==================== design 1
**src/rtl/psc_pkg.sv**
```systemverilog
// psc_pkg -- shared definitions for the prescaled up/down counter.
//   psc_div   : prescaler division ratio from clock and tick rates
//   psc_clog2 : register width needed to hold 0..n-1 (never below 1)
//   PSC_CLK_HZ / PSC_TICK_HZ / PSC_MOD : default configuration
package psc_pkg;

    localparam int unsigned PSC_CLK_HZ  = 50000000;
    localparam int unsigned PSC_TICK_HZ = 1;
    localparam int unsigned PSC_MOD     = 10000;

    // A zero tick rate yields 0 so the DIV >= 2 guard in the top trips.
    function automatic int unsigned psc_div(input int unsigned clk_hz,
                                            input int unsigned tick_hz);
        return (tick_hz == 0) ? 0 : clk_hz / tick_hz;
    endfunction

    function automatic int unsigned psc_clog2(input int unsigned n);
        int unsigned w;
        w = 1;
        while (w < 32 && (64'd1 << w) < 64'(n))
            w = w + 1;
        return w;
    endfunction

endpackage

```
**src/rtl/psc_prescaler.sv**
```systemverilog
// psc_prescaler -- free-running divide-by-DIV prescaler.
// Ports:
//   clock : rising-edge clock
//   reset : synchronous active-high reset, clears the phase register
//   en    : 1 = advance, 0 = freeze phase
//   clr   : synchronous restart of the period (phase back to 0)
//   tick  : one-cycle pulse in the last cycle of each period
module psc_prescaler
    import psc_pkg::*;
#(
    parameter int unsigned DIV = psc_div(PSC_CLK_HZ, PSC_TICK_HZ)
) (
    input  logic clock,
    input  logic reset,
    input  logic en,
    input  logic clr,
    output logic tick
);

    localparam int unsigned     CDIV = psc_clog2(DIV);
    localparam logic [CDIV-1:0] LAST = CDIV'(DIV - 1);

    logic [CDIV-1:0] p;

    // Reset and a restart both win over the period end, so no pulse escapes
    // in a cycle whose phase is being discarded.
    assign tick = en & ~reset & ~clr & (p == LAST);

    always_ff @(posedge clock) begin
        if (reset || clr)
            p <= '0;
        else if (en)
            p <= (p == LAST) ? '0 : p + CDIV'(1);
    end

endmodule

```
**src/rtl/prescaled_updown_counter.sv**
```systemverilog
// prescaled_updown_counter -- modulo-MOD up/down counter advanced by a
// CLK_HZ/TICK_HZ prescaler.
// Ports:
//   clock     : rising-edge clock
//   reset     : synchronous active-high reset
//   en        : 1 = prescaler and counter run, 0 = both freeze
//   ud        : direction, 1 = up, 0 = down (sampled on tick)
//   load      : synchronous load strobe (ignores en, restarts the period)
//   load_val  : load value, clamped to MOD-1
//   tick      : prescaler period pulse
//   count     : registered count, 0..MOD-1
//   tc        : terminal count for the current direction (combinational)
//   wrap      : registered pulse the cycle after a tick wraps the count
//   alarm_val : (PSC_ALARM_EN only) alarm compare value
//   alarm     : (PSC_ALARM_EN only) pulse the cycle after a tick lands on alarm_val
// Optional feature macro: PSC_ALARM_EN.
module prescaled_updown_counter
    import psc_pkg::*;
#(
    parameter int unsigned CLK_HZ  = PSC_CLK_HZ,
    parameter int unsigned TICK_HZ = PSC_TICK_HZ,
    parameter int unsigned MOD     = PSC_MOD,
    parameter int unsigned CW      = $clog2(MOD)
) (
    input  logic          clock,
    input  logic          reset,
    input  logic          en,
    input  logic          ud,
    input  logic          load,
    input  logic [CW-1:0] load_val,
    output logic          tick,
    output logic [CW-1:0] count,
    output logic          tc,
    output logic          wrap
`ifdef PSC_ALARM_EN
    ,
    input  logic [CW-1:0] alarm_val,
    output logic          alarm
`endif
);

    localparam int unsigned   DIV = psc_div(CLK_HZ, TICK_HZ);
    localparam logic [CW-1:0] TOP = CW'(MOD - 1);

    if (DIV < 2) begin : g_bad_div
        $error("prescaled_updown_counter: CLK_HZ/TICK_HZ must be >= 2");
    end
    if (MOD < 2) begin : g_bad_mod
        $error("prescaled_updown_counter: MOD must be >= 2");
    end

    logic          at_top;
    logic          at_zero;
    logic          edge_hit;
    logic [CW-1:0] cnt_nxt;
    logic [CW-1:0] lv_clamp;

    psc_prescaler #(.DIV(DIV)) u_psc (
        .clock (clock),
        .reset (reset),
        .en    (en),
        .clr   (load),
        .tick  (tick)
    );

    assign at_top   = (count == TOP);
    assign at_zero  = (count == '0);
    // The boundary in the current direction doubles as tc and as the
    // "this tick wraps" condition.
    assign edge_hit = ud ? at_top : at_zero;
    assign tc       = edge_hit;

    always_comb begin
        cnt_nxt = count;
        if (ud)
            cnt_nxt = at_top ? '0 : count + CW'(1);
        else
            cnt_nxt = at_zero ? TOP : count - CW'(1);
    end

    // Compare in 32 bits: MOD itself may not fit in CW bits.
    assign lv_clamp = (32'(load_val) >= MOD) ? TOP : load_val;

    always_ff @(posedge clock) begin
        if (reset) begin
            count <= '0;
            wrap  <= 1'b0;
        end else if (load) begin
            count <= lv_clamp;
            wrap  <= 1'b0;
        end else if (tick) begin
            count <= cnt_nxt;
            wrap  <= edge_hit;
        end else begin
            wrap  <= 1'b0;
        end
    end

`ifdef PSC_ALARM_EN
    // tick is already suppressed under reset/load, so loads never alarm.
    always_ff @(posedge clock) begin
        if (reset || load)
            alarm <= 1'b0;
        else
            alarm <= tick && (cnt_nxt == alarm_val);
    end
`endif

endmodule

```
**config.mk**
```make
export PLATFORM = sky130hd
export DESIGN_NAME = prescaled_updown_counter
export DESIGN_NICKNAME = d
export VERILOG_FILES = /design/src/rtl/psc_pkg.sv /design/src/rtl/psc_prescaler.sv /design/src/rtl/prescaled_updown_counter.sv
export SDC_FILE = /design/constraint.sdc
export NUM_CORES = 1
export LEC_CHECK = 0
export ABC_AREA = 1
export CORE_MARGIN = 4
export CORE_UTILIZATION = 30
export DETAILED_ROUTE_END_ITERATION = 6
export PLACE_DENSITY = 0.45
export SLEW_MARGIN = 20
export SYNTH_ARGS = -nofsm -noshare
export SYNTH_HDL_FRONTEND = slang
export SYNTH_SLANG_ARGS = --single-unit
export TNS_END_PERCENT = 30
```
**constraint.sdc**
```tcl
create_clock -name clock -period 1.9 [get_ports clock]
set_clock_uncertainty 0.05 [all_clocks]
set_input_delay 0.38 -clock clock [delete_from_list [all_inputs] [get_ports clock]]
set_output_delay 0.38 -clock clock [all_outputs]
set_load 0.005 [all_outputs]
```
==> commit_impl_results.txt <==
Record implementation results from latest flow run

- The run finished, with violations left.
- Violations in the final reports: setup timing
- The transition time recorded at the tightest slew-check pin is around 400 ps.
* Core Box Area: 9370 µm²
* Met3 wirelength from detailed routing: between 500 and 600 µm
- Cell Int Power: 1.44 mW
- Along the worst path, the maximum fanout reaches 2.
* Max Used Layer: met4
- Post-cts hold buffer count: 0
- Counting the clock-network buffers in the layout gives 5.
- Xor/xnor cell area share of the yosys netlist: 1.19%
* Clock latency on the worst-skew pair: between 300 and 400 ps
* Critical path class: reg -> out
* Top cells by area, synth: sky130_fd_sc_hd__dfxtp_1 (28%), sky130_fd_sc_hd__nand2_1 (17%), sky130_fd_sc_hd__nor2_1 (10%)
- # H-tree levels: 2
- Setup repair after global routing could not meet its margin everywhere.
- MUX area fraction: 0%
- Number of cells on the worst reg-to-reg path: 11
- List of cells traversed by the critical path: ha_4 > nand2_4 > nor2_4 > nand2_2 > nor3_4 > nand2_2 > nor2_4 > buf_2
- OpenSTA, run right after detailed placement, puts the worst setup slack at -536 ps.
* Switching component of the power: slightly above 700 µW
* Share of final layout cell area taken by clock buffers and inverters: approximately 2%
* Hold violation count in the final report: 0
* Post-synth EDFFs: 0
* Fin worst setup slack: -87.6 ps
- The tightest hold path in the finished design has a slack of roughly 440 ps.
- Violation tally from detailed-route iteration zero: roughly 180
* Top cells by count: sky130_fd_sc_hd__nand2_1 (133), sky130_fd_sc_hd__nor2_1 (82), sky130_fd_sc_hd__nand3_1 (53)
- Post-synthesis register bit count: approximately 40
- The group that draws the most power in this run is registers.
- Fraction of the yosys area taken by sequential cells: between 20% and 30%
* First-pass DRT Iterations: 4
- The longest incremental delay of any stage on the critical path is reported as 360 ps.
- The cell type that accounts for the most area after synthesis is sky130_fd_sc_hd__dfxtp_1.
- Length of routed wiring on met1: between 5000 and 6000 µm
- Core utilization of the finished layout: between 40% and 50%
- Die Y: roughly 110 µm
* Non-clock inverters: approximately 52
* Area share of fa/ha/maj cells after synthesis: approximately 1.3%
- The largest cell class by area is logic gates.
- Count of warning messages emitted by the tools: 29
- For the worst min-delay path, the startpoint reported by OpenROAD is u_psc.p[16].
- The slew check shows that the tightest pin keeps a relative margin of roughly three quarters.
* Leakage power figure: a little over 2 nW
* Most instantiated flip-flop cell in the synthesis netlist: sky130_fd_sc_hd__dfxtp_1
- Detailed-placement wirelength estimate: ~7900 µm
- Antenna violations before repair: 0
- FF/Latch Area: around 830 µm²
- Global routing used 28.6% of the available met2 tracks.
- Per the run summary, max-cap violations total 0.
- Endpoints with negative setup slack in the final report add up to 2.
- Area of the die: roughly 11000 µm²
### I/O pins on the die edge, design 1

(4 px per µm) Pins as bars across the die edge, other pins in gray.
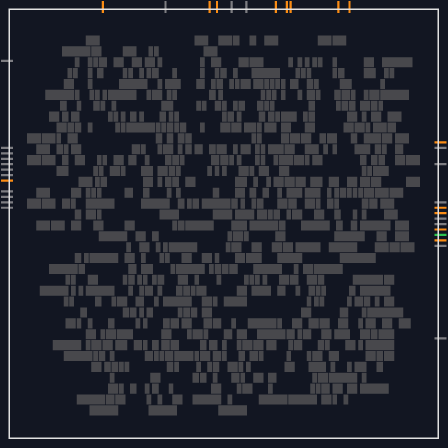
- green: wrap (pins 1; direction output; edge east)
- orange: count (pins 14; direction output; edge 8 north, 5 east, 1 west)


==================== design 2
### I/O pins on the die edge, design 2

(4 px per µm) Pins as bars across the die edge, other pins in gray.
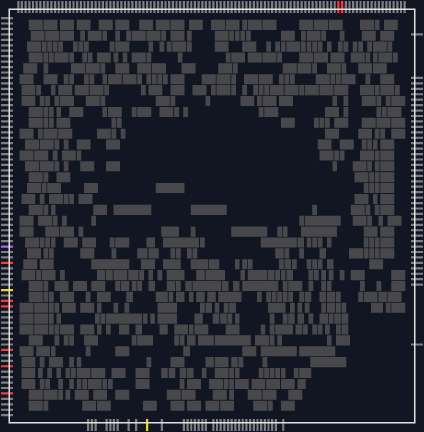
### Nets reached from selected ports, design 2

(3 px per µm)
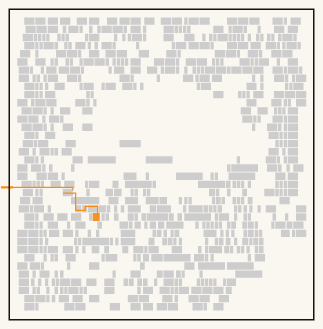
**config.mk**
```make
export PLATFORM = sky130hd
export DESIGN_NAME = axi_m_wr_arbiter
export DESIGN_NICKNAME = d
export VERILOG_FILES = /design/src/rtl/axi_m_wr_arbiter.sv
export SDC_FILE = /design/constraint.sdc
export NUM_CORES = 1
export LEC_CHECK = 0
export ABC_AREA = 1
export CORE_AREA = 2 2 99 101
export CTS_CLUSTER_DIAMETER = 40
export DETAILED_ROUTE_END_ITERATION = 16
export DIE_AREA = 0 0 101 103
export PLACE_DENSITY = 0.72
export SYNTH_ARGS = -nofsm -noshare
export SYNTH_HDL_FRONTEND = slang
export SYNTH_SLANG_ARGS = --single-unit
export TNS_END_PERCENT = 5
```
**constraint.sdc**
```tcl
create_clock -name axi_clk -period 2.9 [get_ports axi_clk]
set_input_delay 0.29 -clock axi_clk [delete_from_list [all_inputs] [get_ports axi_clk]]
set_output_delay 0.29 -clock axi_clk [all_outputs]
set_load 0.005 [all_outputs]
```
**src/rtl/axi_m_wr_arbiter.sv**
```systemverilog
// Two-requester AXI write-channel arbiter with round-robin grant.
// One write transaction is in flight at a time; the owner's AW/W/B channels are muxed onto the bus.
module axi_m_wr_arbiter #(
    parameter int unsigned AW_WIDTH   = 32,
    parameter int unsigned LEN        = 8,
    parameter int unsigned DATA_WIDTH = 32
) (
    input  logic                        axi_clk,
    input  logic                        rst,
    input  logic [1:0]                  s_awvalid,
    output logic [1:0]                  s_awready,
    input  logic [2*AW_WIDTH-1:0]       s_awaddr,
    input  logic [2*LEN-1:0]            s_awlen,
    input  logic [1:0]                  s_wvalid,
    output logic [1:0]                  s_wready,
    input  logic [2*DATA_WIDTH-1:0]     s_wdata,
    input  logic [2*DATA_WIDTH/8-1:0]   s_wstrb,
    input  logic [1:0]                  s_wlast,
    output logic [1:0]                  s_bvalid,
    input  logic [1:0]                  s_bready,
    output logic [1:0]                  s_bresp,
    output logic                        awvalid,
    input  logic                        awready,
    output logic [AW_WIDTH-1:0]         awaddr,
    output logic [LEN-1:0]              awlen,
    output logic                        wvalid,
    input  logic                        wready,
    output logic [DATA_WIDTH-1:0]       wdata,
    output logic [DATA_WIDTH/8-1:0]     wstrb,
    output logic                        wlast,
    input  logic                        bwvalid,
    output logic                        bwready,
    input  logic [1:0]                  bresp,
    output logic [1:0]                  grant,
    output logic                        wlast_err
);

    localparam int unsigned SW = DATA_WIDTH / 8;

    typedef enum logic [1:0] {StIdle, StAddr, StData, StResp} state_e;

    state_e         state_q, state_d;
    logic [1:0]     grant_q, grant_d;
    logic [LEN-1:0] cnt_q, cnt_d;
    logic           last_q, last_d;
    logic           wlast_err_q, wlast_err_d;

    logic                  gidx;
    logic [AW_WIDTH-1:0]   g_awaddr;
    logic [LEN-1:0]        g_awlen;
    logic                  g_wvalid;
    logic [DATA_WIDTH-1:0] g_wdata;
    logic [SW-1:0]         g_wstrb;
    logic                  g_wlast;
    logic                  g_bready;
    logic                  beat;

    // grant_q is one-hot while busy, so bit 1 alone identifies the owner
    assign gidx     = grant_q[1];
    assign g_awaddr = gidx ? s_awaddr[2*AW_WIDTH-1:AW_WIDTH] : s_awaddr[AW_WIDTH-1:0];
    assign g_awlen  = gidx ? s_awlen[2*LEN-1:LEN] : s_awlen[LEN-1:0];
    assign g_wvalid = gidx ? s_wvalid[1] : s_wvalid[0];
    assign g_wdata  = gidx ? s_wdata[2*DATA_WIDTH-1:DATA_WIDTH] : s_wdata[DATA_WIDTH-1:0];
    assign g_wstrb  = gidx ? s_wstrb[2*SW-1:SW] : s_wstrb[SW-1:0];
    assign g_wlast  = gidx ? s_wlast[1] : s_wlast[0];
    assign g_bready = gidx ? s_bready[1] : s_bready[0];
    assign beat     = (state_q == StData) && g_wvalid && wready;

    always_comb begin
        state_d     = state_q;
        grant_d     = grant_q;
        cnt_d       = cnt_q;
        last_d      = last_q;
        wlast_err_d = 1'b0;
        unique case (state_q)
            StIdle: begin
                if (|s_awvalid) begin
                    state_d = StAddr;
                    if (&s_awvalid) begin
                        grant_d = last_q ? 2'b01 : 2'b10;
                    end else begin
                        grant_d = s_awvalid;
                    end
                end
            end
            StAddr: begin
                if (awready) begin
                    cnt_d   = g_awlen;
                    state_d = StData;
                end
            end
            StData: begin
                if (beat) begin
                    // The counter, not the requester's wlast, decides the end of the burst
                    wlast_err_d = g_wlast != (cnt_q == '0);
                    if (cnt_q == '0) begin
                        state_d = StResp;
                    end else begin
                        cnt_d = cnt_q - LEN'(1);
                    end
                end
            end
            StResp: begin
                if (bwvalid && g_bready) begin
                    last_d  = gidx;
                    grant_d = 2'b00;
                    state_d = StIdle;
                end
            end
            default: state_d = StIdle;
        endcase
    end

    always_ff @(posedge axi_clk or negedge rst) begin
        if (!rst) begin
            state_q     <= StIdle;
            grant_q     <= 2'b00;
            cnt_q       <= '0;
            last_q      <= 1'b1;
            wlast_err_q <= 1'b0;
        end else begin
            state_q     <= state_d;
            grant_q     <= grant_d;
            cnt_q       <= cnt_d;
            last_q      <= last_d;
            wlast_err_q <= wlast_err_d;
        end
    end

    always_comb begin
        awvalid   = (state_q == StAddr);
        awaddr    = g_awaddr;
        awlen     = g_awlen;
        s_awready = ((state_q == StAddr) && awready) ? grant_q : 2'b00;
        wvalid    = (state_q == StData) && g_wvalid;
        wdata     = g_wdata;
        wstrb     = g_wstrb;
        wlast     = (state_q == StData) && g_wlast;
        s_wready  = ((state_q == StData) && wready) ? grant_q : 2'b00;
        s_bvalid  = ((state_q == StResp) && bwvalid) ? grant_q : 2'b00;
        bwready   = (state_q == StResp) && g_bready;
        s_bresp   = bresp;
        grant     = grant_q;
        wlast_err = wlast_err_q;
    end

endmodule

```
==> commit_impl_results.txt <==
Record implementation results from latest flow run

- Logic share of the area: roughly 33%
- For this run, the script counts the antenna cells in the layout as 0.
* Critical path buffers and inverters: 3
- Number of placement rows: 36
- Among cell families on the critical path, the largest total delay comes from buffers and inverters.
- Count of sequential standard cells: 14
- Number of buffers inserted to repair setup after CTS: 0
- Per the cell usage report, the commonest logic cell in the layout is sky130_fd_sc_hd__nand2_1.
- Final Cell Area: slightly below 5000 µm²
* Area taken by multi-input logic gates: 1570 µm²
* Fillcell total: slightly above 900
* Fraction of power consumed by combinational cells: between 80% and 90%
* Global routing usage on met3: approximately 5.3%
* Non-clock inverters: 31
- Actual slew at the worst max-slew pin: roughly 730 ps
- Yosys mapped the design onto 29 distinct sky130hd cell types.
- CP Launch Point: grant[1]
- Count of unresolved DRC violations after routing: 0
- Leakage power figure: 2.37 nW
- Post-layout instance count excluding filler cells: roughly 800
- Routed via count divided by cell count: 4.40
- After detailed routing, the average wire length per cell comes to roughly 14 µm.
- Post-synth EDFFs: 0
* Netlist area before placement: about 2200 µm²
- At the worst endpoint, the arrival time is approximately 2200 ps.
* Share of total power consumed by net switching: roughly 47%
- Power per standard cell area: 771 nW/µm²
- Slowest stage delay, CP: about 520 ps
* Commonest cells after routing, fill and taps aside: sky130_fd_sc_hd__nand2_1 (280), sky130_fd_sc_hd__clkdlybuf4s50_1 (253), sky130_fd_sc_hd__inv_1 (30)
- Die Y: just over 100 µm
* Main kind of combinational logic by area: simple AND/OR/NAND/NOR gates
- Fraction of the yosys area taken by sequential cells: about 16%
- The synthesis log from Yosys contains 0 warnings.
* Clock buffer count from CTS: 3
- Length of routed met2 wiring: between 6000 and 7000 µm
* Total Nets Final: between 800 and 900
* Setup Total Neg Slack: 0 ps
* Wire length of the first global-routing pass: roughly 16000 µm
- The area taken by sequential standard cells is reported as roughly 350 µm².
- In this run the mean area of a mapped cell was about 5.1 µm².
- Share of final-layout standard cells stronger than drive strength 1: 4.97%
* Xor/xnor cell area share of the yosys netlist: 0%
- Fin worst setup slack: between 400 and 500 ps
- According to the tapcell log, the count of inserted taps is approximately 110.
* Count of warning messages emitted by the tools: 30
- # H-tree levels: 1
* Register with the highest flop count: cnt_q
- Outcome: complete, no violations
* Max-cap check violation count: 0
* Number of clock-tree buffers in the layout: 4
- In the global route stage, overall resource usage came out at 19.0%.
- Floorplan-stage core utilization: between 20% and 30%
- Per the synthesis report, the dominant area consumer among library cells is sky130_fd_sc_hd__nand2_1.
- Critical path depth: 5
- Post-cts hold buffer count: 0
* TritonCTS clock tree: done
- Non-clock buffers, area share: a little over half
- Simple-Gate Area Share: 62.5%
- Per the timing report, the achievable frequency comes out to 0.400 GHz.
- Gpl congestion: between 0.8 and 0.9
- Switching component of the power: between 1.5 and 2 mW
- Maximum fanout count along the critical path: between 50 and 60
* Detailed-placement wirelength estimate: between 9000 and 10000 µm
- Cell count after synthesis: around 430
- The worst register-to-register path ends at cnt_q[4].
- Antenna violations before repair: 0
- Max Used Layer: met4
- Per the timing report, the most critical flop-to-flop path originates at state_q[0].
- Power attributed to combinational cells is a little over 3 mW.
About 'I/O pins on the die edge' of design 2:
- yellow: s_awvalid (pins 2; direction input; edge 1 west, 1 south)
- purple: bwready (pins 1; direction output; edge west)
- red: s_wstrb (pins 8; direction input; edge 6 west, 2 north)

About 'Nets reached from selected ports' of design 2:
- orange: bwready (direction output; end cells 1; buffers 1; wire 43.7 µm)
number of top-level pins: 258
count of input and output buffers: 253


==================== design 3
### M2 wires, design 3

(4 px per µm)
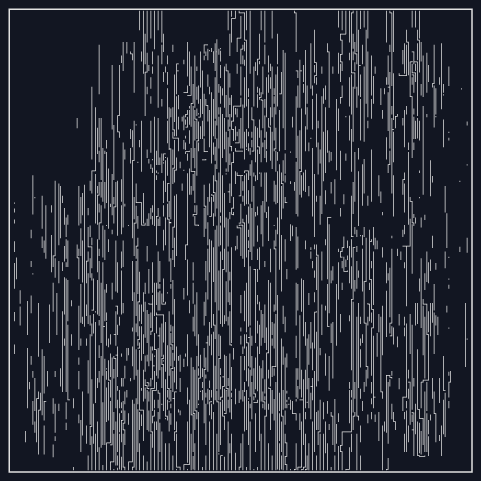
### Nets reached from selected ports, design 3

(2 px per µm)
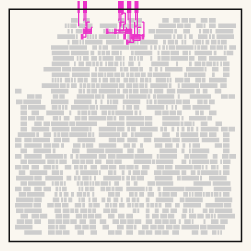
<file path="src/rtl/insn_pkg.sv">
// Shared RV32I instruction field definitions for the encode and decode stages.
package insn_pkg;

   localparam int XLEN  = 32;
   localparam int OPC_W = 7;
   localparam int F3_W  = 3;
   localparam int F7_W  = 7;
   localparam int REG_W = 5;
   localparam int FMT_W = 3;

   // Instruction formats; encodings 6 and 7 are deliberately left unnamed (illegal).
   typedef enum logic [FMT_W-1:0] {
      FMT_R = 3'd0,
      FMT_I = 3'd1,
      FMT_S = 3'd2,
      FMT_B = 3'd3,
      FMT_U = 3'd4,
      FMT_J = 3'd5
   } fmt_e;

   // ADDI x0,x0,0 -- substituted for any instruction that cannot be encoded.
   localparam logic [XLEN-1:0] NOP = 32'h0000_0013;

endpackage

</file>
<file path="src/rtl/insn_pack.sv">
// Combinational RV32I packer: instruction fields -> 32-bit word plus an illegal flag.
// An illegal format or out-of-range immediate yields the NOP word.
module insn_pack
   import insn_pkg::*;
(
   input  logic [FMT_W-1:0] fmt_i,
   input  logic [OPC_W-1:0] opcode_i,
   input  logic [F3_W-1:0]  funct3_i,
   input  logic [F7_W-1:0]  funct7_i,
   input  logic [REG_W-1:0] rd_i,
   input  logic [REG_W-1:0] rs1_i,
   input  logic [REG_W-1:0] rs2_i,
   input  logic [XLEN-1:0]  imm_i,
   output logic [XLEN-1:0]  word_o,
   output logic             illegal_o
);

   logic signed [XLEN-1:0] imm_s;
   logic [XLEN-1:0]        raw_word;
   logic                   imm_ok;

   assign imm_s = $signed(imm_i);

   // Place the fields per format and range-check the immediate it can carry.
   always_comb begin
      raw_word = '0;
      imm_ok   = 1'b1;
      case (fmt_i)
         FMT_R: begin
            raw_word = {funct7_i, rs2_i, rs1_i, funct3_i, rd_i, opcode_i};
         end
         FMT_I: begin
            imm_ok   = (imm_s >= -32'sd2048) && (imm_s <= 32'sd2047);
            raw_word = {imm_i[11:0], rs1_i, funct3_i, rd_i, opcode_i};
         end
         FMT_S: begin
            imm_ok   = (imm_s >= -32'sd2048) && (imm_s <= 32'sd2047);
            raw_word = {imm_i[11:5], rs2_i, rs1_i, funct3_i, imm_i[4:0], opcode_i};
         end
         FMT_B: begin
            imm_ok   = (imm_s >= -32'sd4096) && (imm_s <= 32'sd4094) && !imm_i[0];
            raw_word = {imm_i[12], imm_i[10:5], rs2_i, rs1_i, funct3_i,
                        imm_i[4:1], imm_i[11], opcode_i};
         end
         FMT_U: begin
            imm_ok   = (imm_i[11:0] == 12'd0);
            raw_word = {imm_i[31:12], rd_i, opcode_i};
         end
         FMT_J: begin
            imm_ok   = (imm_s >= -32'sd1048576) && (imm_s <= 32'sd1048574) && !imm_i[0];
            raw_word = {imm_i[20], imm_i[10:1], imm_i[11], imm_i[19:12], rd_i, opcode_i};
         end
         default: begin
            imm_ok = 1'b0;
         end
      endcase
   end

   assign illegal_o = !imm_ok;
   assign word_o    = imm_ok ? raw_word : NOP;

endmodule

</file>
<file path="src/rtl/insn_encoder.sv">
// Instruction encoder/loader: accepts fields over valid/ready, packs them and
// writes the words to consecutive imem addresses through a 2-entry FIFO.
module insn_encoder
   import insn_pkg::*;
#(
   parameter int ADDR_WIDTH = 12,
   parameter int CNT_WIDTH  = 10
) (
   input  logic                  clk,
   input  logic                  rst_n,
   input  logic                  start,
   input  logic [ADDR_WIDTH-1:0] base_addr,
   input  logic [CNT_WIDTH-1:0]  num_insns,
   input  logic                  in_valid,
   output logic                  in_ready,
   input  logic [FMT_W-1:0]      fmt,
   input  logic [OPC_W-1:0]      opcode,
   input  logic [F3_W-1:0]       funct3,
   input  logic [F7_W-1:0]       funct7,
   input  logic [REG_W-1:0]      rd,
   input  logic [REG_W-1:0]      rs1,
   input  logic [REG_W-1:0]      rs2,
   input  logic [XLEN-1:0]       imm,
   output logic                  imem_we,
   input  logic                  imem_ready,
   output logic [ADDR_WIDTH-1:0] imem_addr,
   output logic [XLEN-1:0]       imem_wdata,
   output logic                  busy,
   output logic                  done,
   output logic                  err,
   output logic [CNT_WIDTH-1:0]  err_index
);

   typedef enum logic [1:0] {S_IDLE, S_LOAD, S_DRAIN, S_DONE} state_e;

   state_e                state_q;
   logic                  busy_q;
   logic                  done_q;
   logic                  err_q;
   logic [CNT_WIDTH-1:0]  err_idx_q;
   logic [CNT_WIDTH-1:0]  acc_q;
   logic [CNT_WIDTH-1:0]  num_q;

   logic [XLEN-1:0]       mem_q [2];
   logic                  wr_ptr_q;
   logic                  rd_ptr_q;
   logic [1:0]            count_q;
   logic [1:0]            count_d;
   logic [ADDR_WIDTH-1:0] addr_q;

   logic [XLEN-1:0]       pack_word;
   logic                  pack_illegal;
   logic                  start_take;
   logic                  push;
   logic                  pop;
   logic                  last_accept;

   insn_pack u_pack (
      .fmt_i     (fmt),
      .opcode_i  (opcode),
      .funct3_i  (funct3),
      .funct7_i  (funct7),
      .rd_i      (rd),
      .rs1_i     (rs1),
      .rs2_i     (rs2),
      .imm_i     (imm),
      .word_o    (pack_word),
      .illegal_o (pack_illegal)
   );

   // A full FIFO refuses input even if it pops this cycle (no pass-through).
   assign in_ready    = (state_q == S_LOAD) && (count_q != 2'd2);
   assign start_take  = (state_q == S_IDLE) && start;
   assign push        = in_valid && in_ready;
   assign pop         = (count_q != 2'd0) && imem_ready;
   assign last_accept = (acc_q == num_q - CNT_WIDTH'(1));

   // Occupancy after this cycle's push/pop; also tells DRAIN the FIFO empties now.
   always_comb begin
      count_d = count_q + {1'b0, push} - {1'b0, pop};
   end

   // Control FSM with accept counter, sticky error capture and registered status.
   always_ff @(posedge clk or negedge rst_n) begin
      if (!rst_n) begin
         state_q   <= S_IDLE;
         busy_q    <= 1'b0;
         done_q    <= 1'b0;
         err_q     <= 1'b0;
         err_idx_q <= '0;
         acc_q     <= '0;
         num_q     <= '0;
      end else begin
         done_q <= 1'b0;
         case (state_q)
            S_IDLE: begin
               if (start) begin
                  err_q     <= 1'b0;
                  err_idx_q <= '0;
                  acc_q     <= '0;
                  num_q     <= num_insns;
                  if (num_insns == '0) begin
                     state_q <= S_DONE;
                     done_q  <= 1'b1;
                  end else begin
                     state_q <= S_LOAD;
                     busy_q  <= 1'b1;
                  end
               end
            end
            S_LOAD: begin
               if (push) begin
                  acc_q <= acc_q + CNT_WIDTH'(1);
                  if (pack_illegal) begin
                     err_q <= 1'b1;
                     if (!err_q) err_idx_q <= acc_q;
                  end
                  if (last_accept) state_q <= S_DRAIN;
               end
            end
            S_DRAIN: begin
               // Writes complete in the cycle they are accepted, so an empty
               // FIFO after this cycle means nothing is left outstanding.
               if (count_d == 2'd0) begin
                  state_q <= S_DONE;
                  done_q  <= 1'b1;
                  busy_q  <= 1'b0;
               end
            end
            default: begin
               state_q <= S_IDLE;
            end
         endcase
      end
   end

   // Two-entry word FIFO and the imem write pointer.
   always_ff @(posedge clk or negedge rst_n) begin
      if (!rst_n) begin
         for (int i = 0; i < 2; i++) mem_q[i] <= '0;
         wr_ptr_q <= 1'b0;
         rd_ptr_q <= 1'b0;
         count_q  <= 2'd0;
         addr_q   <= '0;
      end else begin
         if (push) begin
            mem_q[wr_ptr_q] <= pack_word;
            wr_ptr_q        <= ~wr_ptr_q;
         end
         if (pop) begin
            rd_ptr_q <= ~rd_ptr_q;
            addr_q   <= addr_q + ADDR_WIDTH'(4);
         end
         if (start_take) addr_q <= base_addr;
         count_q <= count_d;
      end
   end

   assign imem_we    = (count_q != 2'd0);
   assign imem_addr  = addr_q;
   assign imem_wdata = mem_q[rd_ptr_q];
   assign busy       = busy_q;
   assign done       = done_q;
   assign err        = err_q;
   assign err_index  = err_idx_q;

endmodule

</file>
<file path="config.mk">
export PLATFORM = sky130hd
export DESIGN_NAME = insn_encoder
export DESIGN_NICKNAME = d
export VERILOG_FILES = /design/src/rtl/insn_pkg.sv /design/src/rtl/insn_pack.sv /design/src/rtl/insn_encoder.sv
export SDC_FILE = /design/constraint.sdc
export NUM_CORES = 1
export LEC_CHECK = 0
export CORE_MARGIN = 2
export CORE_UTILIZATION = 52
export CTS_CLUSTER_SIZE = 40
export DETAILED_ROUTE_END_ITERATION = 8
export GPL_ROUTABILITY_DRIVEN = 0
export PLACE_DENSITY = 0.81
export SLEW_MARGIN = 20
export SYNTH_ARGS = -nofsm -noshare
export SYNTH_HDL_FRONTEND = slang
export SYNTH_SLANG_ARGS = --single-unit
export TNS_END_PERCENT = 100
</file>
<file path="constraint.sdc">
create_clock -name clk -period 7.6 [get_ports clk]
set_clock_uncertainty 0.05 [all_clocks]
set_input_delay 0.76 -clock clk [delete_from_list [all_inputs] [get_ports clk]]
set_output_delay 0.76 -clock clk [all_outputs]
set_load 0.005 [all_outputs]
</file>
==> commit_impl_results.txt <==
Record implementation results from latest flow run

* Routed length per placed instance: between 15 and 20 µm
- In the layout the commonest cells are sky130_fd_sc_hd__clkdlybuf4s50_1 (150), sky130_fd_sc_hd__dfrtp_1 (115), sky130_fd_sc_hd__nand2_1 (101).
- The timing report lists the critical path depth as 8 cells.
- After layout, the buffer instance count without clock buffers stands at 158.
* Mean instance size in the synthesized netlist: 9.71 µm²
* Cell with the biggest individual delay on the critical path: sky130_fd_sc_hd__clkdlybuf4s50_1
- Core utilization of the finished layout: 72.4%
- The design has approximately 120 sequential cells.
- The worst setup path is captured at a register.
- Across all stage logs, warnings added up to 29.
- FF/Latch Area: roughly 2900 µm²
- Wire length of the first global-routing pass: around 28000 µm
* Critical Path RT: between 7000 and 8000 ps
* Crit Reg-Reg Startpoint: state_q[1]
* Placement-stage cell area: between 8000 and 9000 µm²
- Chip Area, Yosys: between 6000 and 7000 µm²
- Share of final layout cell area taken by clock buffers and inverters: 7.47%
- Detailed-placement wirelength estimate: 12000 µm
- The report lists the cells along the critical path as clkdlybuf4s50_1 > nor2b_1 > a311oi_1 > nor4_1 > a311oi_4 > buf_4 > a21oi_1 > a211o_1.
- Fraction of the yosys area taken by sequential cells: between 40% and 50%
- Setup Total Neg Slack: 0 ps
- Global routing usage on met3: approximately 5.9%
* Leakage power figure: a little under 4 nW
* Max-area cell share: 44.7%
* Logic share of the area: roughly 39%
- Entering global routing, the biggest net connects between 80 and 90 pins.
- Buffer type at the clock tree root: sky130_fd_sc_hd__clkbuf_16
- Number of placement rows: roughly 40
- Min cycle time layout: approximately 3900 ps
- 489 cells are multi-input combinational gates.
- The final power report lists total power as 2.98 mW.
- Gates resized during post-CTS repair numbered 0.
* Final Cell Area: 8730 µm²
* Number of clock-tree buffers in the layout: 22
- Critical path class: in -> reg
- Outcome: complete, no violations
- Buffers added to address setup during post-CTS repair amount to 0.
- TritonCTS created 17 clock buffers.
- Area of the die: roughly 13000 µm²
- Fmax achieved: between 0.2 and 0.3 GHz
- The global routing report lists met1 layer usage as approximately 35%.
- Core Box Area: ~12000 µm²
* Count of instantiated cells in the yosys netlist: ~660
- Clock tree synthesis found a total of between 100 and 150 sinks.
- Flip-flop and latch share of the layout cell area: 33.0%
- In the post-synthesis netlist, the cell with the most instances is sky130_fd_sc_hd__dfrtp_1.
- Die Y: 115 µm
- Endpoint of the worst-slack reg-to-reg timing path: state_q[1]
* Width of the die: 115 µm
- According to the finish report, the design has a final net count of about 900.
- Total number of tap cells: between 150 and 200
- First-pass DRT Iterations: 5
- Number of cells on the worst reg-to-reg path: 13
- Cells with a size suffix above 1 make up between 10% and 20% of the layout.
- On the critical path the data arrives at 4170 ps.
* Register with the highest flop count: mem_q
* Number of cells in the design after placement: about 950
- Async set-reset flop share out of synthesis: 100%
- CP Launch Point: fmt[0]
- Main kind of combinational logic by area: simple AND/OR/NAND/NOR gates
* Clk power: roughly 870 µW
- Clock slew at reported path FFs: ~50 ps
* Simple-Gate Area Share: 16.2%
* Total nets after synthesis: roughly 770
- Critical path buffers and inverters: 2
- Most instantiated flip-flop cell in the synthesis netlist: sky130_fd_sc_hd__dfrtp_1
- Area share of fa/ha/maj cells after synthesis: 1.75%
* Syn-to-layout area delta: 35.4%
Notes on 'M2 wires' of design 3 above:
- wire length on this layer: 8780 µm
- longest straight run: 43.5 µm
- nets with wire on the layer: 807
- main direction: vertical
wirelength, routed: 17400 µm
total number of vias: 5720
global routing met2 resource utilization: 45.5%

Notes on 'Nets reached from selected ports' of design 3 above:
- magenta: num_insns (direction input; end cells 13; buffers 10; wire 184 µm)
number of top-level pins: 153
count of input and output buffers: 152


==================== design 4
### I/O pins on the die edge, design 4

(4 px per µm) Pins as bars across the die edge, other pins in gray.
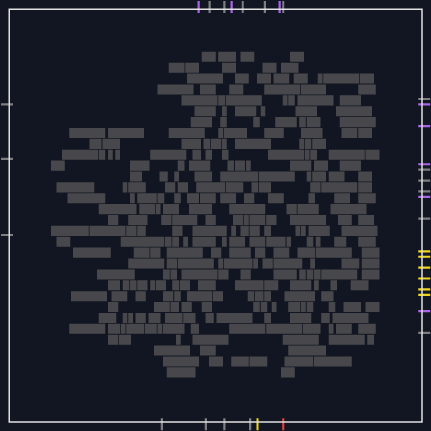
### Routed metal, one color a layer, design 4

(3 px per µm) Only two layers are drawn.
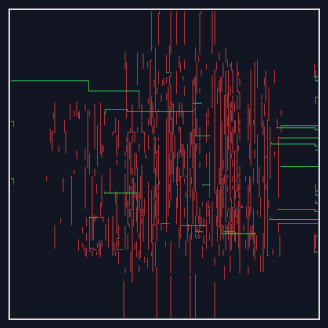
`src/rtl/spi_bmm150_pkg.sv`:
```
// ---------------------------------------------------------------------------
// spi_bmm150_pkg
// Shared definitions for the BMM150-style SPI slave: FSM state encoding,
// register address/data widths and the read/write command bit value.
// ---------------------------------------------------------------------------
package spi_bmm150_pkg;

    localparam int   ADDR_W  = 7;
    localparam int   DATA_W  = 8;
    localparam logic RW_READ = 1'b1;

    typedef enum logic [1:0] {
        IDLE = 2'd0,
        CMD  = 2'd1,
        DATA = 2'd2
    } state_t;

endpackage

```
`src/rtl/sync_ff.sv`:
```
// ---------------------------------------------------------------------------
// sync_ff
// Multi-flop synchronizer for one asynchronous input bit.
// Every stage resets to 1, which is the idle level of sclk and cs_n.
// Ports:
//   i_clk   - destination clock
//   i_rst_n - asynchronous active-low reset
//   i_d     - asynchronous input
//   o_q     - synchronized output (DEPTH clocks of latency)
// ---------------------------------------------------------------------------
module sync_ff #(
    parameter int DEPTH = 2
) (
    input  logic i_clk,
    input  logic i_rst_n,
    input  logic i_d,
    output logic o_q
);

    logic [DEPTH-1:0] r_sync;

    always_ff @(posedge i_clk or negedge i_rst_n) begin
        if (!i_rst_n) begin
            r_sync <= '1;
        end else begin
            r_sync <= {r_sync[DEPTH-2:0], i_d};
        end
    end

    assign o_q = r_sync[DEPTH-1];

endmodule

```
`src/rtl/spi_slave_bmm150.sv`:
```
// ---------------------------------------------------------------------------
// spi_slave_bmm150
// SPI mode-3 slave (MSB first) fronting a 128 x 8 register space.
// First byte of a frame: {rw, addr[6:0]}; following bytes are data, with the
// address auto-incrementing (mod 128) between bytes of a burst.
// Ports:
//   clk, rst_n          - system clock, asynchronous active-low reset
//   sclk, cs_n, mosi    - SPI inputs from the master (asynchronous)
//   miso, miso_oe       - SPI read data and its drive enable
//   reg_addr            - register address of the current access
//   reg_re / reg_rdata  - read strobe; read data valid one clk later
//   reg_we / reg_wdata  - write strobe with write data
//   busy                - a frame is in progress
//   frame_err           - one-clk pulse when cs_n rises mid-byte
// ---------------------------------------------------------------------------
module spi_slave_bmm150
    import spi_bmm150_pkg::*;
#(
    parameter int SYNC_STAGES = 2
) (
    input  logic              clk,
    input  logic              rst_n,
    input  logic              sclk,
    input  logic              cs_n,
    input  logic              mosi,
    output logic              miso,
    output logic              miso_oe,
    output logic [ADDR_W-1:0] reg_addr,
    output logic              reg_re,
    input  logic [DATA_W-1:0] reg_rdata,
    output logic              reg_we,
    output logic [DATA_W-1:0] reg_wdata,
    output logic              busy,
    output logic              frame_err
);

    localparam logic [1:0] FLUSH_N = 2'(SYNC_STAGES);

    // ---------------- input synchronizers: bit 0 sclk, 1 cs_n, 2 mosi
    logic [2:0] w_raw;
    logic [2:0] w_sync;
    assign w_raw = {mosi, cs_n, sclk};

    genvar gi;
    generate
        for (gi = 0; gi < 3; gi++) begin : g_sync
            sync_ff #(.DEPTH(SYNC_STAGES)) u_sync (
                .i_clk   (clk),
                .i_rst_n (rst_n),
                .i_d     (w_raw[gi]),
                .o_q     (w_sync[gi])
            );
        end
    endgenerate

    logic w_sclk_s, w_cs_s, w_mosi_s;
    assign w_sclk_s = w_sync[0];
    assign w_cs_s   = w_sync[1];
    assign w_mosi_s = w_sync[2];

    // ---------------- edge detection
    logic       r_sclk_d, r_cs_d;
    logic [1:0] r_flush_cnt;
    logic       r_armed;
    logic       w_flushed;
    logic       w_sclk_rise, w_sclk_fall, w_cs_fall, w_cs_rise;

    // The synchronizers come out of reset reading 1, so a cs_n that is
    // already low would look like a falling edge once they flush. Frames are
    // only accepted after cs_n has been seen high on real (flushed) samples.
    assign w_flushed   = (r_flush_cnt == FLUSH_N);
    assign w_sclk_rise =  w_sclk_s & ~r_sclk_d;
    assign w_sclk_fall = ~w_sclk_s &  r_sclk_d;
    assign w_cs_fall   = ~w_cs_s   &  r_cs_d & r_armed;
    assign w_cs_rise   =  w_cs_s   & ~r_cs_d;

    always_ff @(posedge clk or negedge rst_n) begin
        if (!rst_n) begin
            r_sclk_d    <= 1'b1;
            r_cs_d      <= 1'b1;
            r_flush_cnt <= 2'd0;
            r_armed     <= 1'b0;
        end else begin
            r_sclk_d <= w_sclk_s;
            r_cs_d   <= w_cs_s;
            if (!w_flushed) begin
                r_flush_cnt <= r_flush_cnt + 2'd1;
            end
            if (w_flushed && w_cs_s) begin
                r_armed <= 1'b1;
            end
        end
    end

    // ---------------- FSM
    state_t r_state, w_state_next;
    logic [2:0] r_bit_cnt;
    logic       w_last_bit;

    assign w_last_bit = w_sclk_rise && (r_bit_cnt == 3'd7);

    always_ff @(posedge clk or negedge rst_n) begin
        if (!rst_n) begin
            r_state <= IDLE;
        end else begin
            r_state <= w_state_next;
        end
    end

    always_comb begin
        w_state_next = r_state;
        case (r_state)
            IDLE:    if (w_cs_fall) w_state_next = CMD;
            CMD:     if (w_cs_rise) w_state_next = IDLE;
                     else if (w_last_bit) w_state_next = DATA;
            DATA:    if (w_cs_rise) w_state_next = IDLE;
            default: w_state_next = IDLE;
        endcase
    end

    // ---------------- datapath
    logic [DATA_W-1:0] r_shift;
    logic              r_rw;
    logic              r_miso;
    logic              r_reg_re, r_reg_we, r_frame_err;
    logic              r_cap, r_cap_direct;
    logic              r_pend_inc;
    logic [ADDR_W-1:0] r_reg_addr;
    logic [DATA_W-1:0] r_reg_wdata;

    always_ff @(posedge clk or negedge rst_n) begin
        if (!rst_n) begin
            r_shift      <= '0;
            r_rw         <= 1'b0;
            r_miso       <= 1'b1;
            r_reg_re     <= 1'b0;
            r_reg_we     <= 1'b0;
            r_frame_err  <= 1'b0;
            r_cap        <= 1'b0;
            r_cap_direct <= 1'b0;
            r_pend_inc   <= 1'b0;
            r_bit_cnt    <= 3'd0;
            r_reg_addr   <= '0;
            r_reg_wdata  <= '0;
        end else begin
            r_reg_re    <= 1'b0;
            r_reg_we    <= 1'b0;
            r_frame_err <= 1'b0;
            r_cap       <= r_reg_re;

            // A byte finishing in the same clk as cs_n rising is complete.
            if (w_cs_rise && r_state != IDLE && r_bit_cnt != 3'd0 && !w_last_bit) begin
                r_frame_err <= 1'b1;
            end

            case (r_state)
                IDLE: begin
                    if (w_cs_fall) begin
                        r_bit_cnt  <= 3'd0;
                        r_pend_inc <= 1'b0;
                        r_miso     <= 1'b1;
                    end
                end
                CMD: begin
                    if (w_sclk_rise) begin
                        r_shift   <= {r_shift[DATA_W-2:0], w_mosi_s};
                        r_bit_cnt <= r_bit_cnt + 3'd1;
                        if (r_bit_cnt == 3'd7) begin
                            // r_shift[6] is the first (rw) bit of the byte
                            r_rw         <= r_shift[6];
                            r_reg_addr   <= {r_shift[5:0], w_mosi_s};
                            r_miso       <= 1'b1;
                            r_cap_direct <= 1'b0;
                            if (r_shift[6] == RW_READ && !w_cs_rise) begin
                                r_reg_re <= 1'b1;
                            end
                        end
                    end
                end
                DATA: begin
                    if (w_sclk_rise) begin
                        r_bit_cnt <= r_bit_cnt + 3'd1;
                        if (r_rw != RW_READ) begin
                            r_shift <= {r_shift[DATA_W-2:0], w_mosi_s};
                        end
                        if (r_bit_cnt == 3'd7) begin
                            r_pend_inc <= 1'b1;
                            if (r_rw != RW_READ) begin
                                r_reg_we    <= 1'b1;
                                r_reg_wdata <= {r_shift[DATA_W-2:0], w_mosi_s};
                            end
                        end
                    end else if (w_sclk_fall) begin
                        if (r_pend_inc) begin
                            // First falling edge of a further burst byte: cs_n
                            // is still low, so move on and fetch the next read.
                            r_pend_inc <= 1'b0;
                            r_reg_addr <= r_reg_addr + 7'd1;
                            if (r_rw == RW_READ) begin
                                r_reg_re     <= 1'b1;
                                r_cap_direct <= 1'b1;
                            end
                        end else if (r_rw == RW_READ) begin
                            r_miso  <= r_shift[DATA_W-1];
                            r_shift <= {r_shift[DATA_W-2:0], 1'b0};
                        end
                    end
                end
                default: ;
            endcase

            // Read data capture. For burst bytes the MSB's falling edge has
            // already passed, so it goes straight onto miso.
            if (r_cap) begin
                if (r_cap_direct) begin
                    r_miso  <= reg_rdata[DATA_W-1];
                    r_shift <= {reg_rdata[DATA_W-2:0], 1'b0};
                end else begin
                    r_shift <= reg_rdata;
                end
            end
        end
    end

    // ---------------- outputs
    logic w_rd_data;
    assign w_rd_data = (r_state == DATA) && (r_rw == RW_READ);

    assign miso      = w_rd_data ? r_miso : 1'b1;
    assign miso_oe   = w_rd_data;
    assign reg_addr  = r_reg_addr;
    assign reg_re    = r_reg_re;
    assign reg_we    = r_reg_we;
    assign reg_wdata = r_reg_wdata;
    assign busy      = (r_state != IDLE);
    assign frame_err = r_frame_err;

endmodule

```
`config.mk`:
```
export PLATFORM = sky130hd
export DESIGN_NAME = spi_slave_bmm150
export DESIGN_NICKNAME = d
export VERILOG_FILES = /design/src/rtl/spi_bmm150_pkg.sv /design/src/rtl/sync_ff.sv /design/src/rtl/spi_slave_bmm150.sv
export SDC_FILE = /design/constraint.sdc
export NUM_CORES = 1
export LEC_CHECK = 0
export CORE_MARGIN = 10
export CORE_UTILIZATION = 35
export DETAILED_ROUTE_END_ITERATION = 10
export HOLD_SLACK_MARGIN = 0.02
export PLACE_DENSITY = 0.57
export SKIP_CTS_REPAIR_TIMING = 1
export SLEW_MARGIN = 20
export SYNTH_ARGS = -nofsm -noshare
export SYNTH_HDL_FRONTEND = slang
export SYNTH_HIERARCHICAL = 1
export SYNTH_SLANG_ARGS = --single-unit
```
`constraint.sdc`:
```
create_clock -name clk -period 1.7 [get_ports clk]
set_input_delay 0.34 -clock clk [delete_from_list [all_inputs] [get_ports clk]]
set_output_delay 0.34 -clock clk [all_outputs]
set_load 0.03 [all_outputs]
```
==> commit_impl_results.txt <==
Record implementation results from latest flow run

- For this design, the sink count on the clock tree is about 47.
- Clock buffer count from CTS: 5
* Fin worst setup slack: -115 ps
- Fraction of power consumed by combinational cells: approximately a third
- Global route hottest layer: met2
* Sequential Power: between 1 and 1.5 mW
- Fraction of the yosys area taken by sequential cells: between 40% and 50%
- The total area inside the core boundary comes to between 6000 and 7000 µm².
- Setup repair after global routing could not meet its margin everywhere.
* Family of cells with the greatest summed delay on the critical path: flip-flops
* Number of unique standard cell types used by synthesis: about 43
* Number of buffers outside the clock class in the layout: roughly 70
* Final-layout worst hold slack: roughly 360 ps
- At the end of the flow, the number of nets in the layout was between 300 and 400.
- Critical path startpoint category: register
- The biggest slice of the area belongs to logic gates.
* Outcome: finished, violations left
- After filler insertion, the fill cell instance count of the layout stands at 600.
* Clock latency on the worst-skew pair: between 300 and 400 ps
- Cell count after synthesis: 219
- Max Used Layer: met4
- Cell with the biggest individual delay on the critical path: sky130_fd_sc_hd__dfstp_2
* Launch point of the worst hold path: g_sync[2].u_sync/r_sync[0]
* Critical path capture point type: register
* Clk pwr share: between 20% and 30%
- Power, Total: between 3 and 4 mW
- Hold violation count in the final report: 0
* Leading cell type in the layout, fill and taps excluded: sky130_fd_sc_hd__dfrtp_1
* Global routing met2 resource utilization: 19.4%
- Maximum fanout count along the critical path: 8
* Number of cells on the worst reg-to-reg path: 7
- The checks that failed: setup timing.
- Buffer type at the clock tree root: sky130_fd_sc_hd__clkbuf_8
- In the detailed route, the total length drawn on met2 is 3090 µm.
- Hold analysis lists the worst path endpoint as g_sync[2].u_sync/r_sync[1].
- Post-synthesis register bit count: around 47
- Endpoints with negative setup slack in the final report add up to 23.
- In the synthesized netlist the async set-or-reset flop fraction comes to 100%.
- For this run, combinational gates with multiple inputs come to 148.
- The pin closest to its max-slew limit shows a slew of 540 ps.
- At the placement stage, the worst setup path has a slack of -213 ps.
* Share of the clock period used by the worst path after layout: 107%
- At the end of the flow the core is filled with cells to about 53%.
## Picture notes: 'I/O pins on the die edge' of design 4
- purple: reg_wdata (pins 8; direction output; edge 5 east, 3 north)
- yellow: reg_addr (pins 7; direction output; edge 6 east, 1 south)
- red: mosi (pins 1; direction input; edge south)

## Picture notes: 'Routed metal, one color a layer' of design 4
- red: M2 (wire length 3090 µm)
- green: M3 (wire length 247 µm)
routed length per placed instance: 16.4 µm
total track usage: 10.9%
wirelength, routed: 6070 µm
total number of vias: 1926


==================== design 5
==> config.mk <==
export PLATFORM = sky130hd
export DESIGN_NAME = bg_priority_merger
export DESIGN_NICKNAME = d
export VERILOG_FILES = /design/src/rtl/bg_pkg.sv /design/src/rtl/bg_rank_select.sv /design/src/rtl/bg_priority_merger.sv
export SDC_FILE = /design/constraint.sdc
export NUM_CORES = 1
export LEC_CHECK = 0
export ABC_AREA = 0
export CAP_MARGIN = 25
export CORE_ASPECT_RATIO = 0.7
export CORE_MARGIN = 2
export CORE_UTILIZATION = 56
export DETAILED_ROUTE_END_ITERATION = 16
export GPL_TIMING_DRIVEN = 0
export PLACE_DENSITY = 0.86
export RECOVER_POWER = 50
export SLEW_MARGIN = 20
export SYNTH_ARGS = -nofsm -noshare
export SYNTH_HDL_FRONTEND = slang
export SYNTH_SLANG_ARGS = --single-unit
==> constraint.sdc <==
create_clock -name clock -period 10.8 [get_ports clock]
set_input_delay 2.16 -clock clock [delete_from_list [all_inputs] [get_ports clock]]
set_output_delay 2.16 -clock clock [all_outputs]
set_load 0.02 [all_outputs]
==> src/rtl/bg_pkg.sv <==
// rtl/bg_pkg.sv - shared field positions, types and rank-key helper for the background merger
package bg_pkg;

    localparam int PRIO_HI    = 19;
    localparam int PRIO_LO    = 18;
    localparam int BITMAP_BIT = 16;
    localparam int VIS_BIT    = 15;
    localparam int PAYLOAD_W  = 15;

    // Rank key: {~visible, priority[1:0], bg_index[1:0]}; MSB set means not visible
    localparam int KEY_W       = 5;
    localparam int KEY_HID_BIT = 4;

    typedef logic [19:0]        formatted_t;
    typedef logic [2:0]         layer_id_t;
    typedef logic [KEY_W-1:0]   rank_key_t;
    typedef logic [PAYLOAD_W-1:0] payload_t;

    localparam layer_id_t LAYER_BACKDROP = 3'd4;

    // Smaller key wins: visible beats hidden, then lower priority, then lower BG index
    function automatic rank_key_t make_key(input formatted_t w, input logic [1:0] n);
        return {~w[VIS_BIT], w[PRIO_HI:PRIO_LO], n};
    endfunction

    function automatic logic is_bitmapped(input formatted_t w);
        return w[BITMAP_BIT];
    endfunction

endpackage

==> src/rtl/bg_rank_select.sv <==
// rtl/bg_rank_select.sv - combinational min and second-min search over four rank keys
module bg_rank_select
    import bg_pkg::*;
(
    input  rank_key_t [3:0] keys,
    output logic [1:0]      top_idx,
    output logic [1:0]      second_idx
);

    localparam int N_KEYS = 4;

    logic [1:0] top_sel;
    logic [1:0] sec_sel;

    // Keys embed the BG index so they are always distinct; strict compare is enough
    always_comb begin
        top_sel = 2'd0;
        for (int i = 1; i < N_KEYS; i++) begin
            if (keys[i] < keys[top_sel]) begin
                top_sel = 2'(i);
            end
        end
        sec_sel = (top_sel == 2'd0) ? 2'd1 : 2'd0;
        for (int i = 0; i < N_KEYS; i++) begin
            if ((2'(i) != top_sel) && (keys[i] < keys[sec_sel])) begin
                sec_sel = 2'(i);
            end
        end
        top_idx    = top_sel;
        second_idx = sec_sel;
    end

endmodule

==> src/rtl/bg_priority_merger.sv <==
// rtl/bg_priority_merger.sv - two-stage top/second background layer selector with x tracking
module bg_priority_merger
    import bg_pkg::*;
#(
    parameter int NUM_BG      = 4,
    parameter int LINE_PIXELS = 240,
    parameter int XW          = 8
) (
    input  logic                   clock,
    input  logic                   reset,
    input  logic                   line_start,
    input  logic                   in_valid,
    output logic                   in_ready,
    input  logic [NUM_BG*20-1:0]   bg_words,
    output logic                   out_valid,
    input  logic                   out_ready,
    output formatted_t             top_word,
    output layer_id_t              top_layer,
    output formatted_t             second_word,
    output layer_id_t              second_layer,
    output logic [XW-1:0]          pixel_x,
    output logic                   last_pixel
);

    localparam logic [XW-1:0] X_LAST = XW'(LINE_PIXELS - 1);

    logic s2_adv;
    logic s1_adv;
    logic accept;

    logic [XW-1:0] x_in;
    logic [XW-1:0] x_cnt_q, x_cnt_d;

    logic                        s1_valid_q, s1_valid_d;
    formatted_t [NUM_BG-1:0]     s1_words_q, s1_words_d;
    rank_key_t  [NUM_BG-1:0]     s1_keys_q,  s1_keys_d;
    logic [XW-1:0]               s1_x_q,     s1_x_d;

    logic          s2_valid_q,        s2_valid_d;
    formatted_t    top_word_q,        top_word_d;
    layer_id_t     top_layer_q,       top_layer_d;
    formatted_t    second_word_q,     second_word_d;
    layer_id_t     second_layer_q,    second_layer_d;
    logic [XW-1:0] pixel_x_q,         pixel_x_d;
    logic          last_pixel_q,      last_pixel_d;

    logic [1:0] top_idx;
    logic [1:0] second_idx;
    logic       top_vis;
    logic       second_vis;

    // Handshake: each stage moves when its downstream slot is free or draining
    always_comb begin
        s2_adv = ~s2_valid_q | out_ready;
        s1_adv = ~s1_valid_q | s2_adv;
        accept = in_valid & s1_adv;
    end

    // Input-side x counter; line_start zeroes the x used by a same-cycle accept
    always_comb begin
        x_in    = line_start ? '0 : x_cnt_q;
        x_cnt_d = x_cnt_q;
        if (accept) begin
            x_cnt_d = (x_in == X_LAST) ? '0 : x_in + 1'b1;
        end else if (line_start) begin
            x_cnt_d = '0;
        end
    end

    // Stage 1: capture words, their rank keys and the pixel x on accept
    always_comb begin
        s1_valid_d = s1_valid_q;
        s1_words_d = s1_words_q;
        s1_keys_d  = s1_keys_q;
        s1_x_d     = s1_x_q;
        if (s1_adv) begin
            s1_valid_d = in_valid;
        end
        if (accept) begin
            for (int n = 0; n < NUM_BG; n++) begin
                s1_words_d[n] = bg_words[20*n +: 20];
                s1_keys_d[n]  = make_key(bg_words[20*n +: 20], 2'(n));
            end
            s1_x_d = x_in;
        end
    end

    bg_rank_select u_rank (
        .keys       (s1_keys_q),
        .top_idx    (top_idx),
        .second_idx (second_idx)
    );

    // Stage 2: register winners, replacing hidden ones with the backdrop
    always_comb begin
        top_vis        = ~s1_keys_q[top_idx][KEY_HID_BIT];
        second_vis     = ~s1_keys_q[second_idx][KEY_HID_BIT];
        s2_valid_d     = s2_valid_q;
        top_word_d     = top_word_q;
        top_layer_d    = top_layer_q;
        second_word_d  = second_word_q;
        second_layer_d = second_layer_q;
        pixel_x_d      = pixel_x_q;
        last_pixel_d   = last_pixel_q;
        if (s2_adv) begin
            s2_valid_d = s1_valid_q;
        end
        if (s2_adv && s1_valid_q) begin
            top_word_d     = top_vis    ? s1_words_q[top_idx]    : '0;
            top_layer_d    = top_vis    ? {1'b0, top_idx}        : LAYER_BACKDROP;
            second_word_d  = second_vis ? s1_words_q[second_idx] : '0;
            second_layer_d = second_vis ? {1'b0, second_idx}     : LAYER_BACKDROP;
            pixel_x_d      = s1_x_q;
            last_pixel_d   = (s1_x_q == X_LAST);
        end
    end

    // State registers with synchronous reset; in-flight pixels are discarded
    always_ff @(posedge clock) begin
        if (reset) begin
            x_cnt_q        <= '0;
            s1_valid_q     <= 1'b0;
            s1_words_q     <= '0;
            s1_keys_q      <= '0;
            s1_x_q         <= '0;
            s2_valid_q     <= 1'b0;
            top_word_q     <= '0;
            top_layer_q    <= LAYER_BACKDROP;
            second_word_q  <= '0;
            second_layer_q <= LAYER_BACKDROP;
            pixel_x_q      <= '0;
            last_pixel_q   <= 1'b0;
        end else begin
            x_cnt_q        <= x_cnt_d;
            s1_valid_q     <= s1_valid_d;
            s1_words_q     <= s1_words_d;
            s1_keys_q      <= s1_keys_d;
            s1_x_q         <= s1_x_d;
            s2_valid_q     <= s2_valid_d;
            top_word_q     <= top_word_d;
            top_layer_q    <= top_layer_d;
            second_word_q  <= second_word_d;
            second_layer_q <= second_layer_d;
            pixel_x_q      <= pixel_x_d;
            last_pixel_q   <= last_pixel_d;
        end
    end

    assign in_ready     = s1_adv;
    assign out_valid    = s2_valid_q;
    assign top_word     = top_word_q;
    assign top_layer    = top_layer_q;
    assign second_word  = second_word_q;
    assign second_layer = second_layer_q;
    assign pixel_x      = pixel_x_q;
    assign last_pixel   = last_pixel_q;

endmodule

### Cell outlines without signal wires, design 5

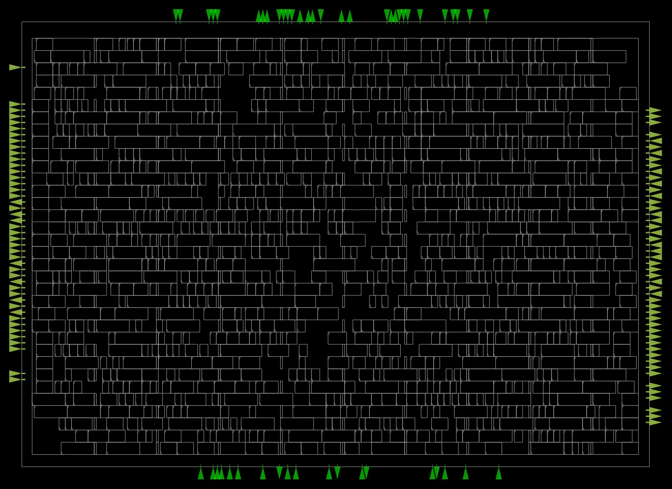
flip-flop and latch share of the layout cell area: 33.5%
Core Box Area: 12500 µm²
fillcell total: 939
core utilization of the finished layout: 75.2%

### I/O pins on the die edge, design 5

(3 px per µm) Pins as bars across the die edge, other pins in gray.
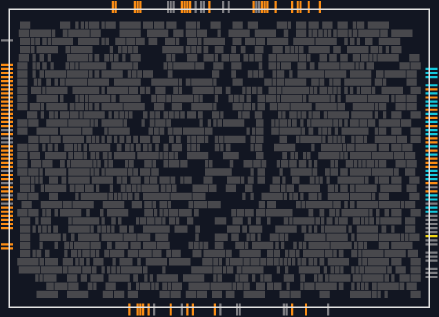
- yellow: last_pixel (pins 1; direction output; edge east)
- orange: bg_words (pins 80; direction input; edge 36 west, 20 north, 13 east, 11 south)
- cyan: top_word (pins 20; direction output; edge east)

==> commit_impl_results.txt <==
Record implementation results from latest flow run

- Outcome: complete, no violations
- Among all cell classes, the greatest summed area belongs to logic gates.
- The flow reports that sequential cells draw about a third of the design power.
- Worst endpoint data arrival time: 9230 ps
* Max FFs per register: 76
- Number of global-route vias before repair: between 6000 and 7000
- The final layout reports a setup TNS of 0 ps.
- CP Launch Point: s1_keys_q[4]
- The script computed the net switching share of total power as between 30% and 40%.
* Critical path buffers and inverters: 4
* Fraction of power consumed by combinational cells: 37.3%
- Cell accounting for the most synthesized area: sky130_fd_sc_hd__dfxtp_1
* Total number of vias: 7314
* Fraction of the yosys area taken by sequential cells: a little over two fifths
- Per the layout report, the design carries 6 non-clock inverters.
- In the final layout, excluding clock buffers the buffer count is roughly 210.
* Buffer type at the clock tree root: sky130_fd_sc_hd__clkbuf_16
* Max-area cell share: 43.7%
* Critical path class: reg -> reg
- The floorplan step set the die height to about 100 µm.
- Per the post-synthesis report, the number of cells in the design is 904.
- Async set-reset flop share out of synthesis: 0%
- The design has about 160 sequential cells.
- Counting instances in the post-synthesis netlist gives the leading cell types as sky130_fd_sc_hd__nand2_1 (209), sky130_fd_sc_hd__dfxtp_1 (157), sky130_fd_sc_hd__a21oi_1 (149).
- Maximum count of clock buffers along a single path: 2
- The synthesis log from Yosys contains 0 warnings.
* Total number of tap cells: 162
- The H-tree was split into 4 levels.
* Total nets after synthesis: between 1000 and 1500
* Maximum fanout count along the critical path: 10
- In the final layout, multi-input gates take up about two fifths of the cell area.
* Critical path startpoint category: register
- Looking at the worst setup and hold paths, the clock pins of their registers show a slew of roughly 70 ps.
- The layer flagged by global routing as most heavily used is met1.
- Critical Path RT: between 10000 and 15000 ps
- Power comes to just under 2 mW.
* MUX area fraction: 4.08%
- Across the whole layout, storage elements account for roughly 3100 µm².
- Actual slew at the worst max-slew pin: roughly 740 ps
- Number of multi-input logic gates: roughly 680
- For this run the detailed placement stage logged an HPWL of 17900 µm.
- The worst path meets setup with 1930 ps of slack.
- The most critical hold endpoint after final layout shows a slack of about 450 ps.
- Number of buffers inserted to repair setup after CTS: 0
- Worst Hold Depth: 2
* Placement-stage cell area: about 8800 µm²
- Prior to clock tree synthesis, the placed netlist has a worst setup slack of approximately 2200 ps.
- The detailed router finished its first iteration with 1032 violations.
- Commonest cells after routing, fill and taps aside: sky130_fd_sc_hd__nand2_1 (209), sky130_fd_sc_hd__dfxtp_1 (157), sky130_fd_sc_hd__a21oi_1 (149)
- In the synthesized netlist, the dominant kind of combinational cell is AND-OR/OR-AND gates.
* Number of cells on the worst reg-to-reg path: 35
- Post-synth EDFFs: 0
- The gate-level netlist out of Yosys references 46 unique cell types.
- Unrepaired setup endpoints after global routing: no
- The final report gives the standard cell area, fillers excluded, as approximately 9400 µm².
* Register with the highest flop count: s1_words_q
- In the final routed layout, each cell accounts on average for 19.6 µm.
- The number of antenna diodes in the final layout is 0.
* Met1 track demand over resource in global routing: around 54%
* Xor/xnor cell area share of the yosys netlist: less than 1%
- Number of placement rows: 34
- Counting the clock-network buffers in the layout gives 19.
- Including well taps, the total number of placed cells is between 1000 and 1500.
* Syn-to-layout area delta: 30.2%

==================== design 6
### M2 wires, design 6

(6 px per µm)
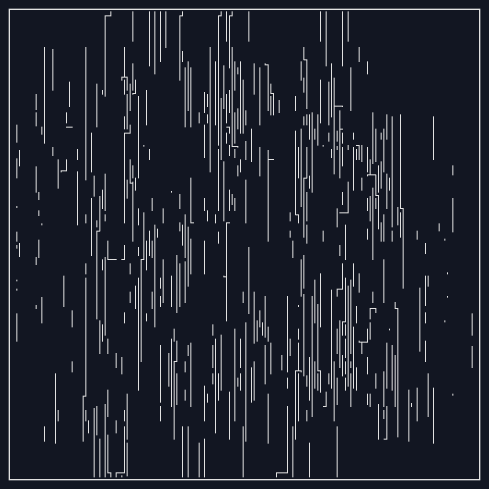
### I/O pins on the die edge, design 6

(6 px per µm) Pins as bars across the die edge, other pins in gray.
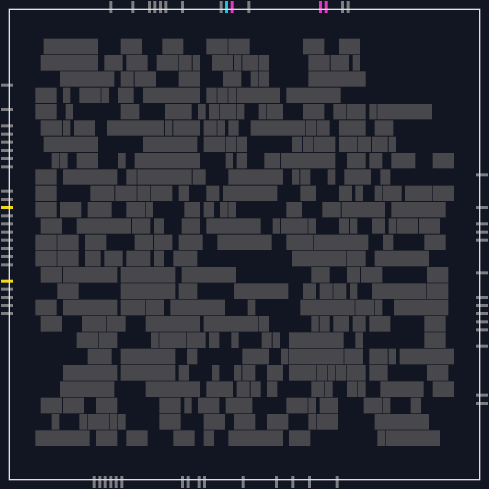
===== src/rtl/l2_status_regs_p.sv =====
// L2 controller status/credit register bank: MSHR and write-buffer credits, flag vector,
// forward-stall slots and a self-sequencing set/way flush sweep.
module l2_status_regs_p #(
    parameter int N_MSHR  = 16,
    parameter int N_WB    = 4,
    parameter int N_FWD   = 2,
    parameter int N_FLAG  = 5,
    parameter int L2_SETS = 512,
    parameter int L2_WAYS = 8,
    localparam int MW = $clog2(N_MSHR),
    localparam int BW = $clog2(N_WB),
    localparam int SW = $clog2(L2_SETS),
    localparam int WW = $clog2(L2_WAYS)
) (
    input  logic              clk,
    input  logic              rst,
    input  logic              mshr_alloc,
    input  logic              mshr_free,
    input  logic [MW-1:0]     mshr_free_idx,
    output logic [MW:0]       mshr_cnt,
    output logic              mshr_none,
    output logic              cred_err,
    input  logic [N_FLAG-1:0] flag_set,
    input  logic [N_FLAG-1:0] flag_clr,
    output logic [N_FLAG-1:0] flags,
    input  logic              fwd_set,
    input  logic [MW-1:0]     fwd_set_idx,
    input  logic [N_FWD-1:0]  fwd_clr,
    output logic [N_FWD-1:0]  fwd_valid,
    output logic [N_FWD-1:0]  fwd_ended,
    output logic              fwd_full,
    input  logic              flush_start,
    input  logic              flush_step,
    input  logic              flush_abort,
    output logic              ongoing_flush,
    output logic [SW-1:0]     flush_set,
    output logic [WW-1:0]     flush_way,
    output logic              flush_done,
    input  logic              wb_alloc,
    input  logic              wb_hit,
    input  logic              wb_free,
    output logic [BW:0]       wb_cnt,
    output logic [BW-1:0]     wb_evict_ptr
);

    localparam logic [MW:0]   MSHR_MAX = (MW+1)'(N_MSHR);
    localparam logic [BW:0]   WB_MAX   = (BW+1)'(N_WB);
    localparam logic [BW-1:0] WB_PTR0  = BW'(N_WB - 1);
    localparam logic [SW-1:0] SET_LAST = SW'(L2_SETS - 1);
    localparam logic [WW-1:0] WAY_LAST = WW'(L2_WAYS - 1);

    typedef enum logic [0:0] {FL_IDLE = 1'b0, FL_SWEEP = 1'b1} fl_state_t;

    logic [MW:0]     mshr_nxt_s;
    logic            mshr_err_s;
    logic [BW:0]     wb_nxt_s;
    logic            wb_err_s;
    logic            wb_alloc_eff_s;
    logic [N_FWD-1:0] fwd_take_s;
    logic            fwd_found_s;
    logic            fwd_err_s;
    logic [MW-1:0]   fwd_entry_r [N_FWD];
    fl_state_t       fl_state_r;
    fl_state_t       fl_state_nxt_s;
    logic [SW-1:0]   set_nxt_s;
    logic [WW-1:0]   way_nxt_s;
    logic            done_nxt_s;

    assign mshr_none      = (mshr_cnt == '0);
    assign fwd_full       = &fwd_valid;
    assign wb_alloc_eff_s = wb_alloc & ~wb_hit;

    // MSHR credit next value; a simultaneous alloc and free cancel out
    always_comb begin
        mshr_nxt_s = mshr_cnt;
        mshr_err_s = 1'b0;
        if (mshr_alloc && !mshr_free) begin
            if (mshr_cnt == '0) mshr_err_s = 1'b1;
            else                mshr_nxt_s = mshr_cnt - 1'b1;
        end else if (mshr_free && !mshr_alloc) begin
            if (mshr_cnt == MSHR_MAX) mshr_err_s = 1'b1;
            else                      mshr_nxt_s = mshr_cnt + 1'b1;
        end else begin
            mshr_nxt_s = mshr_cnt;
        end
    end

    // Write-buffer credit next value; merging inserts consume no credit
    always_comb begin
        wb_nxt_s = wb_cnt;
        wb_err_s = 1'b0;
        if (wb_alloc_eff_s && !wb_free) begin
            if (wb_cnt == '0) wb_err_s = 1'b1;
            else              wb_nxt_s = wb_cnt - 1'b1;
        end else if (wb_free && !wb_alloc_eff_s) begin
            if (wb_cnt == WB_MAX) wb_err_s = 1'b1;
            else                  wb_nxt_s = wb_cnt + 1'b1;
        end else begin
            wb_nxt_s = wb_cnt;
        end
    end

    // Lowest open slot for a new forward stall; slots being cleared this cycle are skipped
    always_comb begin
        fwd_take_s  = '0;
        fwd_found_s = 1'b0;
        for (int i = 0; i < N_FWD; i++) begin
            if (!fwd_valid[i] && !fwd_clr[i] && !fwd_found_s) begin
                fwd_take_s[i] = 1'b1;
                fwd_found_s   = 1'b1;
            end else begin
                fwd_take_s[i] = 1'b0;
            end
        end
        if (!fwd_set || fwd_full) begin
            fwd_take_s = '0;
        end else begin
            fwd_take_s = fwd_take_s;
        end
        fwd_err_s = fwd_set & fwd_full;
    end

    // Credits, flags, sticky error and evict pointer
    always_ff @(posedge clk or negedge rst) begin
        if (!rst) begin
            mshr_cnt     <= MSHR_MAX;
            wb_cnt       <= WB_MAX;
            wb_evict_ptr <= WB_PTR0;
            cred_err     <= 1'b0;
            flags        <= '0;
        end else begin
            mshr_cnt <= mshr_nxt_s;
            wb_cnt   <= wb_nxt_s;
            cred_err <= cred_err | mshr_err_s | wb_err_s | fwd_err_s;
            flags    <= (flags | flag_set) & ~flag_clr;
            if (wb_free && !flags[3]) wb_evict_ptr <= wb_evict_ptr + 1'b1;
        end
    end

    // Forward-stall slots: clear beats open and beats the ended update
    always_ff @(posedge clk or negedge rst) begin
        if (!rst) begin
            fwd_valid <= '0;
            fwd_ended <= '0;
            for (int i = 0; i < N_FWD; i++) fwd_entry_r[i] <= '0;
        end else begin
            for (int i = 0; i < N_FWD; i++) begin
                if (fwd_clr[i]) begin
                    fwd_valid[i] <= 1'b0;
                    fwd_ended[i] <= 1'b0;
                end else if (fwd_take_s[i]) begin
                    fwd_valid[i]   <= 1'b1;
                    fwd_ended[i]   <= 1'b0;
                    fwd_entry_r[i] <= fwd_set_idx;
                end else if (fwd_valid[i] && mshr_free && (fwd_entry_r[i] == mshr_free_idx)) begin
                    fwd_ended[i] <= 1'b1;
                end
            end
        end
    end

    // Flush FSM state and registered sweep outputs
    always_ff @(posedge clk or negedge rst) begin
        if (!rst) begin
            fl_state_r    <= FL_IDLE;
            ongoing_flush <= 1'b0;
            flush_set     <= '0;
            flush_way     <= '0;
            flush_done    <= 1'b0;
        end else begin
            fl_state_r    <= fl_state_nxt_s;
            ongoing_flush <= (fl_state_nxt_s == FL_SWEEP);
            flush_set     <= set_nxt_s;
            flush_way     <= way_nxt_s;
            flush_done    <= done_nxt_s;
        end
    end

    // Flush FSM next state; abort beats step, start is ignored while sweeping
    always_comb begin
        fl_state_nxt_s = fl_state_r;
        case (fl_state_r)
            FL_IDLE: begin
                if (flush_start) fl_state_nxt_s = FL_SWEEP;
                else             fl_state_nxt_s = FL_IDLE;
            end
            FL_SWEEP: begin
                if (flush_abort)
                    fl_state_nxt_s = FL_IDLE;
                else if (flush_step && flush_way == WAY_LAST && flush_set == SET_LAST)
                    fl_state_nxt_s = FL_IDLE;
                else
                    fl_state_nxt_s = FL_SWEEP;
            end
            default: fl_state_nxt_s = FL_IDLE;
        endcase
    end

    // Flush FSM output values: set/way walk and completion pulse
    always_comb begin
        set_nxt_s  = flush_set;
        way_nxt_s  = flush_way;
        done_nxt_s = 1'b0;
        case (fl_state_r)
            FL_IDLE: begin
                set_nxt_s = '0;
                way_nxt_s = '0;
            end
            FL_SWEEP: begin
                if (flush_abort) begin
                    set_nxt_s = '0;
                    way_nxt_s = '0;
                end else if (flush_step) begin
                    if (flush_way != WAY_LAST) begin
                        way_nxt_s = flush_way + 1'b1;
                    end else if (flush_set != SET_LAST) begin
                        way_nxt_s = '0;
                        set_nxt_s = flush_set + 1'b1;
                    end else begin
                        way_nxt_s  = '0;
                        set_nxt_s  = '0;
                        done_nxt_s = 1'b1;
                    end
                end else begin
                    set_nxt_s = flush_set;
                end
            end
            default: begin
                set_nxt_s = '0;
                way_nxt_s = '0;
            end
        endcase
    end

endmodule


===== config.mk =====
export PLATFORM = sky130hd
export DESIGN_NAME = l2_status_regs_p
export DESIGN_NICKNAME = d
export VERILOG_FILES = /design/src/rtl/l2_status_regs_p.sv
export SDC_FILE = /design/constraint.sdc
export NUM_CORES = 1
export LEC_CHECK = 0
export CORE_MARGIN = 4
export CORE_UTILIZATION = 45
export CTS_BUF_LIST = sky130_fd_sc_hd__clkbuf_16
export CTS_CLUSTER_SIZE = 25
export DETAILED_ROUTE_END_ITERATION = 16
export GPL_TIMING_DRIVEN = 0
export MAX_ROUTING_LAYER = met4
export PLACE_DENSITY_LB_ADDON = 0.1
export SETUP_SLACK_MARGIN = 0.05
export SLEW_MARGIN = 10
export SYNTH_ARGS = -nofsm -noshare
export SYNTH_HDL_FRONTEND = slang
export SYNTH_SLANG_ARGS = --single-unit

===== constraint.sdc =====
create_clock -name clk -period 3.15 [get_ports clk]
set_input_delay 0.63 -clock clk [delete_from_list [all_inputs] [get_ports clk]]
set_output_delay 0.63 -clock clk [all_outputs]
set_load 0.1 [all_outputs]

==> commit_impl_results.txt <==
Record implementation results from latest flow run

- Unrepaired setup endpoints after global routing: no
* Mean instance size in the synthesized netlist: 10.3 µm²
- Summed over all nets, the half-perimeter wirelength after detailed placement is approximately 3600 µm.
- Summing the areas of all and, or, nand and nor instances in the mapped netlist gives roughly 16% of the synthesized area.
* Main kind of combinational logic by area: simple AND/OR/NAND/NOR gates
- Summing internal, switching and leakage power gives ~2.5 mW.
- Top cells by count: sky130_fd_sc_hd__dfrtp_1 (38), sky130_fd_sc_hd__nor2_1 (26), sky130_fd_sc_hd__inv_1 (13), sky130_fd_sc_hd__nand2_1 (13)
- The final timing report gives a worst setup slack of around 250 ps.
* Clk power: 572 µW
- OpenSTA lists the critical path endpoint as mshr_none.
- Outcome: complete, no violations
- Number of unique standard cell types used by synthesis: around 40
- List of cells traversed by the critical path: or4_4 > nor2_2 > dlygate4sd2_1
* Clock slew at reported path FFs: 60 ps
- The initial antenna violation count was 0.
- After clock tree synthesis, the flow added hold-fix buffers numbering 0.
* Count of sequential standard cells: around 42
* Cell with the biggest individual delay on the critical path: sky130_fd_sc_hd__dlygate4sd2_1
- Critical path startpoint category: register
* Number of clock-tree buffers in the layout: 5
* Chip Area, Yosys: between 2000 and 2500 µm²
* Commonest cells after routing, fill and taps aside: sky130_fd_sc_hd__clkdlybuf4s50_1 (63), sky130_fd_sc_hd__dfrtp_1 (38), sky130_fd_sc_hd__nor2_1 (25)
* Cell accounting for the most synthesized area: sky130_fd_sc_hd__dfrtp_1
* Leakage power figure: roughly 1.4 nW
- Number of buffers outside the clock class in the layout: around 72
* Total number of tap cells: roughly 67
* Count of input and output buffers: 65
- Number of cells in the design after placement: 349
* Overflow left after global routing: 0
* Cell Int Power: around 1.4 mW
- The final layout report lists a filler cell count of 403.
- The number of clock sinks came to 42.
* Global routing met2 resource utilization: 26.5%
- The area taken by multi-input combinational cells is reported as around 1100 µm².
- Per Yosys stat, the portion of area used by sequential elements is a little under half.
* Share of final layout cell area taken by clock buffers and inverters: under 10%
* Critical path buffers and inverters: 1
* Most instantiated flip-flop cell in the synthesis netlist: sky130_fd_sc_hd__dfrtp_1
* Total nets after synthesis: 261
- Die Y: 78.2 µm
* Crit Reg-Reg Startpoint: mshr_cnt[0]
* Number of cells on the worst reg-to-reg path: 6
- The number of gates resized after CTS was 1.
## Picture notes: 'M2 wires' of design 6
- nets with wire on the layer: 283
- share of all routed wire: 47%

## Picture notes: 'I/O pins on the die edge' of design 6
- yellow: fwd_ended (pins 2; direction output; edge west)
- magenta: wb_cnt (pins 3; direction output; edge north)
- cyan: fwd_full (pins 1; direction output; edge north)


==================== design 7
### Nets reached from selected ports, design 7

(3 px per µm)
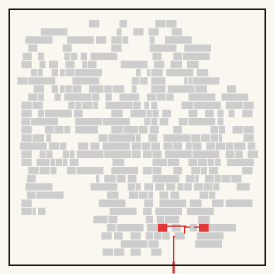
### I/O pins on the die edge, design 7

(6 px per µm) Pins as bars across the die edge, other pins in gray.
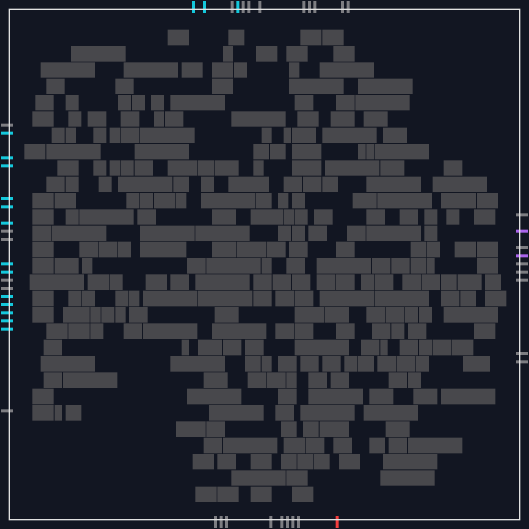
--- config.mk ---
export PLATFORM = sky130hd
export DESIGN_NAME = pipe_hazard_ctrl
export DESIGN_NICKNAME = d
export VERILOG_FILES = /design/src/rtl/pipe_hazard_ctrl.sv
export SDC_FILE = /design/constraint.sdc
export NUM_CORES = 1
export LEC_CHECK = 0
export CAP_MARGIN = 10
export CELL_PAD_IN_SITES_DETAIL_PLACEMENT = 0
export CELL_PAD_IN_SITES_GLOBAL_PLACEMENT = 1
export CORE_MARGIN = 2
export CORE_UTILIZATION = 41
export DETAILED_ROUTE_END_ITERATION = 8
export PLACE_DENSITY = 0.9
export SLEW_MARGIN = 20
export SYNTH_ARGS = -nofsm -noshare
export SYNTH_HDL_FRONTEND = slang
export SYNTH_SLANG_ARGS = --single-unit
export TNS_END_PERCENT = 30
--- constraint.sdc ---
create_clock -name clk_i -period 3.18 [get_ports clk_i]
set_clock_uncertainty 0.2 [all_clocks]
set_input_delay 0.477 -clock clk_i [delete_from_list [all_inputs] [get_ports clk_i]]
set_output_delay 0.477 -clock clk_i [all_outputs]
set_load 0.02 [all_outputs]
--- src/rtl/pipe_hazard_ctrl.sv ---
// Hazard and forwarding controller for the in-order pipeline. It tracks every instruction past ID
// in a per-stage scoreboard and derives EX forwarding selects, ID stalls and IF/ID flushes from it.
module pipe_hazard_ctrl #(
  parameter int unsigned STAGES   = 3,
  parameter int unsigned LOAD_FWD = 3,
  parameter int unsigned CNT_W    = 16,
  parameter int unsigned SELW     = (STAGES > 1) ? $clog2(STAGES) : 1
) (
  input  logic             clk_i,
  input  logic             rst_i,
  input  logic             id_valid_i,
  input  logic [4:0]       id_rs1_i,
  input  logic [4:0]       id_rs2_i,
  input  logic             id_use_rs1_i,
  input  logic             id_use_rs2_i,
  input  logic [4:0]       id_rd_i,
  input  logic             id_regwrite_i,
  input  logic             id_memread_i,
  input  logic             id_branch_i,
  input  logic             branch_taken_i,
  input  logic             ext_stall_i,
  output logic             pc_write_o,
  output logic             ifid_write_o,
  output logic             ifid_flush_o,
  output logic             idex_bubble_o,
  output logic [SELW-1:0]  fwd_a_o,
  output logic [SELW-1:0]  fwd_b_o,
  output logic [CNT_W-1:0] stall_cnt_o
);

  typedef struct packed {
    logic       vld;
    logic [4:0] rd;
    logic       regwrite;
    logic       memread;
    logic [4:0] rs1;
    logic [4:0] rs2;
    logic       use_rs1;
    logic       use_rs2;
  } entry_t;

  // Index 1 is EX, index STAGES is WB.
  entry_t           ent_q [1:STAGES];
  entry_t           id_ent;
  logic [CNT_W-1:0] stall_cnt_q;
  logic             load_use;
  logic             br_haz;
  logic             hz;

  // x0 is hard-wired, so a write to it never produces a dependency.
  function automatic logic match(input entry_t e, input logic [4:0] r);
    return e.vld & e.regwrite & (e.rd == r) & (r != 5'd0);
  endfunction

  always_comb begin
    id_ent          = '0;
    id_ent.vld      = id_valid_i;
    id_ent.rd       = id_rd_i;
    id_ent.regwrite = id_regwrite_i;
    id_ent.memread  = id_memread_i;
    id_ent.rs1      = id_rs1_i;
    id_ent.rs2      = id_rs2_i;
    id_ent.use_rs1  = id_use_rs1_i;
    id_ent.use_rs2  = id_use_rs2_i;
  end

  always_comb begin
    logic dep;
    load_use = 1'b0;
    br_haz   = 1'b0;
    for (int s = 1; s <= int'(STAGES); s++) begin
      dep = (id_use_rs1_i & match(ent_q[s], id_rs1_i)) |
            (id_use_rs2_i & match(ent_q[s], id_rs2_i));
      // A load is unusable until it reaches LOAD_FWD; the consumer would hit EX at s+1.
      if (dep && ent_q[s].memread && ((s + 1) < int'(LOAD_FWD))) load_use = 1'b1;
      // The ID comparator has no bypass, so wait until the producer sits in WB.
      if (dep && id_branch_i && (s < int'(STAGES))) br_haz = 1'b1;
    end
    load_use = load_use & id_valid_i;
    br_haz   = br_haz & id_valid_i;
  end

  assign hz            = load_use | br_haz;
  assign pc_write_o    = ~hz & ~ext_stall_i;
  assign ifid_write_o  = ~hz & ~ext_stall_i;
  assign idex_bubble_o = hz & ~ext_stall_i;
  assign ifid_flush_o  = branch_taken_i & ~hz & ~ext_stall_i;
  assign stall_cnt_o   = stall_cnt_q;

  // Walk from the oldest stage down so the nearest matching producer wins.
  always_comb begin
    fwd_a_o = '0;
    fwd_b_o = '0;
    for (int s = int'(STAGES); s >= 2; s--) begin
      if (!ent_q[s].memread || (s >= int'(LOAD_FWD))) begin
        if (match(ent_q[s], ent_q[1].rs1)) fwd_a_o = SELW'(s - 1);
        if (match(ent_q[s], ent_q[1].rs2)) fwd_b_o = SELW'(s - 1);
      end
    end
    if (!ent_q[1].use_rs1) fwd_a_o = '0;
    if (!ent_q[1].use_rs2) fwd_b_o = '0;
  end

  always_ff @(posedge clk_i or posedge rst_i) begin
    if (rst_i) begin
      for (int s = 1; s <= int'(STAGES); s++) ent_q[s] <= '0;
      stall_cnt_q <= '0;
    end else if (!ext_stall_i) begin
      for (int s = int'(STAGES); s >= 2; s--) ent_q[s] <= ent_q[s-1];
      ent_q[1] <= hz ? entry_t'('0) : id_ent;
      if (hz && (stall_cnt_q != {CNT_W{1'b1}})) stall_cnt_q <= stall_cnt_q + 1'b1;
    end
  end

endmodule

==> commit_impl_results.txt <==
Record implementation results from latest flow run

- The flow ran to the end, and the final reports show no timing, DRC or antenna violations.
* Area taken by multi-input logic gates: approximately 1300 µm²
- Slew HR: 57.5%
* Wire length of the first global-routing pass: roughly 10000 µm
- The average instance in the mapped netlist occupies 11.7 µm².
* Overflow left after global routing: 0
- Slowest stage delay, CP: 560 ps
- Detailed routing placed a total of roughly 310 µm of wire on met3.
- The synthesis report lists the Yosys warning total as 0.
- The number of clock sinks came to around 50.
* Critical path capture point type: primary output
- Netlist area before placement: 2680 µm²
- Across all hold checks on the routed design, the worst slack comes to between 200 and 300 ps.
- The global routing stage identified its most utilized layer as met2.
* Family of cells with the greatest summed delay on the critical path: simple AND/OR/NAND/NOR gates
* Top cells by area, synth: sky130_fd_sc_hd__dfrtp_1 (48%), sky130_fd_sc_hd__xnor2_1 (14%), sky130_fd_sc_hd__mux2_2 (6.3%)
- Setup-violating endpoint count in the final report: 0
* Number of cells in the design after placement: 356
- Share of the clock period used by the worst path after layout: between 90% and 100%
- Logic share of the area: between 30% and 40%
* Core Box Area: approximately 6300 µm²
- Per the layout area report, the register area comes to 1280 µm².
- Routed via count divided by cell count: about 5.3
- Sequential Power: just under 800 µW
- The top cell type in the final layout, fill and taps aside, is sky130_fd_sc_hd__dfrtp_1.
- Register share of total power: between 50% and 60%
- At the pin with the least slew margin, the transition time is roughly 640 ps.
- The detailed router reports a met2 wire length of 2720 µm.
- The layout report gives the register share of total cell area as 37.5%.
- Maximum count of clock buffers along a single path: 2
- Cell Int Power: around 1.1 mW
- Count of warning messages emitted by the tools: 28
* Share of final-layout standard cells stronger than drive strength 1: between 10% and 20%
- Number of buffers inserted to repair setup after CTS: 1
- In the synthesized netlist, the cells that appear most often are sky130_fd_sc_hd__dfrtp_1 (51), sky130_fd_sc_hd__xnor2_1 (43), sky130_fd_sc_hd__a22o_1 (19).
- Per the post-synthesis report, the nets total between 200 and 300.
- Non-clock inverters: 1
* Core utilization of the finished layout: 53.6%
* Total Nets Final: around 310
- Top pwr grp: registers
* Crit Reg-Reg Startpoint: ent_q[37]
- Number of cells on the worst reg-to-reg path: 8
- On the reported timing paths, the clock transition at the registers reads approximately 90 ps.
- Critical Path RT: roughly 2500 ps
* Share of total power consumed by net switching: a little over a quarter
- The most critical setup path has its startpoint at id_rs2_i[1].
Notes on 'Nets reached from selected ports' of design 7 above:
- red: id_use_rs1_i (direction input; end cells 2; buffers 2; wire 22.0 µm)
number of top-level pins: 49
count of input and output buffers: 48

Notes on 'I/O pins on the die edge' of design 7 above:
- purple: fwd_b_o (pins 2; direction output; edge east)
- red: id_use_rs1_i (pins 1; direction input; edge south)
- cyan: stall_cnt_o (pins 16; direction output; edge 13 west, 3 north)
- all pins by edge: 19 west, 12 north, 9 east, 9 south
width of the die: 84.8 µm
Die Y: 84.8 µm


==================== design 8
### M2 wires, design 8

(6 px per µm)
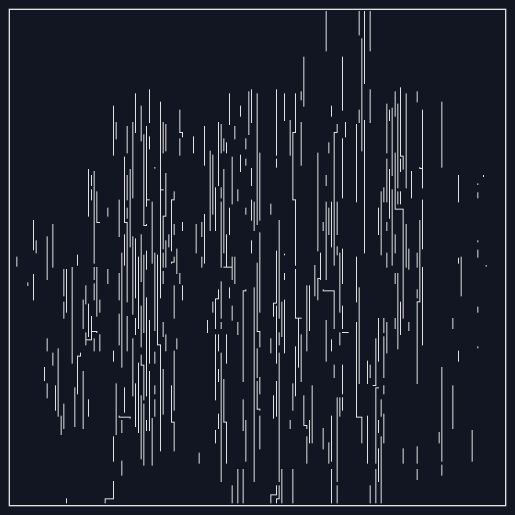
### I/O pins on the die edge, design 8

(6 px per µm) Pins as bars across the die edge, other pins in gray.
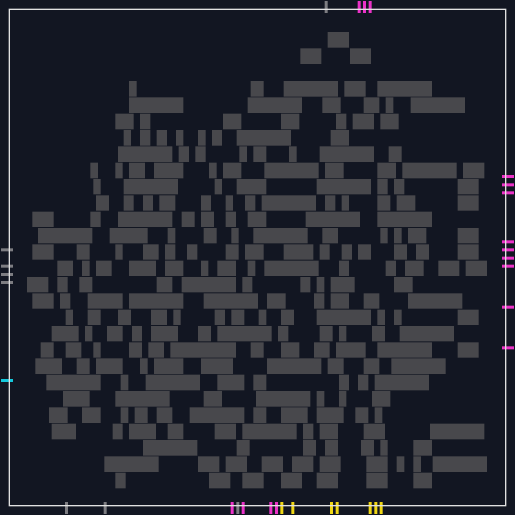
--- config.mk ---
export PLATFORM = sky130hd
export DESIGN_NAME = eth_pcs_rx_slip_ctrl_flat
export DESIGN_NICKNAME = d
export VERILOG_FILES = /design/src/rtl/eth_pcs_rx_slip_ctrl_if.sv /design/src/rtl/eth_pcs_rx_slip_ctrl.sv /design/src/flat_wrapper.sv
export SDC_FILE = /design/constraint.sdc
export NUM_CORES = 1
export LEC_CHECK = 0
export CAP_MARGIN = 40
export CELL_PAD_IN_SITES_DETAIL_PLACEMENT = 1
export CELL_PAD_IN_SITES_GLOBAL_PLACEMENT = 2
export CORE_MARGIN = 2
export CORE_UTILIZATION = 33
export CTS_CLUSTER_SIZE = 24
export DETAILED_ROUTE_END_ITERATION = 8
export PLACE_DENSITY = 0.89
export SETUP_SLACK_MARGIN = 0.2
export SKIP_CTS_REPAIR_TIMING = 1
export SYNTH_ARGS = -nofsm -noshare
export SYNTH_HDL_FRONTEND = slang
export SYNTH_SLANG_ARGS = --single-unit
--- constraint.sdc ---
create_clock -name i_clk -period 2.4 [get_ports i_clk]
set_input_delay 0.48 -clock i_clk [delete_from_list [all_inputs] [get_ports i_clk]]
set_output_delay 0.48 -clock i_clk [all_outputs]
set_load 0.005 [all_outputs]
--- src/rtl/eth_pcs_rx_slip_ctrl_if.sv ---
// Signal bundle between the RX slip sequencer and its gearbox/synchroniser neighbours.
// The slave side is the sequencer; the master side drives the strobes and status.
interface eth_pcs_rx_slip_ctrl_if #(
    parameter int W_SLIP_POS = 7,
    parameter int W_SLIP_CNT = 16
);
    logic                  i_valid;
    logic                  i_slip_req;
    logic                  i_rx_lock;
    logic                  o_sync_valid;
    logic                  o_slip_pulse;
    logic [W_SLIP_POS-1:0] o_slip_pos;
    logic [W_SLIP_CNT-1:0] o_slip_cnt;
    logic                  o_lock_lost;
    logic                  o_timeout;

    modport slave (
        input  i_valid, i_slip_req, i_rx_lock,
        output o_sync_valid, o_slip_pulse, o_slip_pos, o_slip_cnt, o_lock_lost, o_timeout
    );

    modport master (
        output i_valid, i_slip_req, i_rx_lock,
        input  o_sync_valid, o_slip_pulse, o_slip_pos, o_slip_cnt, o_lock_lost, o_timeout
    );
endinterface

--- src/rtl/eth_pcs_rx_slip_ctrl.sv ---
// 10GBASE-R RX bit-slip sequencer: turns synchroniser slip requests into gearbox shifts,
// blanks block-valid while the new boundary settles, and tracks offset, slips, lock loss, timeout.
module eth_pcs_rx_slip_ctrl #(
    parameter int W_SLIP_POS   = 7,
    parameter int SLIP_BLANK   = 4,
    parameter int LOCK_TIMEOUT = 1024,
    parameter int W_SLIP_CNT   = 16
) (
    input  logic                  i_clk,
    input  logic                  i_reset_n,
    eth_pcs_rx_slip_ctrl_if.slave bus
);
    localparam logic [1:0] HUNT   = 2'd0;
    localparam logic [1:0] SLIP   = 2'd1;
    localparam logic [1:0] BLANK  = 2'd2;
    localparam logic [1:0] LOCKED = 2'd3;

    localparam int BLANK_W = (SLIP_BLANK > 1) ? $clog2(SLIP_BLANK) : 1;
    localparam int TMO_W   = $clog2(LOCK_TIMEOUT);

    localparam logic [BLANK_W-1:0]    BLANK_LAST = BLANK_W'(SLIP_BLANK - 1);
    localparam logic [TMO_W-1:0]      TMO_LAST   = TMO_W'(LOCK_TIMEOUT - 1);
    localparam logic [W_SLIP_POS-1:0] POS_LAST   = W_SLIP_POS'(65);

    logic [1:0]            state_q, state_d;
    logic [BLANK_W-1:0]    blank_q, blank_d;
    logic [TMO_W-1:0]      tmo_q, tmo_d;
    logic [W_SLIP_POS-1:0] slip_pos_q, slip_pos_d;
    logic [W_SLIP_CNT-1:0] slip_cnt_q, slip_cnt_d;
    logic                  slip_pulse_q, slip_pulse_d;
    logic                  lock_lost_q, lock_lost_d;
    logic                  timeout_q, timeout_d;

    always_comb begin
        state_d     = state_q;
        blank_d     = blank_q;
        tmo_d       = tmo_q;
        slip_pos_d  = slip_pos_q;
        slip_cnt_d  = slip_cnt_q;
        lock_lost_d = 1'b0;
        timeout_d   = 1'b0;

        case (state_q)
            HUNT: begin
                // A slip request outranks lock in the same block.
                if (bus.i_valid && bus.i_slip_req) state_d = SLIP;
                else if (bus.i_rx_lock)            state_d = LOCKED;
            end
            SLIP: begin
                state_d    = BLANK;
                blank_d    = '0;
                slip_pos_d = (slip_pos_q == POS_LAST) ? '0 : slip_pos_q + W_SLIP_POS'(1);
                slip_cnt_d = (slip_cnt_q == '1) ? slip_cnt_q : slip_cnt_q + W_SLIP_CNT'(1);
            end
            BLANK: begin
                if (bus.i_valid) begin
                    if (blank_q == BLANK_LAST) state_d = HUNT;
                    else                       blank_d = blank_q + BLANK_W'(1);
                end
            end
            LOCKED: begin
                if (bus.i_valid && bus.i_slip_req) begin
                    state_d     = SLIP;
                    lock_lost_d = 1'b1;
                end else if (!bus.i_rx_lock) begin
                    state_d     = HUNT;
                    lock_lost_d = 1'b1;
                end
            end
            default: state_d = HUNT;
        endcase

        // Lock-acquisition timer only runs while unlocked; a new lock restarts it.
        if (state_q != LOCKED && bus.i_valid) begin
            if (tmo_q == TMO_LAST) begin
                tmo_d     = '0;
                timeout_d = 1'b1;
            end else begin
                tmo_d = tmo_q + TMO_W'(1);
            end
        end
        if (state_d == LOCKED && state_q != LOCKED) tmo_d = '0;

        slip_pulse_d = (state_d == SLIP);
    end

    always_ff @(posedge i_clk or negedge i_reset_n) begin
        if (!i_reset_n) begin
            state_q      <= HUNT;
            blank_q      <= '0;
            tmo_q        <= '0;
            slip_pos_q   <= '0;
            slip_cnt_q   <= '0;
            slip_pulse_q <= 1'b0;
            lock_lost_q  <= 1'b0;
            timeout_q    <= 1'b0;
        end else begin
            state_q      <= state_d;
            blank_q      <= blank_d;
            tmo_q        <= tmo_d;
            slip_pos_q   <= slip_pos_d;
            slip_cnt_q   <= slip_cnt_d;
            slip_pulse_q <= slip_pulse_d;
            lock_lost_q  <= lock_lost_d;
            timeout_q    <= timeout_d;
        end
    end

    assign bus.o_sync_valid = bus.i_valid && (state_q == HUNT || state_q == LOCKED);
    assign bus.o_slip_pulse = slip_pulse_q;
    assign bus.o_slip_pos   = slip_pos_q;
    assign bus.o_slip_cnt   = slip_cnt_q;
    assign bus.o_lock_lost  = lock_lost_q;
    assign bus.o_timeout    = timeout_q;
endmodule

--- src/flat_wrapper.sv ---
// flat-port wrapper written by rule: the top's interface ports become plain ports
module eth_pcs_rx_slip_ctrl_flat 
#(
    parameter int W_SLIP_POS   = 7,
    parameter int SLIP_BLANK   = 4,
    parameter int LOCK_TIMEOUT = 1024,
    parameter int W_SLIP_CNT   = 16
)
  (i_clk, i_reset_n, bus_i_valid, bus_i_slip_req, bus_i_rx_lock, bus_o_sync_valid, bus_o_slip_pulse, bus_o_slip_pos, bus_o_slip_cnt, bus_o_lock_lost, bus_o_timeout);
  eth_pcs_rx_slip_ctrl_if #(.W_SLIP_POS(W_SLIP_POS), .W_SLIP_CNT(W_SLIP_CNT)) bus_i ();
  input  logic i_clk;
  input  logic i_reset_n;
  input wire logic [$bits(bus_i.i_valid)-1:0] bus_i_valid;
  input wire logic [$bits(bus_i.i_slip_req)-1:0] bus_i_slip_req;
  input wire logic [$bits(bus_i.i_rx_lock)-1:0] bus_i_rx_lock;
  output wire logic [$bits(bus_i.o_sync_valid)-1:0] bus_o_sync_valid;
  output wire logic [$bits(bus_i.o_slip_pulse)-1:0] bus_o_slip_pulse;
  output wire logic [$bits(bus_i.o_slip_pos)-1:0] bus_o_slip_pos;
  output wire logic [$bits(bus_i.o_slip_cnt)-1:0] bus_o_slip_cnt;
  output wire logic [$bits(bus_i.o_lock_lost)-1:0] bus_o_lock_lost;
  output wire logic [$bits(bus_i.o_timeout)-1:0] bus_o_timeout;
  assign bus_i.i_valid = bus_i_valid;
  assign bus_i.i_slip_req = bus_i_slip_req;
  assign bus_i.i_rx_lock = bus_i_rx_lock;
  assign bus_o_sync_valid = bus_i.o_sync_valid;
  assign bus_o_slip_pulse = bus_i.o_slip_pulse;
  assign bus_o_slip_pos = bus_i.o_slip_pos;
  assign bus_o_slip_cnt = bus_i.o_slip_cnt;
  assign bus_o_lock_lost = bus_i.o_lock_lost;
  assign bus_o_timeout = bus_i.o_timeout;
  eth_pcs_rx_slip_ctrl #(.W_SLIP_POS(W_SLIP_POS), .SLIP_BLANK(SLIP_BLANK), .LOCK_TIMEOUT(LOCK_TIMEOUT), .W_SLIP_CNT(W_SLIP_CNT)) u_core (.i_clk(i_clk), .i_reset_n(i_reset_n), .bus(bus_i));
endmodule
==> commit_impl_results.txt <==
Record implementation results from latest flow run

- Antenna violations before repair: 0
- Switching component of the power: ~860 µW
- Cell accounting for the most synthesized area: sky130_fd_sc_hd__dfrtp_1
- The synthesized design contains around 40 register bits.
* Non-clock inverters: 6
- Counting along the longest clock path gives a buffer depth of 2.
- Yosys instantiated no cell more often than sky130_fd_sc_hd__dfrtp_1.
* Power, Total: 2.49 mW
- Commonest cells after routing, fill and taps aside: sky130_fd_sc_hd__dfrtp_1 (40), sky130_fd_sc_hd__clkdlybuf4s50_1 (29), sky130_fd_sc_hd__nand2_1 (18)
- Outcome: complete, no violations
* Number of clock-tree buffers in the layout: 5
* Top pwr grp: registers
* Capturing instance or port of the critical path: u_core.tmo_q[5]
- Along the critical path, the tally of buffer and inverter instances is 1.
- Power per standard cell area: 955 nW/µm²
* Max FFs per register: 16
* Clock slew at reported path FFs: 80 ps
- The core region is a little under 6000 µm².
- DRT antenna net count: 0
- For this run, combinational gates with multiple inputs come to around 150.
- Mean instance size in the synthesized netlist: ~10 µm²
* Count of warning messages emitted by the tools: 30
- The worst setup path is captured at a register.
- The share of the Yosys chip area taken by registers is between 40 and 50%.
* Top cells by count: sky130_fd_sc_hd__dfrtp_1 (40), sky130_fd_sc_hd__nand2_1 (18), sky130_fd_sc_hd__nor2_1 (16)
- After synthesis, the chip area reported by Yosys is between 2000 and 2500 µm².
* Sequential Power: 1.00 mW
- Yosys reported that registers with async set or reset make up 100%.
* Unrepaired setup endpoints after global routing: no
- The final timing report counts setup violations totalling 0.
- Slack of the worst reg-to-reg path: slightly below 400 ps
- Simple-Gate Area Share: between 20 and 25%
- The synthesized netlist devotes about 5.5% of its cell area to adder and majority cells.
* Crit Reg-Reg Startpoint: u_core.state_q[1]
- The design has approximately 40 sequential cells.
* Setup Total Neg Slack: 0 ps
* Xor/xnor cell area share of the yosys netlist: under 10%
- Global routing used 14.8% of the available tracks.
* Count of instantiated cells in the yosys netlist: between 200 and 250
* Cell Int Power: ~1.6 mW
- Max-area cell share: roughly 49%
- Core utilization of the finished layout: a little over two fifths
- The layout report lists the clock-cell share of area as under 10%.
* Fin worst setup slack: a little under 400 ps
* Actual slew at the worst max-slew pin: roughly 600 ps
- The number of global-route vias before repair came to ~1600.
- Total number of vias: between 1500 and 2000
- In the post-synthesis netlist, the biggest area contributors are sky130_fd_sc_hd__dfrtp_1 (49%), sky130_fd_sc_hd__xnor2_1 (6.0%), sky130_fd_sc_hd__ha_1 (5.5%).
- For this floorplan the total number of well-tap instances is approximately 75.
* Detailed-placement wirelength estimate: roughly 3300 µm
- Skew final: approximately 9.1 ps
* Routed length per placed instance: 14.3 µm
* Placement-stage cell area: ~2500 µm²
- The first TritonRoute pass finished after 4 iterations.
* Met1 track demand over resource in global routing: 18.6%
* Number of antenna diodes: 0
- Yosys mapped the design onto 39 distinct sky130hd cell types.
- Leakage power figure: ~1.1 nW
- In the synthesized netlist, mux cells make up roughly 1.8% of the area.
- Slew HR: between 60% and 70%
About 'M2 wires' of design 8:
- main direction: vertical
- nets with wire on the layer: 230
- longest straight run: 32.6 µm

About 'I/O pins on the die edge' of design 8:
- cyan: bus_o_sync_valid (pins 1; direction output; edge west)
- yellow: bus_o_slip_pos (pins 7; direction output; edge south)
- magenta: bus_o_slip_cnt (pins 16; direction output; edge 9 east, 4 south, 3 north)
- all pins by edge: 14 south, 9 east, 5 west, 4 north
width of the die: 82.5 µm
count of input and output buffers: 31
Die Y: 82.5 µm


==================== design 9
### src/rtl/exe_mem_fwd_pipe.sv
// ----------------------------------------------------------------------------
// exe_mem_fwd_pipe
//
// This module holds the pipeline registers that carry each instruction's
// register-write descriptor through the EXE, MEM and WB stages. It supplies
// the exe_* and mem_* forwarding descriptors to the DE hazard logic. It turns
// a load-use stall into a bubble in EXE. It also drives the register-file
// write port and keeps stall and retire event counters.
//
// Stage registers: _p0 = EXE, _p1 = MEM, _p2 = WB.
//
// Ports:
//   clk, resetn      clock and synchronous active-low reset
//   stall            load-use stall from DE; DE holds its instruction
//   de_valid         DE holds a real instruction
//   de_reg_en        DE instruction writes a GPR
//   de_reg_waddr     DE instruction destination GPR
//   de_mem_read      DE instruction is a load
//   exe_alu_result   ALU result of the instruction in EXE (combinational)
//   mem_rdata        data-memory read data of the load in MEM
//   exe_reg_*        EXE write descriptor and forward data
//   exe_mem_read     EXE instruction is a load
//   mem_reg_*        MEM write descriptor and forward data
//   wb_reg_*         register-file write port
//   stall_cnt        cycles lost to load-use stalls
//   retire_cnt       instructions that left WB valid
// ----------------------------------------------------------------------------
module exe_mem_fwd_pipe (
    input  logic        clk,
    input  logic        resetn,
    input  logic        stall,
    input  logic        de_valid,
    input  logic        de_reg_en,
    input  logic [4:0]  de_reg_waddr,
    input  logic        de_mem_read,
    input  logic [31:0] exe_alu_result,
    input  logic [31:0] mem_rdata,
    output logic        exe_reg_en,
    output logic [4:0]  exe_reg_waddr,
    output logic [31:0] exe_reg_wdata,
    output logic        exe_mem_read,
    output logic        mem_reg_en,
    output logic [4:0]  mem_reg_waddr,
    output logic [31:0] mem_reg_wdata,
    output logic        wb_reg_en,
    output logic [4:0]  wb_reg_waddr,
    output logic [31:0] wb_reg_wdata,
    output logic [31:0] stall_cnt,
    output logic [31:0] retire_cnt
);

    logic        accept;
    logic        de_wen;

    logic        vld_p0;
    logic        wen_p0;
    logic [4:0]  waddr_p0;
    logic        rd_p0;

    logic        vld_p1;
    logic        wen_p1;
    logic [4:0]  waddr_p1;
    logic        rd_p1;
    logic [31:0] alu_p1;

    logic        vld_p2;
    logic        wen_p2;
    logic [4:0]  waddr_p2;
    logic [31:0] wdata_p2;

    assign accept = de_valid & ~stall;
    // A write to $0 is dropped at the door, so no stage ever shows it enabled.
    assign de_wen = de_reg_en & (de_reg_waddr != 5'd0);

    always_ff @(posedge clk) begin
        if (!resetn) begin
            vld_p0     <= 1'b0;
            wen_p0     <= 1'b0;
            waddr_p0   <= 5'd0;
            rd_p0      <= 1'b0;
            vld_p1     <= 1'b0;
            wen_p1     <= 1'b0;
            waddr_p1   <= 5'd0;
            rd_p1      <= 1'b0;
            alu_p1     <= 32'd0;
            vld_p2     <= 1'b0;
            wen_p2     <= 1'b0;
            waddr_p2   <= 5'd0;
            wdata_p2   <= 32'd0;
            stall_cnt  <= 32'd0;
            retire_cnt <= 32'd0;
        end else begin
            // DE -> EXE: a stall or an empty DE loads a bubble.
            vld_p0   <= accept;
            wen_p0   <= accept & de_wen;
            waddr_p0 <= (accept & de_wen) ? de_reg_waddr : 5'd0;
            rd_p0    <= accept & de_mem_read;

            // EXE -> MEM
            vld_p1   <= vld_p0;
            wen_p1   <= wen_p0;
            waddr_p1 <= waddr_p0;
            rd_p1    <= rd_p0;
            alu_p1   <= exe_alu_result;

            // MEM -> WB
            vld_p2   <= vld_p1;
            wen_p2   <= wen_p1;
            waddr_p2 <= waddr_p1;
            wdata_p2 <= mem_reg_wdata;

            if (stall && de_valid) begin
                stall_cnt <= stall_cnt + 32'd1;
            end
            if (vld_p2) begin
                retire_cnt <= retire_cnt + 32'd1;
            end
        end
    end

    // Bubbles always carry wen=0 and mem_read=0. The valid qualification is
    // therefore already in the stored bit, and these outputs come directly
    // from flops.
    assign exe_reg_en    = wen_p0;
    assign exe_reg_waddr = waddr_p0;
    assign exe_reg_wdata = exe_alu_result;
    assign exe_mem_read  = rd_p0;

    assign mem_reg_en    = wen_p1;
    assign mem_reg_waddr = waddr_p1;
    assign mem_reg_wdata = rd_p1 ? mem_rdata : alu_p1;

    assign wb_reg_en     = wen_p2;
    assign wb_reg_waddr  = waddr_p2;
    assign wb_reg_wdata  = wdata_p2;

    // vld_p1 is kept for stage symmetry; only WB validity feeds a counter.
    logic unused_ok;
    assign unused_ok = vld_p1;

endmodule

### config.mk
export PLATFORM = sky130hd
export DESIGN_NAME = exe_mem_fwd_pipe
export DESIGN_NICKNAME = d
export VERILOG_FILES = /design/src/rtl/exe_mem_fwd_pipe.sv
export SDC_FILE = /design/constraint.sdc
export NUM_CORES = 1
export LEC_CHECK = 0
export CORE_MARGIN = 2
export CORE_UTILIZATION = 45
export CTS_BUF_LIST = sky130_fd_sc_hd__clkbuf_2 sky130_fd_sc_hd__clkbuf_4 sky130_fd_sc_hd__clkbuf_8
export CTS_CLUSTER_SIZE = 10
export DETAILED_ROUTE_END_ITERATION = 7
export HOLD_SLACK_MARGIN = 0.12
export PLACE_DENSITY = 0.93
export SKIP_LAST_GASP = 1
export SLEW_MARGIN = 15
export SYNTH_ARGS = -nofsm -noshare
export SYNTH_HDL_FRONTEND = slang
export SYNTH_SLANG_ARGS = --single-unit
### constraint.sdc
create_clock -name clk -period 3.1 [get_ports clk]
set_input_delay 0.62 -clock clk [delete_from_list [all_inputs] [get_ports clk]]
set_output_delay 0.62 -clock clk [all_outputs]
set_load 0.005 [all_outputs]
### M2 wires, design 9

(4 px per µm)
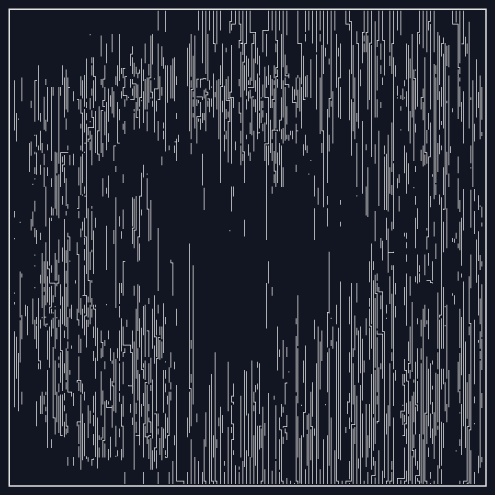
- main direction: vertical
- nets with wire on the layer: 809
- longest straight run: 44.5 µm
- share of all routed wire: 50%
- wire length on this layer: 8330 µm
total number of vias: 5181
wirelength, routed: 16500 µm
global routing met2 resource utilization: 41.4%

==> commit_impl_results.txt <==
Record implementation results from latest flow run

- Post-layout instance count excluding filler cells: about 1000
- Family of cells with the greatest summed delay on the critical path: buffers and inverters
* Routed length per placed instance: around 17 µm
* Top pwr grp: registers
* Number of global-route vias before repair: 4954
- Max-cap check violation count: 0
* FF/Latch Area: approximately 3000 µm²
- Static timing analysis puts the maximum clock frequency at about 0.37 GHz.
- Max Used Layer: met4
* Met1 track demand over resource in global routing: about a quarter
* Worst endpoint data arrival time: roughly 2100 ps
- Switching component of the power: approximately 860 µW
- Overflow left after global routing: 0
- Core utilization of the finished layout: between 60% and 70%
- Violation tally from detailed-route iteration zero: between 300 and 400
- The worst setup path is launched from a register.
* Crit Reg-Reg Startpoint: retire_cnt[0]
* Share of total power consumed by net switching: around a fifth
- The clock buffers instantiated in the layout total 19.
- Sequential Power: about 2 mW
- The final timing report lists a max-slew violation count of 0.
* Most frequent cell after synthesis: sky130_fd_sc_hd__dfxtp_1
* Netlist area before placement: 5930 µm²
- Count of instantiated cells in the yosys netlist: 604
* Post-synthesis register bit count: around 150
- The skew report gives the latency at the later pin of the worst-skew pair as 450 ps.
- Number of antenna diodes: 0
* Total track usage: between 20% and 30%
* First-pass DRT Iterations: 6
- Wire length of the first global-routing pass: 26100 µm
* MUX area fraction: 6.41%
- Slew HR: between 40 and 50%
- Looking at the VDD voltage map, the peak drop is around 0.00024 V.
* Number of unique standard cell types used by synthesis: 35
* Final-layout worst hold slack: ~440 ps
- Counting the warning lines in the Yosys log gives 0.
* Launch point of the worst hold path: vld_p0
- Largest cell class by area: sequential cells
* Area taken by multi-input logic gates: roughly 2500 µm²
- The run finished with clean final reports.
### Nets reached from selected ports, design 9

(2 px per µm)
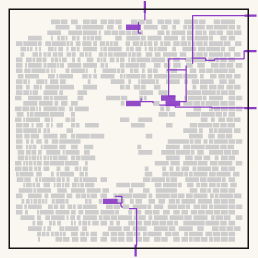
- purple: mem_reg_waddr (direction output; end cells 5; buffers 5; wire 247 µm)


==================== design 10
### M2 wires, design 10

(4 px per µm)
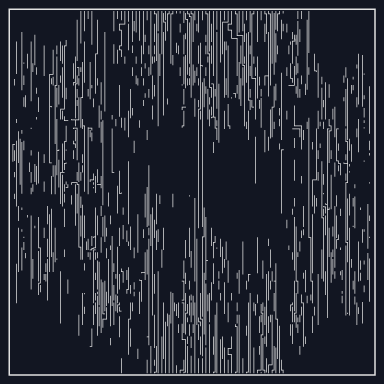
[config.mk]
export PLATFORM = sky130hd
export DESIGN_NAME = dbg_halt_ctrl
export DESIGN_NICKNAME = d
export VERILOG_FILES = /design/src/rtl/dbg_halt_ctrl_pkg.sv /design/src/rtl/dbg_halt_ctrl.sv
export SDC_FILE = /design/constraint.sdc
export NUM_CORES = 1
export LEC_CHECK = 0
export ABC_AREA = 1
export CORE_UTILIZATION = 39
export CTS_CLUSTER_SIZE = 14
export DETAILED_ROUTE_END_ITERATION = 8
export HOLD_SLACK_MARGIN = 0.05
export PLACE_DENSITY = 0.82
export SLEW_MARGIN = 20
export SYNTH_ARGS = -nofsm -noshare
export SYNTH_HDL_FRONTEND = slang
export SYNTH_SLANG_ARGS = --single-unit
[constraint.sdc]
create_clock -name cpu_clk -period 1.65 [get_ports cpu_clk]
set_input_delay 0.2475 -clock cpu_clk [delete_from_list [all_inputs] [get_ports cpu_clk]]
set_output_delay 0.2475 -clock cpu_clk [all_outputs]
set_load 0.05 [all_outputs]
[src/rtl/dbg_halt_ctrl_pkg.sv]
// Shared types and constants for the debug halt sequencer.
// Cause codes match the dcsr.cause encoding seen by the debugger.
package dbg_halt_ctrl_pkg;

    typedef enum logic [1:0] {
        ST_RUN    = 2'd0,
        ST_DRAIN  = 2'd1,
        ST_HALTED = 2'd2,
        ST_STEP   = 2'd3
    } dbg_state_e;

    localparam logic [2:0] DBG_CAUSE_NONE    = 3'd0;
    localparam logic [2:0] DBG_CAUSE_EBREAK  = 3'd1;
    localparam logic [2:0] DBG_CAUSE_TRIGGER = 3'd2;
    localparam logic [2:0] DBG_CAUSE_HALTREQ = 3'd3;
    localparam logic [2:0] DBG_CAUSE_STEP    = 3'd4;

    localparam int DBG_DRAIN_MAX_DEF = 16;

endpackage

[src/rtl/dbg_halt_ctrl.sv]
// Debug-mode entry/exit sequencer: flush, drain, halt, resume, step.
// dpc/dcsr.cause are captured on entry; dpc is CSR-writable while halted.
module dbg_halt_ctrl
    import dbg_halt_ctrl_pkg::*;
#(
    parameter int ADDR_WIDTH = 32,
    parameter int DRAIN_MAX  = DBG_DRAIN_MAX_DEF
) (
    input  logic                  cpu_clk,
    input  logic                  cpu_rstn,
    input  logic                  breakpoint,
    input  logic                  ebreak_ex,
    input  logic                  haltreq,
    input  logic                  resumereq,
    input  logic                  step,
    input  logic [ADDR_WIDTH-1:0] pc_ex,
    input  logic [ADDR_WIDTH-1:0] pc_next,
    input  logic                  pipe_idle,
    input  logic                  instr_retire,
    input  logic                  dpc_wr_en,
    input  logic [ADDR_WIDTH-1:0] dpc_wr_data,
    output logic                  dbg_mode,
    output logic                  halted,
    output logic                  resumeack,
    output logic                  pipe_flush,
    output logic                  pc_redirect,
    output logic [ADDR_WIDTH-1:0] redirect_pc,
    output logic [ADDR_WIDTH-1:0] dpc,
    output logic [2:0]            dcsr_cause
);

    localparam int CW = $clog2(DRAIN_MAX + 1);
    localparam logic [CW-1:0] CNT_LAST = CW'(DRAIN_MAX - 1);

    dbg_state_e            state_q;
    logic [CW-1:0]         cnt_q;
    logic                  dbg_q;
    logic                  ack_q;
    logic                  flush_q;
    logic                  redir_q;
    logic [ADDR_WIDTH-1:0] dpc_q;
    logic [2:0]            cause_q;

    logic                  hit;
    logic [2:0]            sel_cause;
    logic [ADDR_WIDTH-1:0] sel_pc;
    logic                  in_step;

    assign in_step = (state_q == ST_STEP);

    // Halt-cause priority; while stepping a retire outranks haltreq.
    always_comb begin
        hit       = 1'b0;
        sel_cause = DBG_CAUSE_NONE;
        sel_pc    = pc_next;
        if (breakpoint) begin
            hit       = 1'b1;
            sel_cause = DBG_CAUSE_TRIGGER;
            sel_pc    = pc_ex;
        end else if (ebreak_ex) begin
            hit       = 1'b1;
            sel_cause = DBG_CAUSE_EBREAK;
            sel_pc    = pc_ex;
        end else if (in_step && instr_retire) begin
            hit       = 1'b1;
            sel_cause = DBG_CAUSE_STEP;
        end else if (haltreq) begin
            hit       = 1'b1;
            sel_cause = DBG_CAUSE_HALTREQ;
        end
    end

    // Sequencer FSM with registered status and one-cycle pulses.
    always_ff @(posedge cpu_clk or negedge cpu_rstn) begin
        if (!cpu_rstn) begin
            state_q <= ST_RUN;
            cnt_q   <= '0;
            dbg_q   <= 1'b0;
            ack_q   <= 1'b0;
            flush_q <= 1'b0;
            redir_q <= 1'b0;
            dpc_q   <= '0;
            cause_q <= DBG_CAUSE_NONE;
        end else begin
            ack_q   <= 1'b0;
            flush_q <= 1'b0;
            redir_q <= 1'b0;
            case (state_q)
                ST_RUN, ST_STEP: begin
                    if (hit) begin
                        state_q <= ST_DRAIN;
                        cause_q <= sel_cause;
                        dpc_q   <= sel_pc;
                        flush_q <= 1'b1;
                    end
                end
                ST_DRAIN: begin
                    if (pipe_idle || cnt_q == CNT_LAST) begin
                        state_q <= ST_HALTED;
                        cnt_q   <= '0;
                    end else begin
                        cnt_q <= cnt_q + 1'b1;
                    end
                end
                ST_HALTED: begin
                    if (dpc_wr_en) begin
                        dpc_q <= dpc_wr_data;
                    end
                    if (resumereq) begin
                        dbg_q   <= 1'b0;
                        ack_q   <= 1'b1;
                        redir_q <= 1'b1;
                        state_q <= step ? ST_STEP : ST_RUN;
                    end else begin
                        dbg_q <= 1'b1;
                    end
                end
                default: state_q <= ST_RUN;
            endcase
        end
    end

    assign dbg_mode    = dbg_q;
    assign halted      = dbg_q;
    assign resumeack   = ack_q;
    assign pipe_flush  = flush_q;
    assign pc_redirect = redir_q;
    assign redirect_pc = dpc_q;
    assign dpc         = dpc_q;
    assign dcsr_cause  = cause_q;

endmodule
==> commit_impl_results.txt <==
Record implementation results from latest flow run

* Max Used Layer: met4
- Sequential cells make up around a quarter of the cell area.
- The worst pin sits at a relative slew slack of around 69%.
- Top pwr grp: combinational logic
- Clk pwr share: between 6 and 7%
- Per the skew report, the later register of the worst-skew pair sees a clock latency of 290 ps.
- Maximum number of pins on one net before global-route repair: 33
- Main kind of combinational logic by area: simple AND/OR/NAND/NOR gates
- Hold violation count in the final report: 0
* Sequential Power: approximately 2.1 mW
- Post-layout instance count excluding filler cells: 740
- Max-cap check violation count: 0
- Placement-stage cell area: 4580 µm²
- Critical path capture point type: register
- The die covers approximately 8300 µm².
* Outcome: complete, no violations
* Register share of total power: between 20% and 30%
* Simple-Gate Area Share: a little under two fifths
- Before CTS, the worst setup slack after placement is -103 ps.
- Looking at the reg2reg group, the worst path starts from cnt_q[0].
- Violation tally from detailed-route iteration zero: between 90 and 100
* Fmax achieved: 0.642 GHz
- Max-slew check failures listed in the final report amount to 0.
- The script parses the final routing iteration and logs DRC violations as 0.
- Per the layout report, the design carries between 70 and 80 non-clock inverters.
- Netlist area before placement: 3090 µm²
- Setup Total Neg Slack: 0 ps
* Cell count after synthesis: between 400 and 500
- The detailed router put a total of 3450 µm of wire on met1.
- The area recorded from the Yosys report for this design is about 3100 µm².
- Cts repair resizes: 2
- Most instantiated flip-flop cell in the synthesis netlist: sky130_fd_sc_hd__dfrtp_1
- Area taken by multi-input logic gates: 1330 µm²
- Logic share of the area: 28.3%
- Worst endpoint data arrival time: about 1800 ps
- In this run, synthesis inferred 0 flip-flops with an integrated enable.
* Core utilization of the finished layout: 61.1%
- Maximum count of clock buffers along a single path: 2
- Per the layout report, the design carries 700 filler cells.
* Number of multi-input logic gates: ~310
- Maximum fanout count along the critical path: 4
- Total nets after synthesis: between 500 and 600
- Xor/xnor cell area share of the yosys netlist: less than 1%
* Max rail drop VDD: roughly 0.0011 V
* Fraction of power consumed by combinational cells: about 72%
* Leakage power figure: 2.67 nW
- Routed length per placed instance: about 11 µm
- Share of final layout cell area taken by clock buffers and inverters: about 1.7%
- Top cells by area, synth: sky130_fd_sc_hd__dfrtp_1 (36%), sky130_fd_sc_hd__nand2_1 (31%), sky130_fd_sc_hd__inv_1 (8.9%)
- Antenna violations before repair: 0
* Power, Total: between 9 and 10 mW
- Net switching is 58.4% of the power.
* Tally of yosys warning messages: 0
- The transition time recorded at the tightest slew-check pin is ~470 ps.
* Width of the die: 91.1 µm
* Power per standard cell area: roughly 2100 nW/µm²
* Cell with the biggest individual delay on the critical path: sky130_fd_sc_hd__dfrtp_1
- DRT antenna net count: 0
* Number of top-level pins: between 150 and 200
- The routed design uses roughly 450 µm of met3 wire.
- Complex-gate fraction of the synthesized area: between 1.5 and 2%
* Critical Path RT: 1880 ps
- Share of the clock period used by the worst path after layout: a little over nine tenths
- The power report lists the clock group at 637 µW.
- Gpl congestion: between 0.7 and 0.8
## Picture notes: 'M2 wires' of design 10
- nets with wire on the layer: 556
- wire length on this layer: 4310 µm
wirelength, routed: 8240 µm
total number of vias: 3269
global routing met2 resource utilization: 38.6%


==================== design 11
## config.mk

```make
export PLATFORM = sky130hd
export DESIGN_NAME = operand_stager
export DESIGN_NICKNAME = d
export VERILOG_FILES = /design/src/rtl/operand_stager.sv
export SDC_FILE = /design/constraint.sdc
export NUM_CORES = 1
export LEC_CHECK = 0
export CAP_MARGIN = 20
export CORE_MARGIN = 4
export CORE_UTILIZATION = 45
export DETAILED_ROUTE_END_ITERATION = 10
export PLACE_DENSITY = 0.87
export SETUP_SLACK_MARGIN = 0.5
export SYNTH_ARGS = -nofsm -noshare
export SYNTH_HDL_FRONTEND = slang
export SYNTH_SLANG_ARGS = --single-unit
```

## constraint.sdc

```tcl
create_clock -name clk -period 4.8 [get_ports clk]
set_clock_uncertainty 0.15 [all_clocks]
set_input_delay 0.96 -clock clk [delete_from_list [all_inputs] [get_ports clk]]
set_output_delay 0.96 -clock clk [all_outputs]
set_load 0.005 [all_outputs]
```

## src/rtl/operand_stager.sv

```systemverilog
// -----------------------------------------------------------------------------
// operand_stager
//
// Upstream feeder for the operand-compare stage. It collects two WIDTH-bit
// operands, one beat at a time, from a valid/ready stream into a registered
// pair: in0 holds the first beat and in1 holds the second. The pair is shown
// with out_valid until the consumer takes it with out_ready. The block also
// keeps a wrapping count of the pairs it has handed off.
//
// Optional feature (compile-time macro OPERAND_STAGER_OVERLAP_EN):
//   While FULL, the block may accept a new first beat in the same cycle that
//   the consumer takes the current pair. This gives one pair every 2 cycles.
//   Without the macro, in_ready is 0 in FULL and a pair takes at least
//   3 cycles.
//
// Ports:
//   clk        in   system clock, rising edge
//   rst        in   synchronous active-high reset; it has the highest priority
//   clear      in   synchronous abort of a partly or fully staged pair
//   in_data    in   operand beat (WIDTH)
//   in_valid   in   in_data is valid
//   in_ready   out  stager can accept a beat (combinational)
//   in0        out  first staged operand (registered, WIDTH)
//   in1        out  second staged operand (registered, WIDTH)
//   out_valid  out  in0/in1 form a complete pair
//   out_ready  in   consumer accepts the pair
//   pending_a  out  first operand is captured and the second is awaited
//   pair_count out  pairs handed off, modulo 2^CNT_W (CNT_W)
// -----------------------------------------------------------------------------
module operand_stager #(
    parameter int WIDTH = 8,
    parameter int CNT_W = 8
) (
    input  logic             clk,
    input  logic             rst,
    input  logic             clear,
    input  logic [WIDTH-1:0] in_data,
    input  logic             in_valid,
    output logic             in_ready,
    output logic [WIDTH-1:0] in0,
    output logic [WIDTH-1:0] in1,
    output logic             out_valid,
    input  logic             out_ready,
    output logic             pending_a,
    output logic [CNT_W-1:0] pair_count
);

    typedef enum logic [1:0] {
        EMPTY  = 2'd0,
        HAVE_A = 2'd1,
        FULL   = 2'd2
    } state_t;

    state_t state;
    state_t state_next;
    logic   accept;
    logic   handoff;

    assign accept  = in_valid && in_ready;
    assign handoff = out_valid && out_ready;

    // State register.
    // NOTE: sequential state always uses non-blocking (<=) so every register
    // samples values from before the edge, whatever order the processes run in.
    always_ff @(posedge clk) begin
        if (rst) begin
            state <= EMPTY;
        end else begin
            state <= state_next;
        end
    end

    // Next-state logic. clear overrides everything except rst.
    // NOTE: state_next gets its default value first, so no path through the
    // case leaves it unassigned and no latch is inferred.
    always_comb begin
        state_next = state;
        if (clear) begin
            state_next = EMPTY;
        end else begin
            unique case (state)
                EMPTY:   if (accept) state_next = HAVE_A;
                HAVE_A:  if (accept) state_next = FULL;
                FULL: begin
                    if (handoff) begin
`ifdef OPERAND_STAGER_OVERLAP_EN
                        // A beat taken during handoff starts the next pair.
                        state_next = accept ? HAVE_A : EMPTY;
`else
                        state_next = EMPTY;
`endif
                    end
                end
                default: state_next = EMPTY;
            endcase
        end
    end

    // Output decode. out_valid and pending_a come straight from the state
    // register, so they have no combinational input paths.
    always_comb begin
        out_valid = (state == FULL);
        pending_a = (state == HAVE_A);
`ifdef OPERAND_STAGER_OVERLAP_EN
        in_ready  = !clear && ((state != FULL) || out_ready);
`else
        in_ready  = !clear && (state != FULL);
`endif
    end

    // Operand capture. accept already includes !clear through in_ready.
    // A beat accepted in FULL (overlap only) is the first beat of the next pair.
    always_ff @(posedge clk) begin
        if (rst) begin
            in0 <= '0;
            in1 <= '0;
        end else if (accept) begin
            if (state == HAVE_A) begin
                in1 <= in_data;
            end else begin
                in0 <= in_data;
            end
        end
    end

    // Pair counter. A handoff in the same cycle as clear is discarded.
    always_ff @(posedge clk) begin
        if (rst) begin
            pair_count <= '0;
        end else if (handoff && !clear) begin
            pair_count <= pair_count + 1'b1;
        end
    end

endmodule
```

### M2 wires, design 11

(8 px per µm)
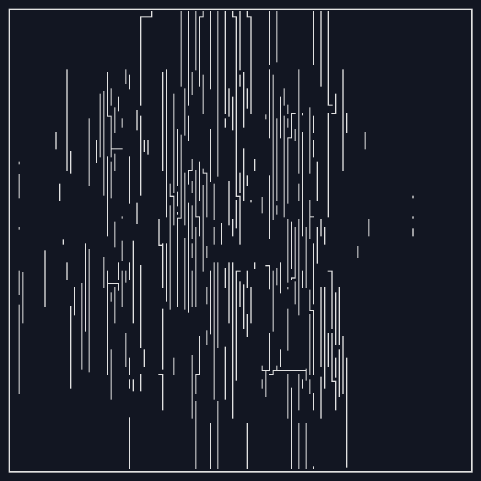
- longest straight run: 22.4 µm
- nets with wire on the layer: 148
- main direction: vertical
- share of all routed wire: 49%
- wire length on this layer: 1320 µm

### Cell outlines without signal wires, design 11

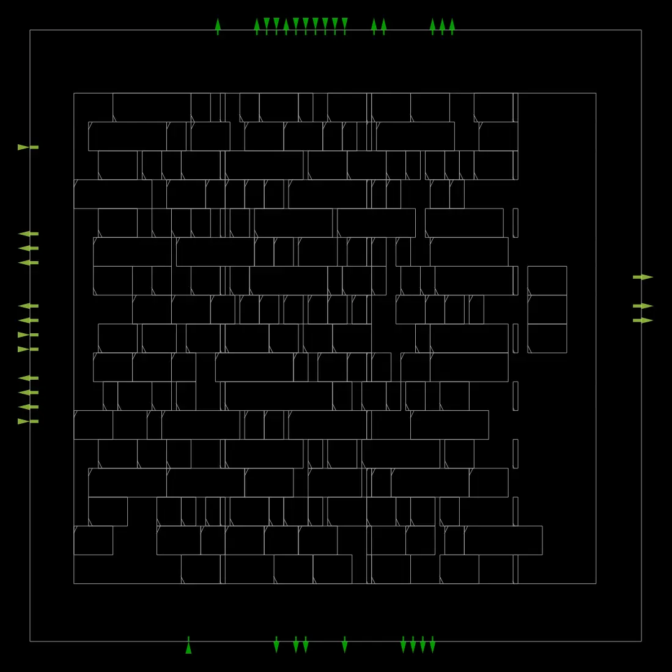
number of placement rows: 17
total number of tap cells: 28
fillcell total: 180
count of sequential standard cells: 26
flip-flop and latch share of the layout cell area: 34.1%

==> commit_impl_results.txt <==
Record implementation results from latest flow run

* Outcome: complete, no violations
- Detailed-placement wirelength estimate: between 2000 and 2500 µm
- In the final report, the number of hold violations comes to 0.
* Global routing usage on met3: 4.90%
- The placement stage leaves a total instance area of approximately 1500 µm².
* Launch point of the worst hold path: in1[3]
- Including well taps, the total number of placed cells is approximately 190.
- Max-slew violations: 0
- Number of clock-tree buffers in the layout: 4
- All stages included, the depth of the critical timing path comes to 3.
* Max rail drop VDD: 0.000264 V
* Actual slew at the worst max-slew pin: 952 ps
* Number of buffers outside the clock class in the layout: about 40
- Traced cell by cell, the critical path runs through clkdlybuf4s50_1 > nor2_1 > clkdlybuf4s50_1.
- Chip Area, Yosys: about 1100 µm²
- The global routing report lists met1 layer usage as about 23%.
- Total nets after synthesis: roughly 140
- The routed design uses 135 µm of met3 wire.
- In the synthesized netlist, mux cells make up 1.92% of the area.
- Dividing the detail-routed wire length by the instance count gives 14.2 µm.
* Logic share of the area: roughly a third
* Final Cell Area: ~1500 µm²
* Post-layout instance count excluding filler cells: approximately 190
* Wirelength, routed: around 2700 µm
- Per the TritonCTS log, the buffer count is 3.
- In this run the worst setup path begins at clear.
* Width of the die: 57.6 µm
* Number of cells on the worst reg-to-reg path: 3
- Setup Total Neg Slack: 0 ps
- Top cells by area, synth: sky130_fd_sc_hd__dfxtp_1 (47%), sky130_fd_sc_hd__a21oi_1 (9.9%), sky130_fd_sc_hd__nand2_1 (6.1%)
- Floorplan-stage core utilization: between 40 and 50%
### Nets reached from selected ports, design 11

(4 px per µm)
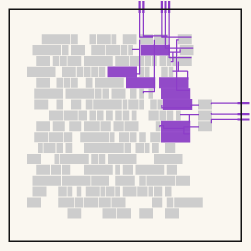
- purple: in1 (direction output; end cells 8; buffers 8; wire 180 µm)
number of top-level pins: 40
count of input and output buffers: 39



==> layout pictures side by side <==
Cell outlines without signal wires.
panel A
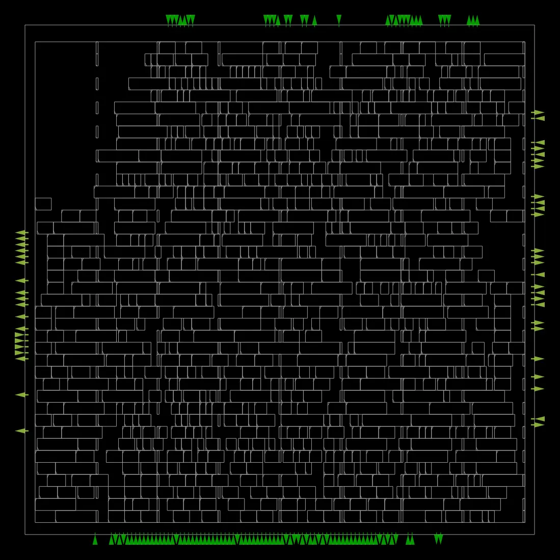
panel B
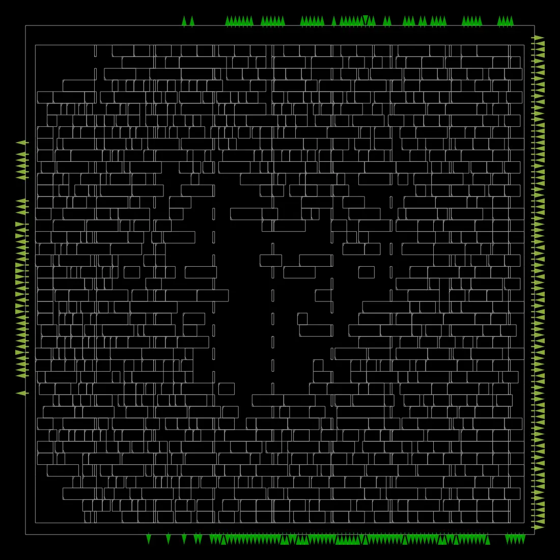
panel C
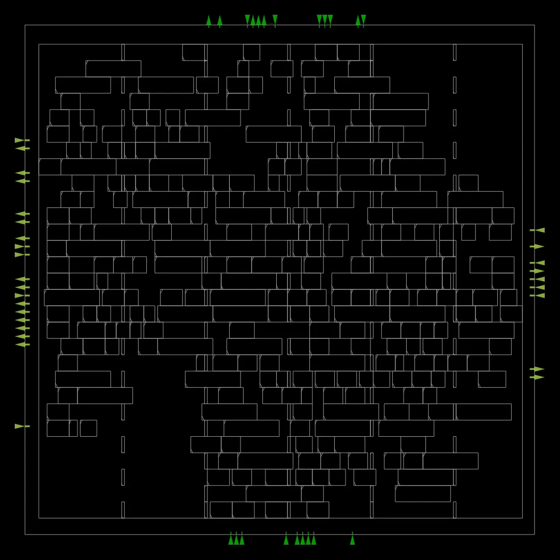
panel D
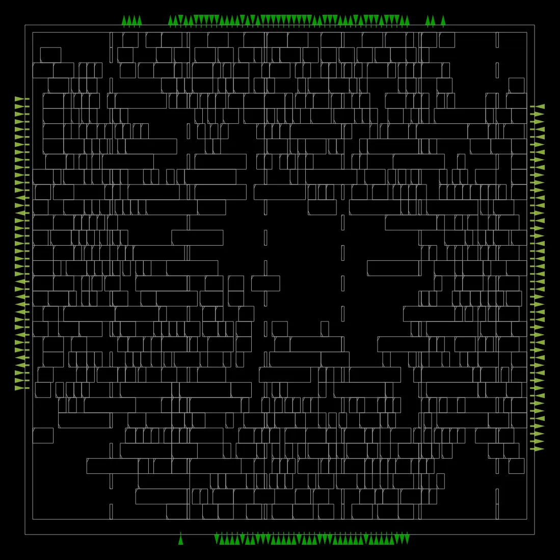
panel E
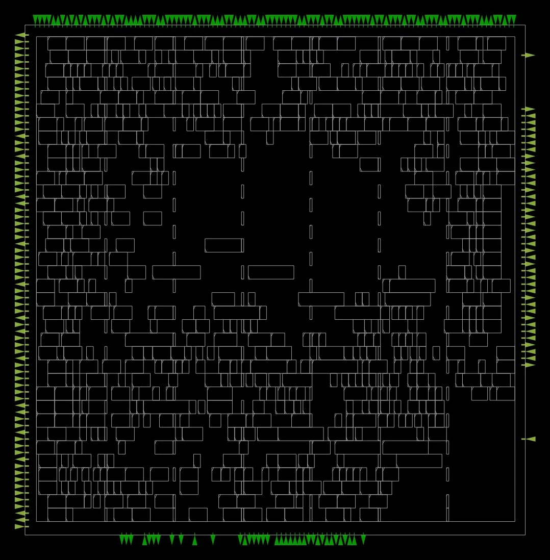
panel F
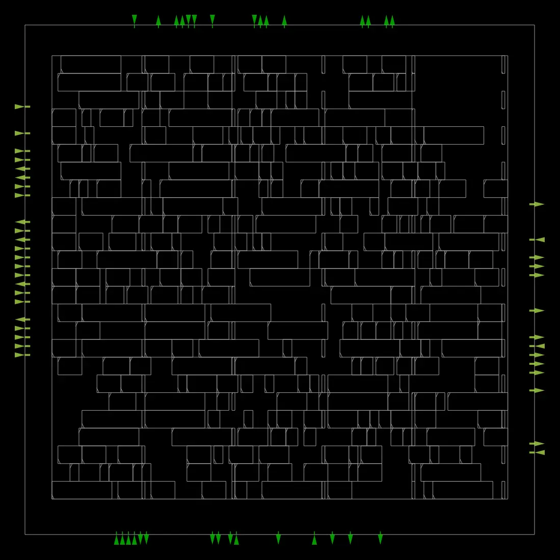
| picture | from |
|---|---|
| panel B | design 9 |
| panel F | design 6 |
| panel D | design 10 |
| panel E | design 2 |
| panel A | design 3 |
| panel C | design 7 |
Of these, most sequential cells: panel B
Of these, fewest sequential cells: panel E


==> screenshots <==
M2 wires.
Plate I
(4 px per µm)
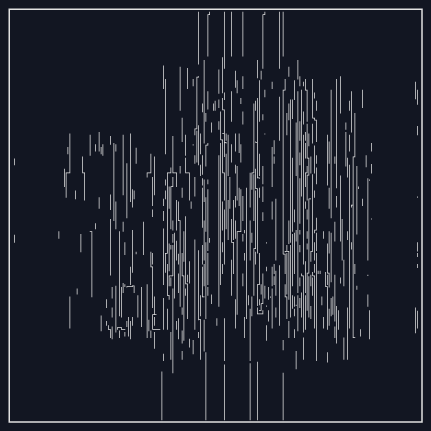
Plate II
(4 px per µm)
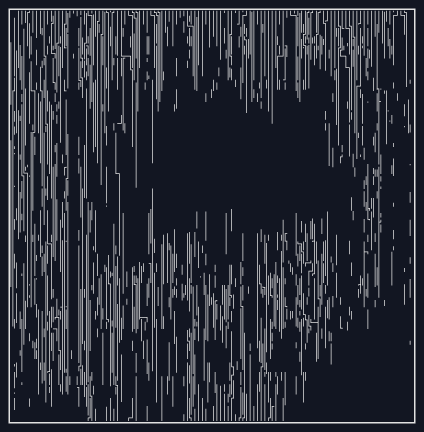
Plate III
(4 px per µm)
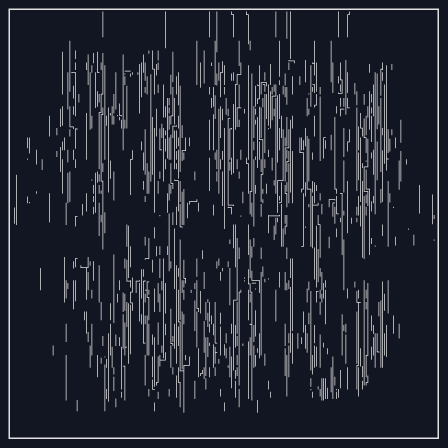
Plate IV
(6 px per µm)
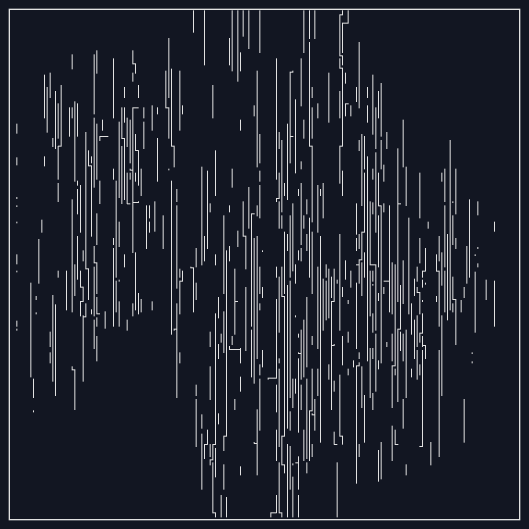
Plate V
(3 px per µm)
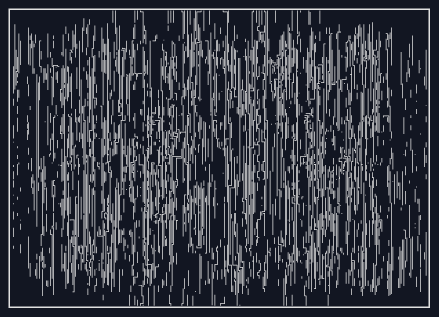
Of these, largest die: Plate V
Of these, smallest die: Plate IV
Design 7 is Plate IV.
Design 2 is Plate II.
Design 1 is Plate III.
Design 5 is Plate V.
Design 4 is Plate I.

Power is estimated from default activity; no workload was simulated.
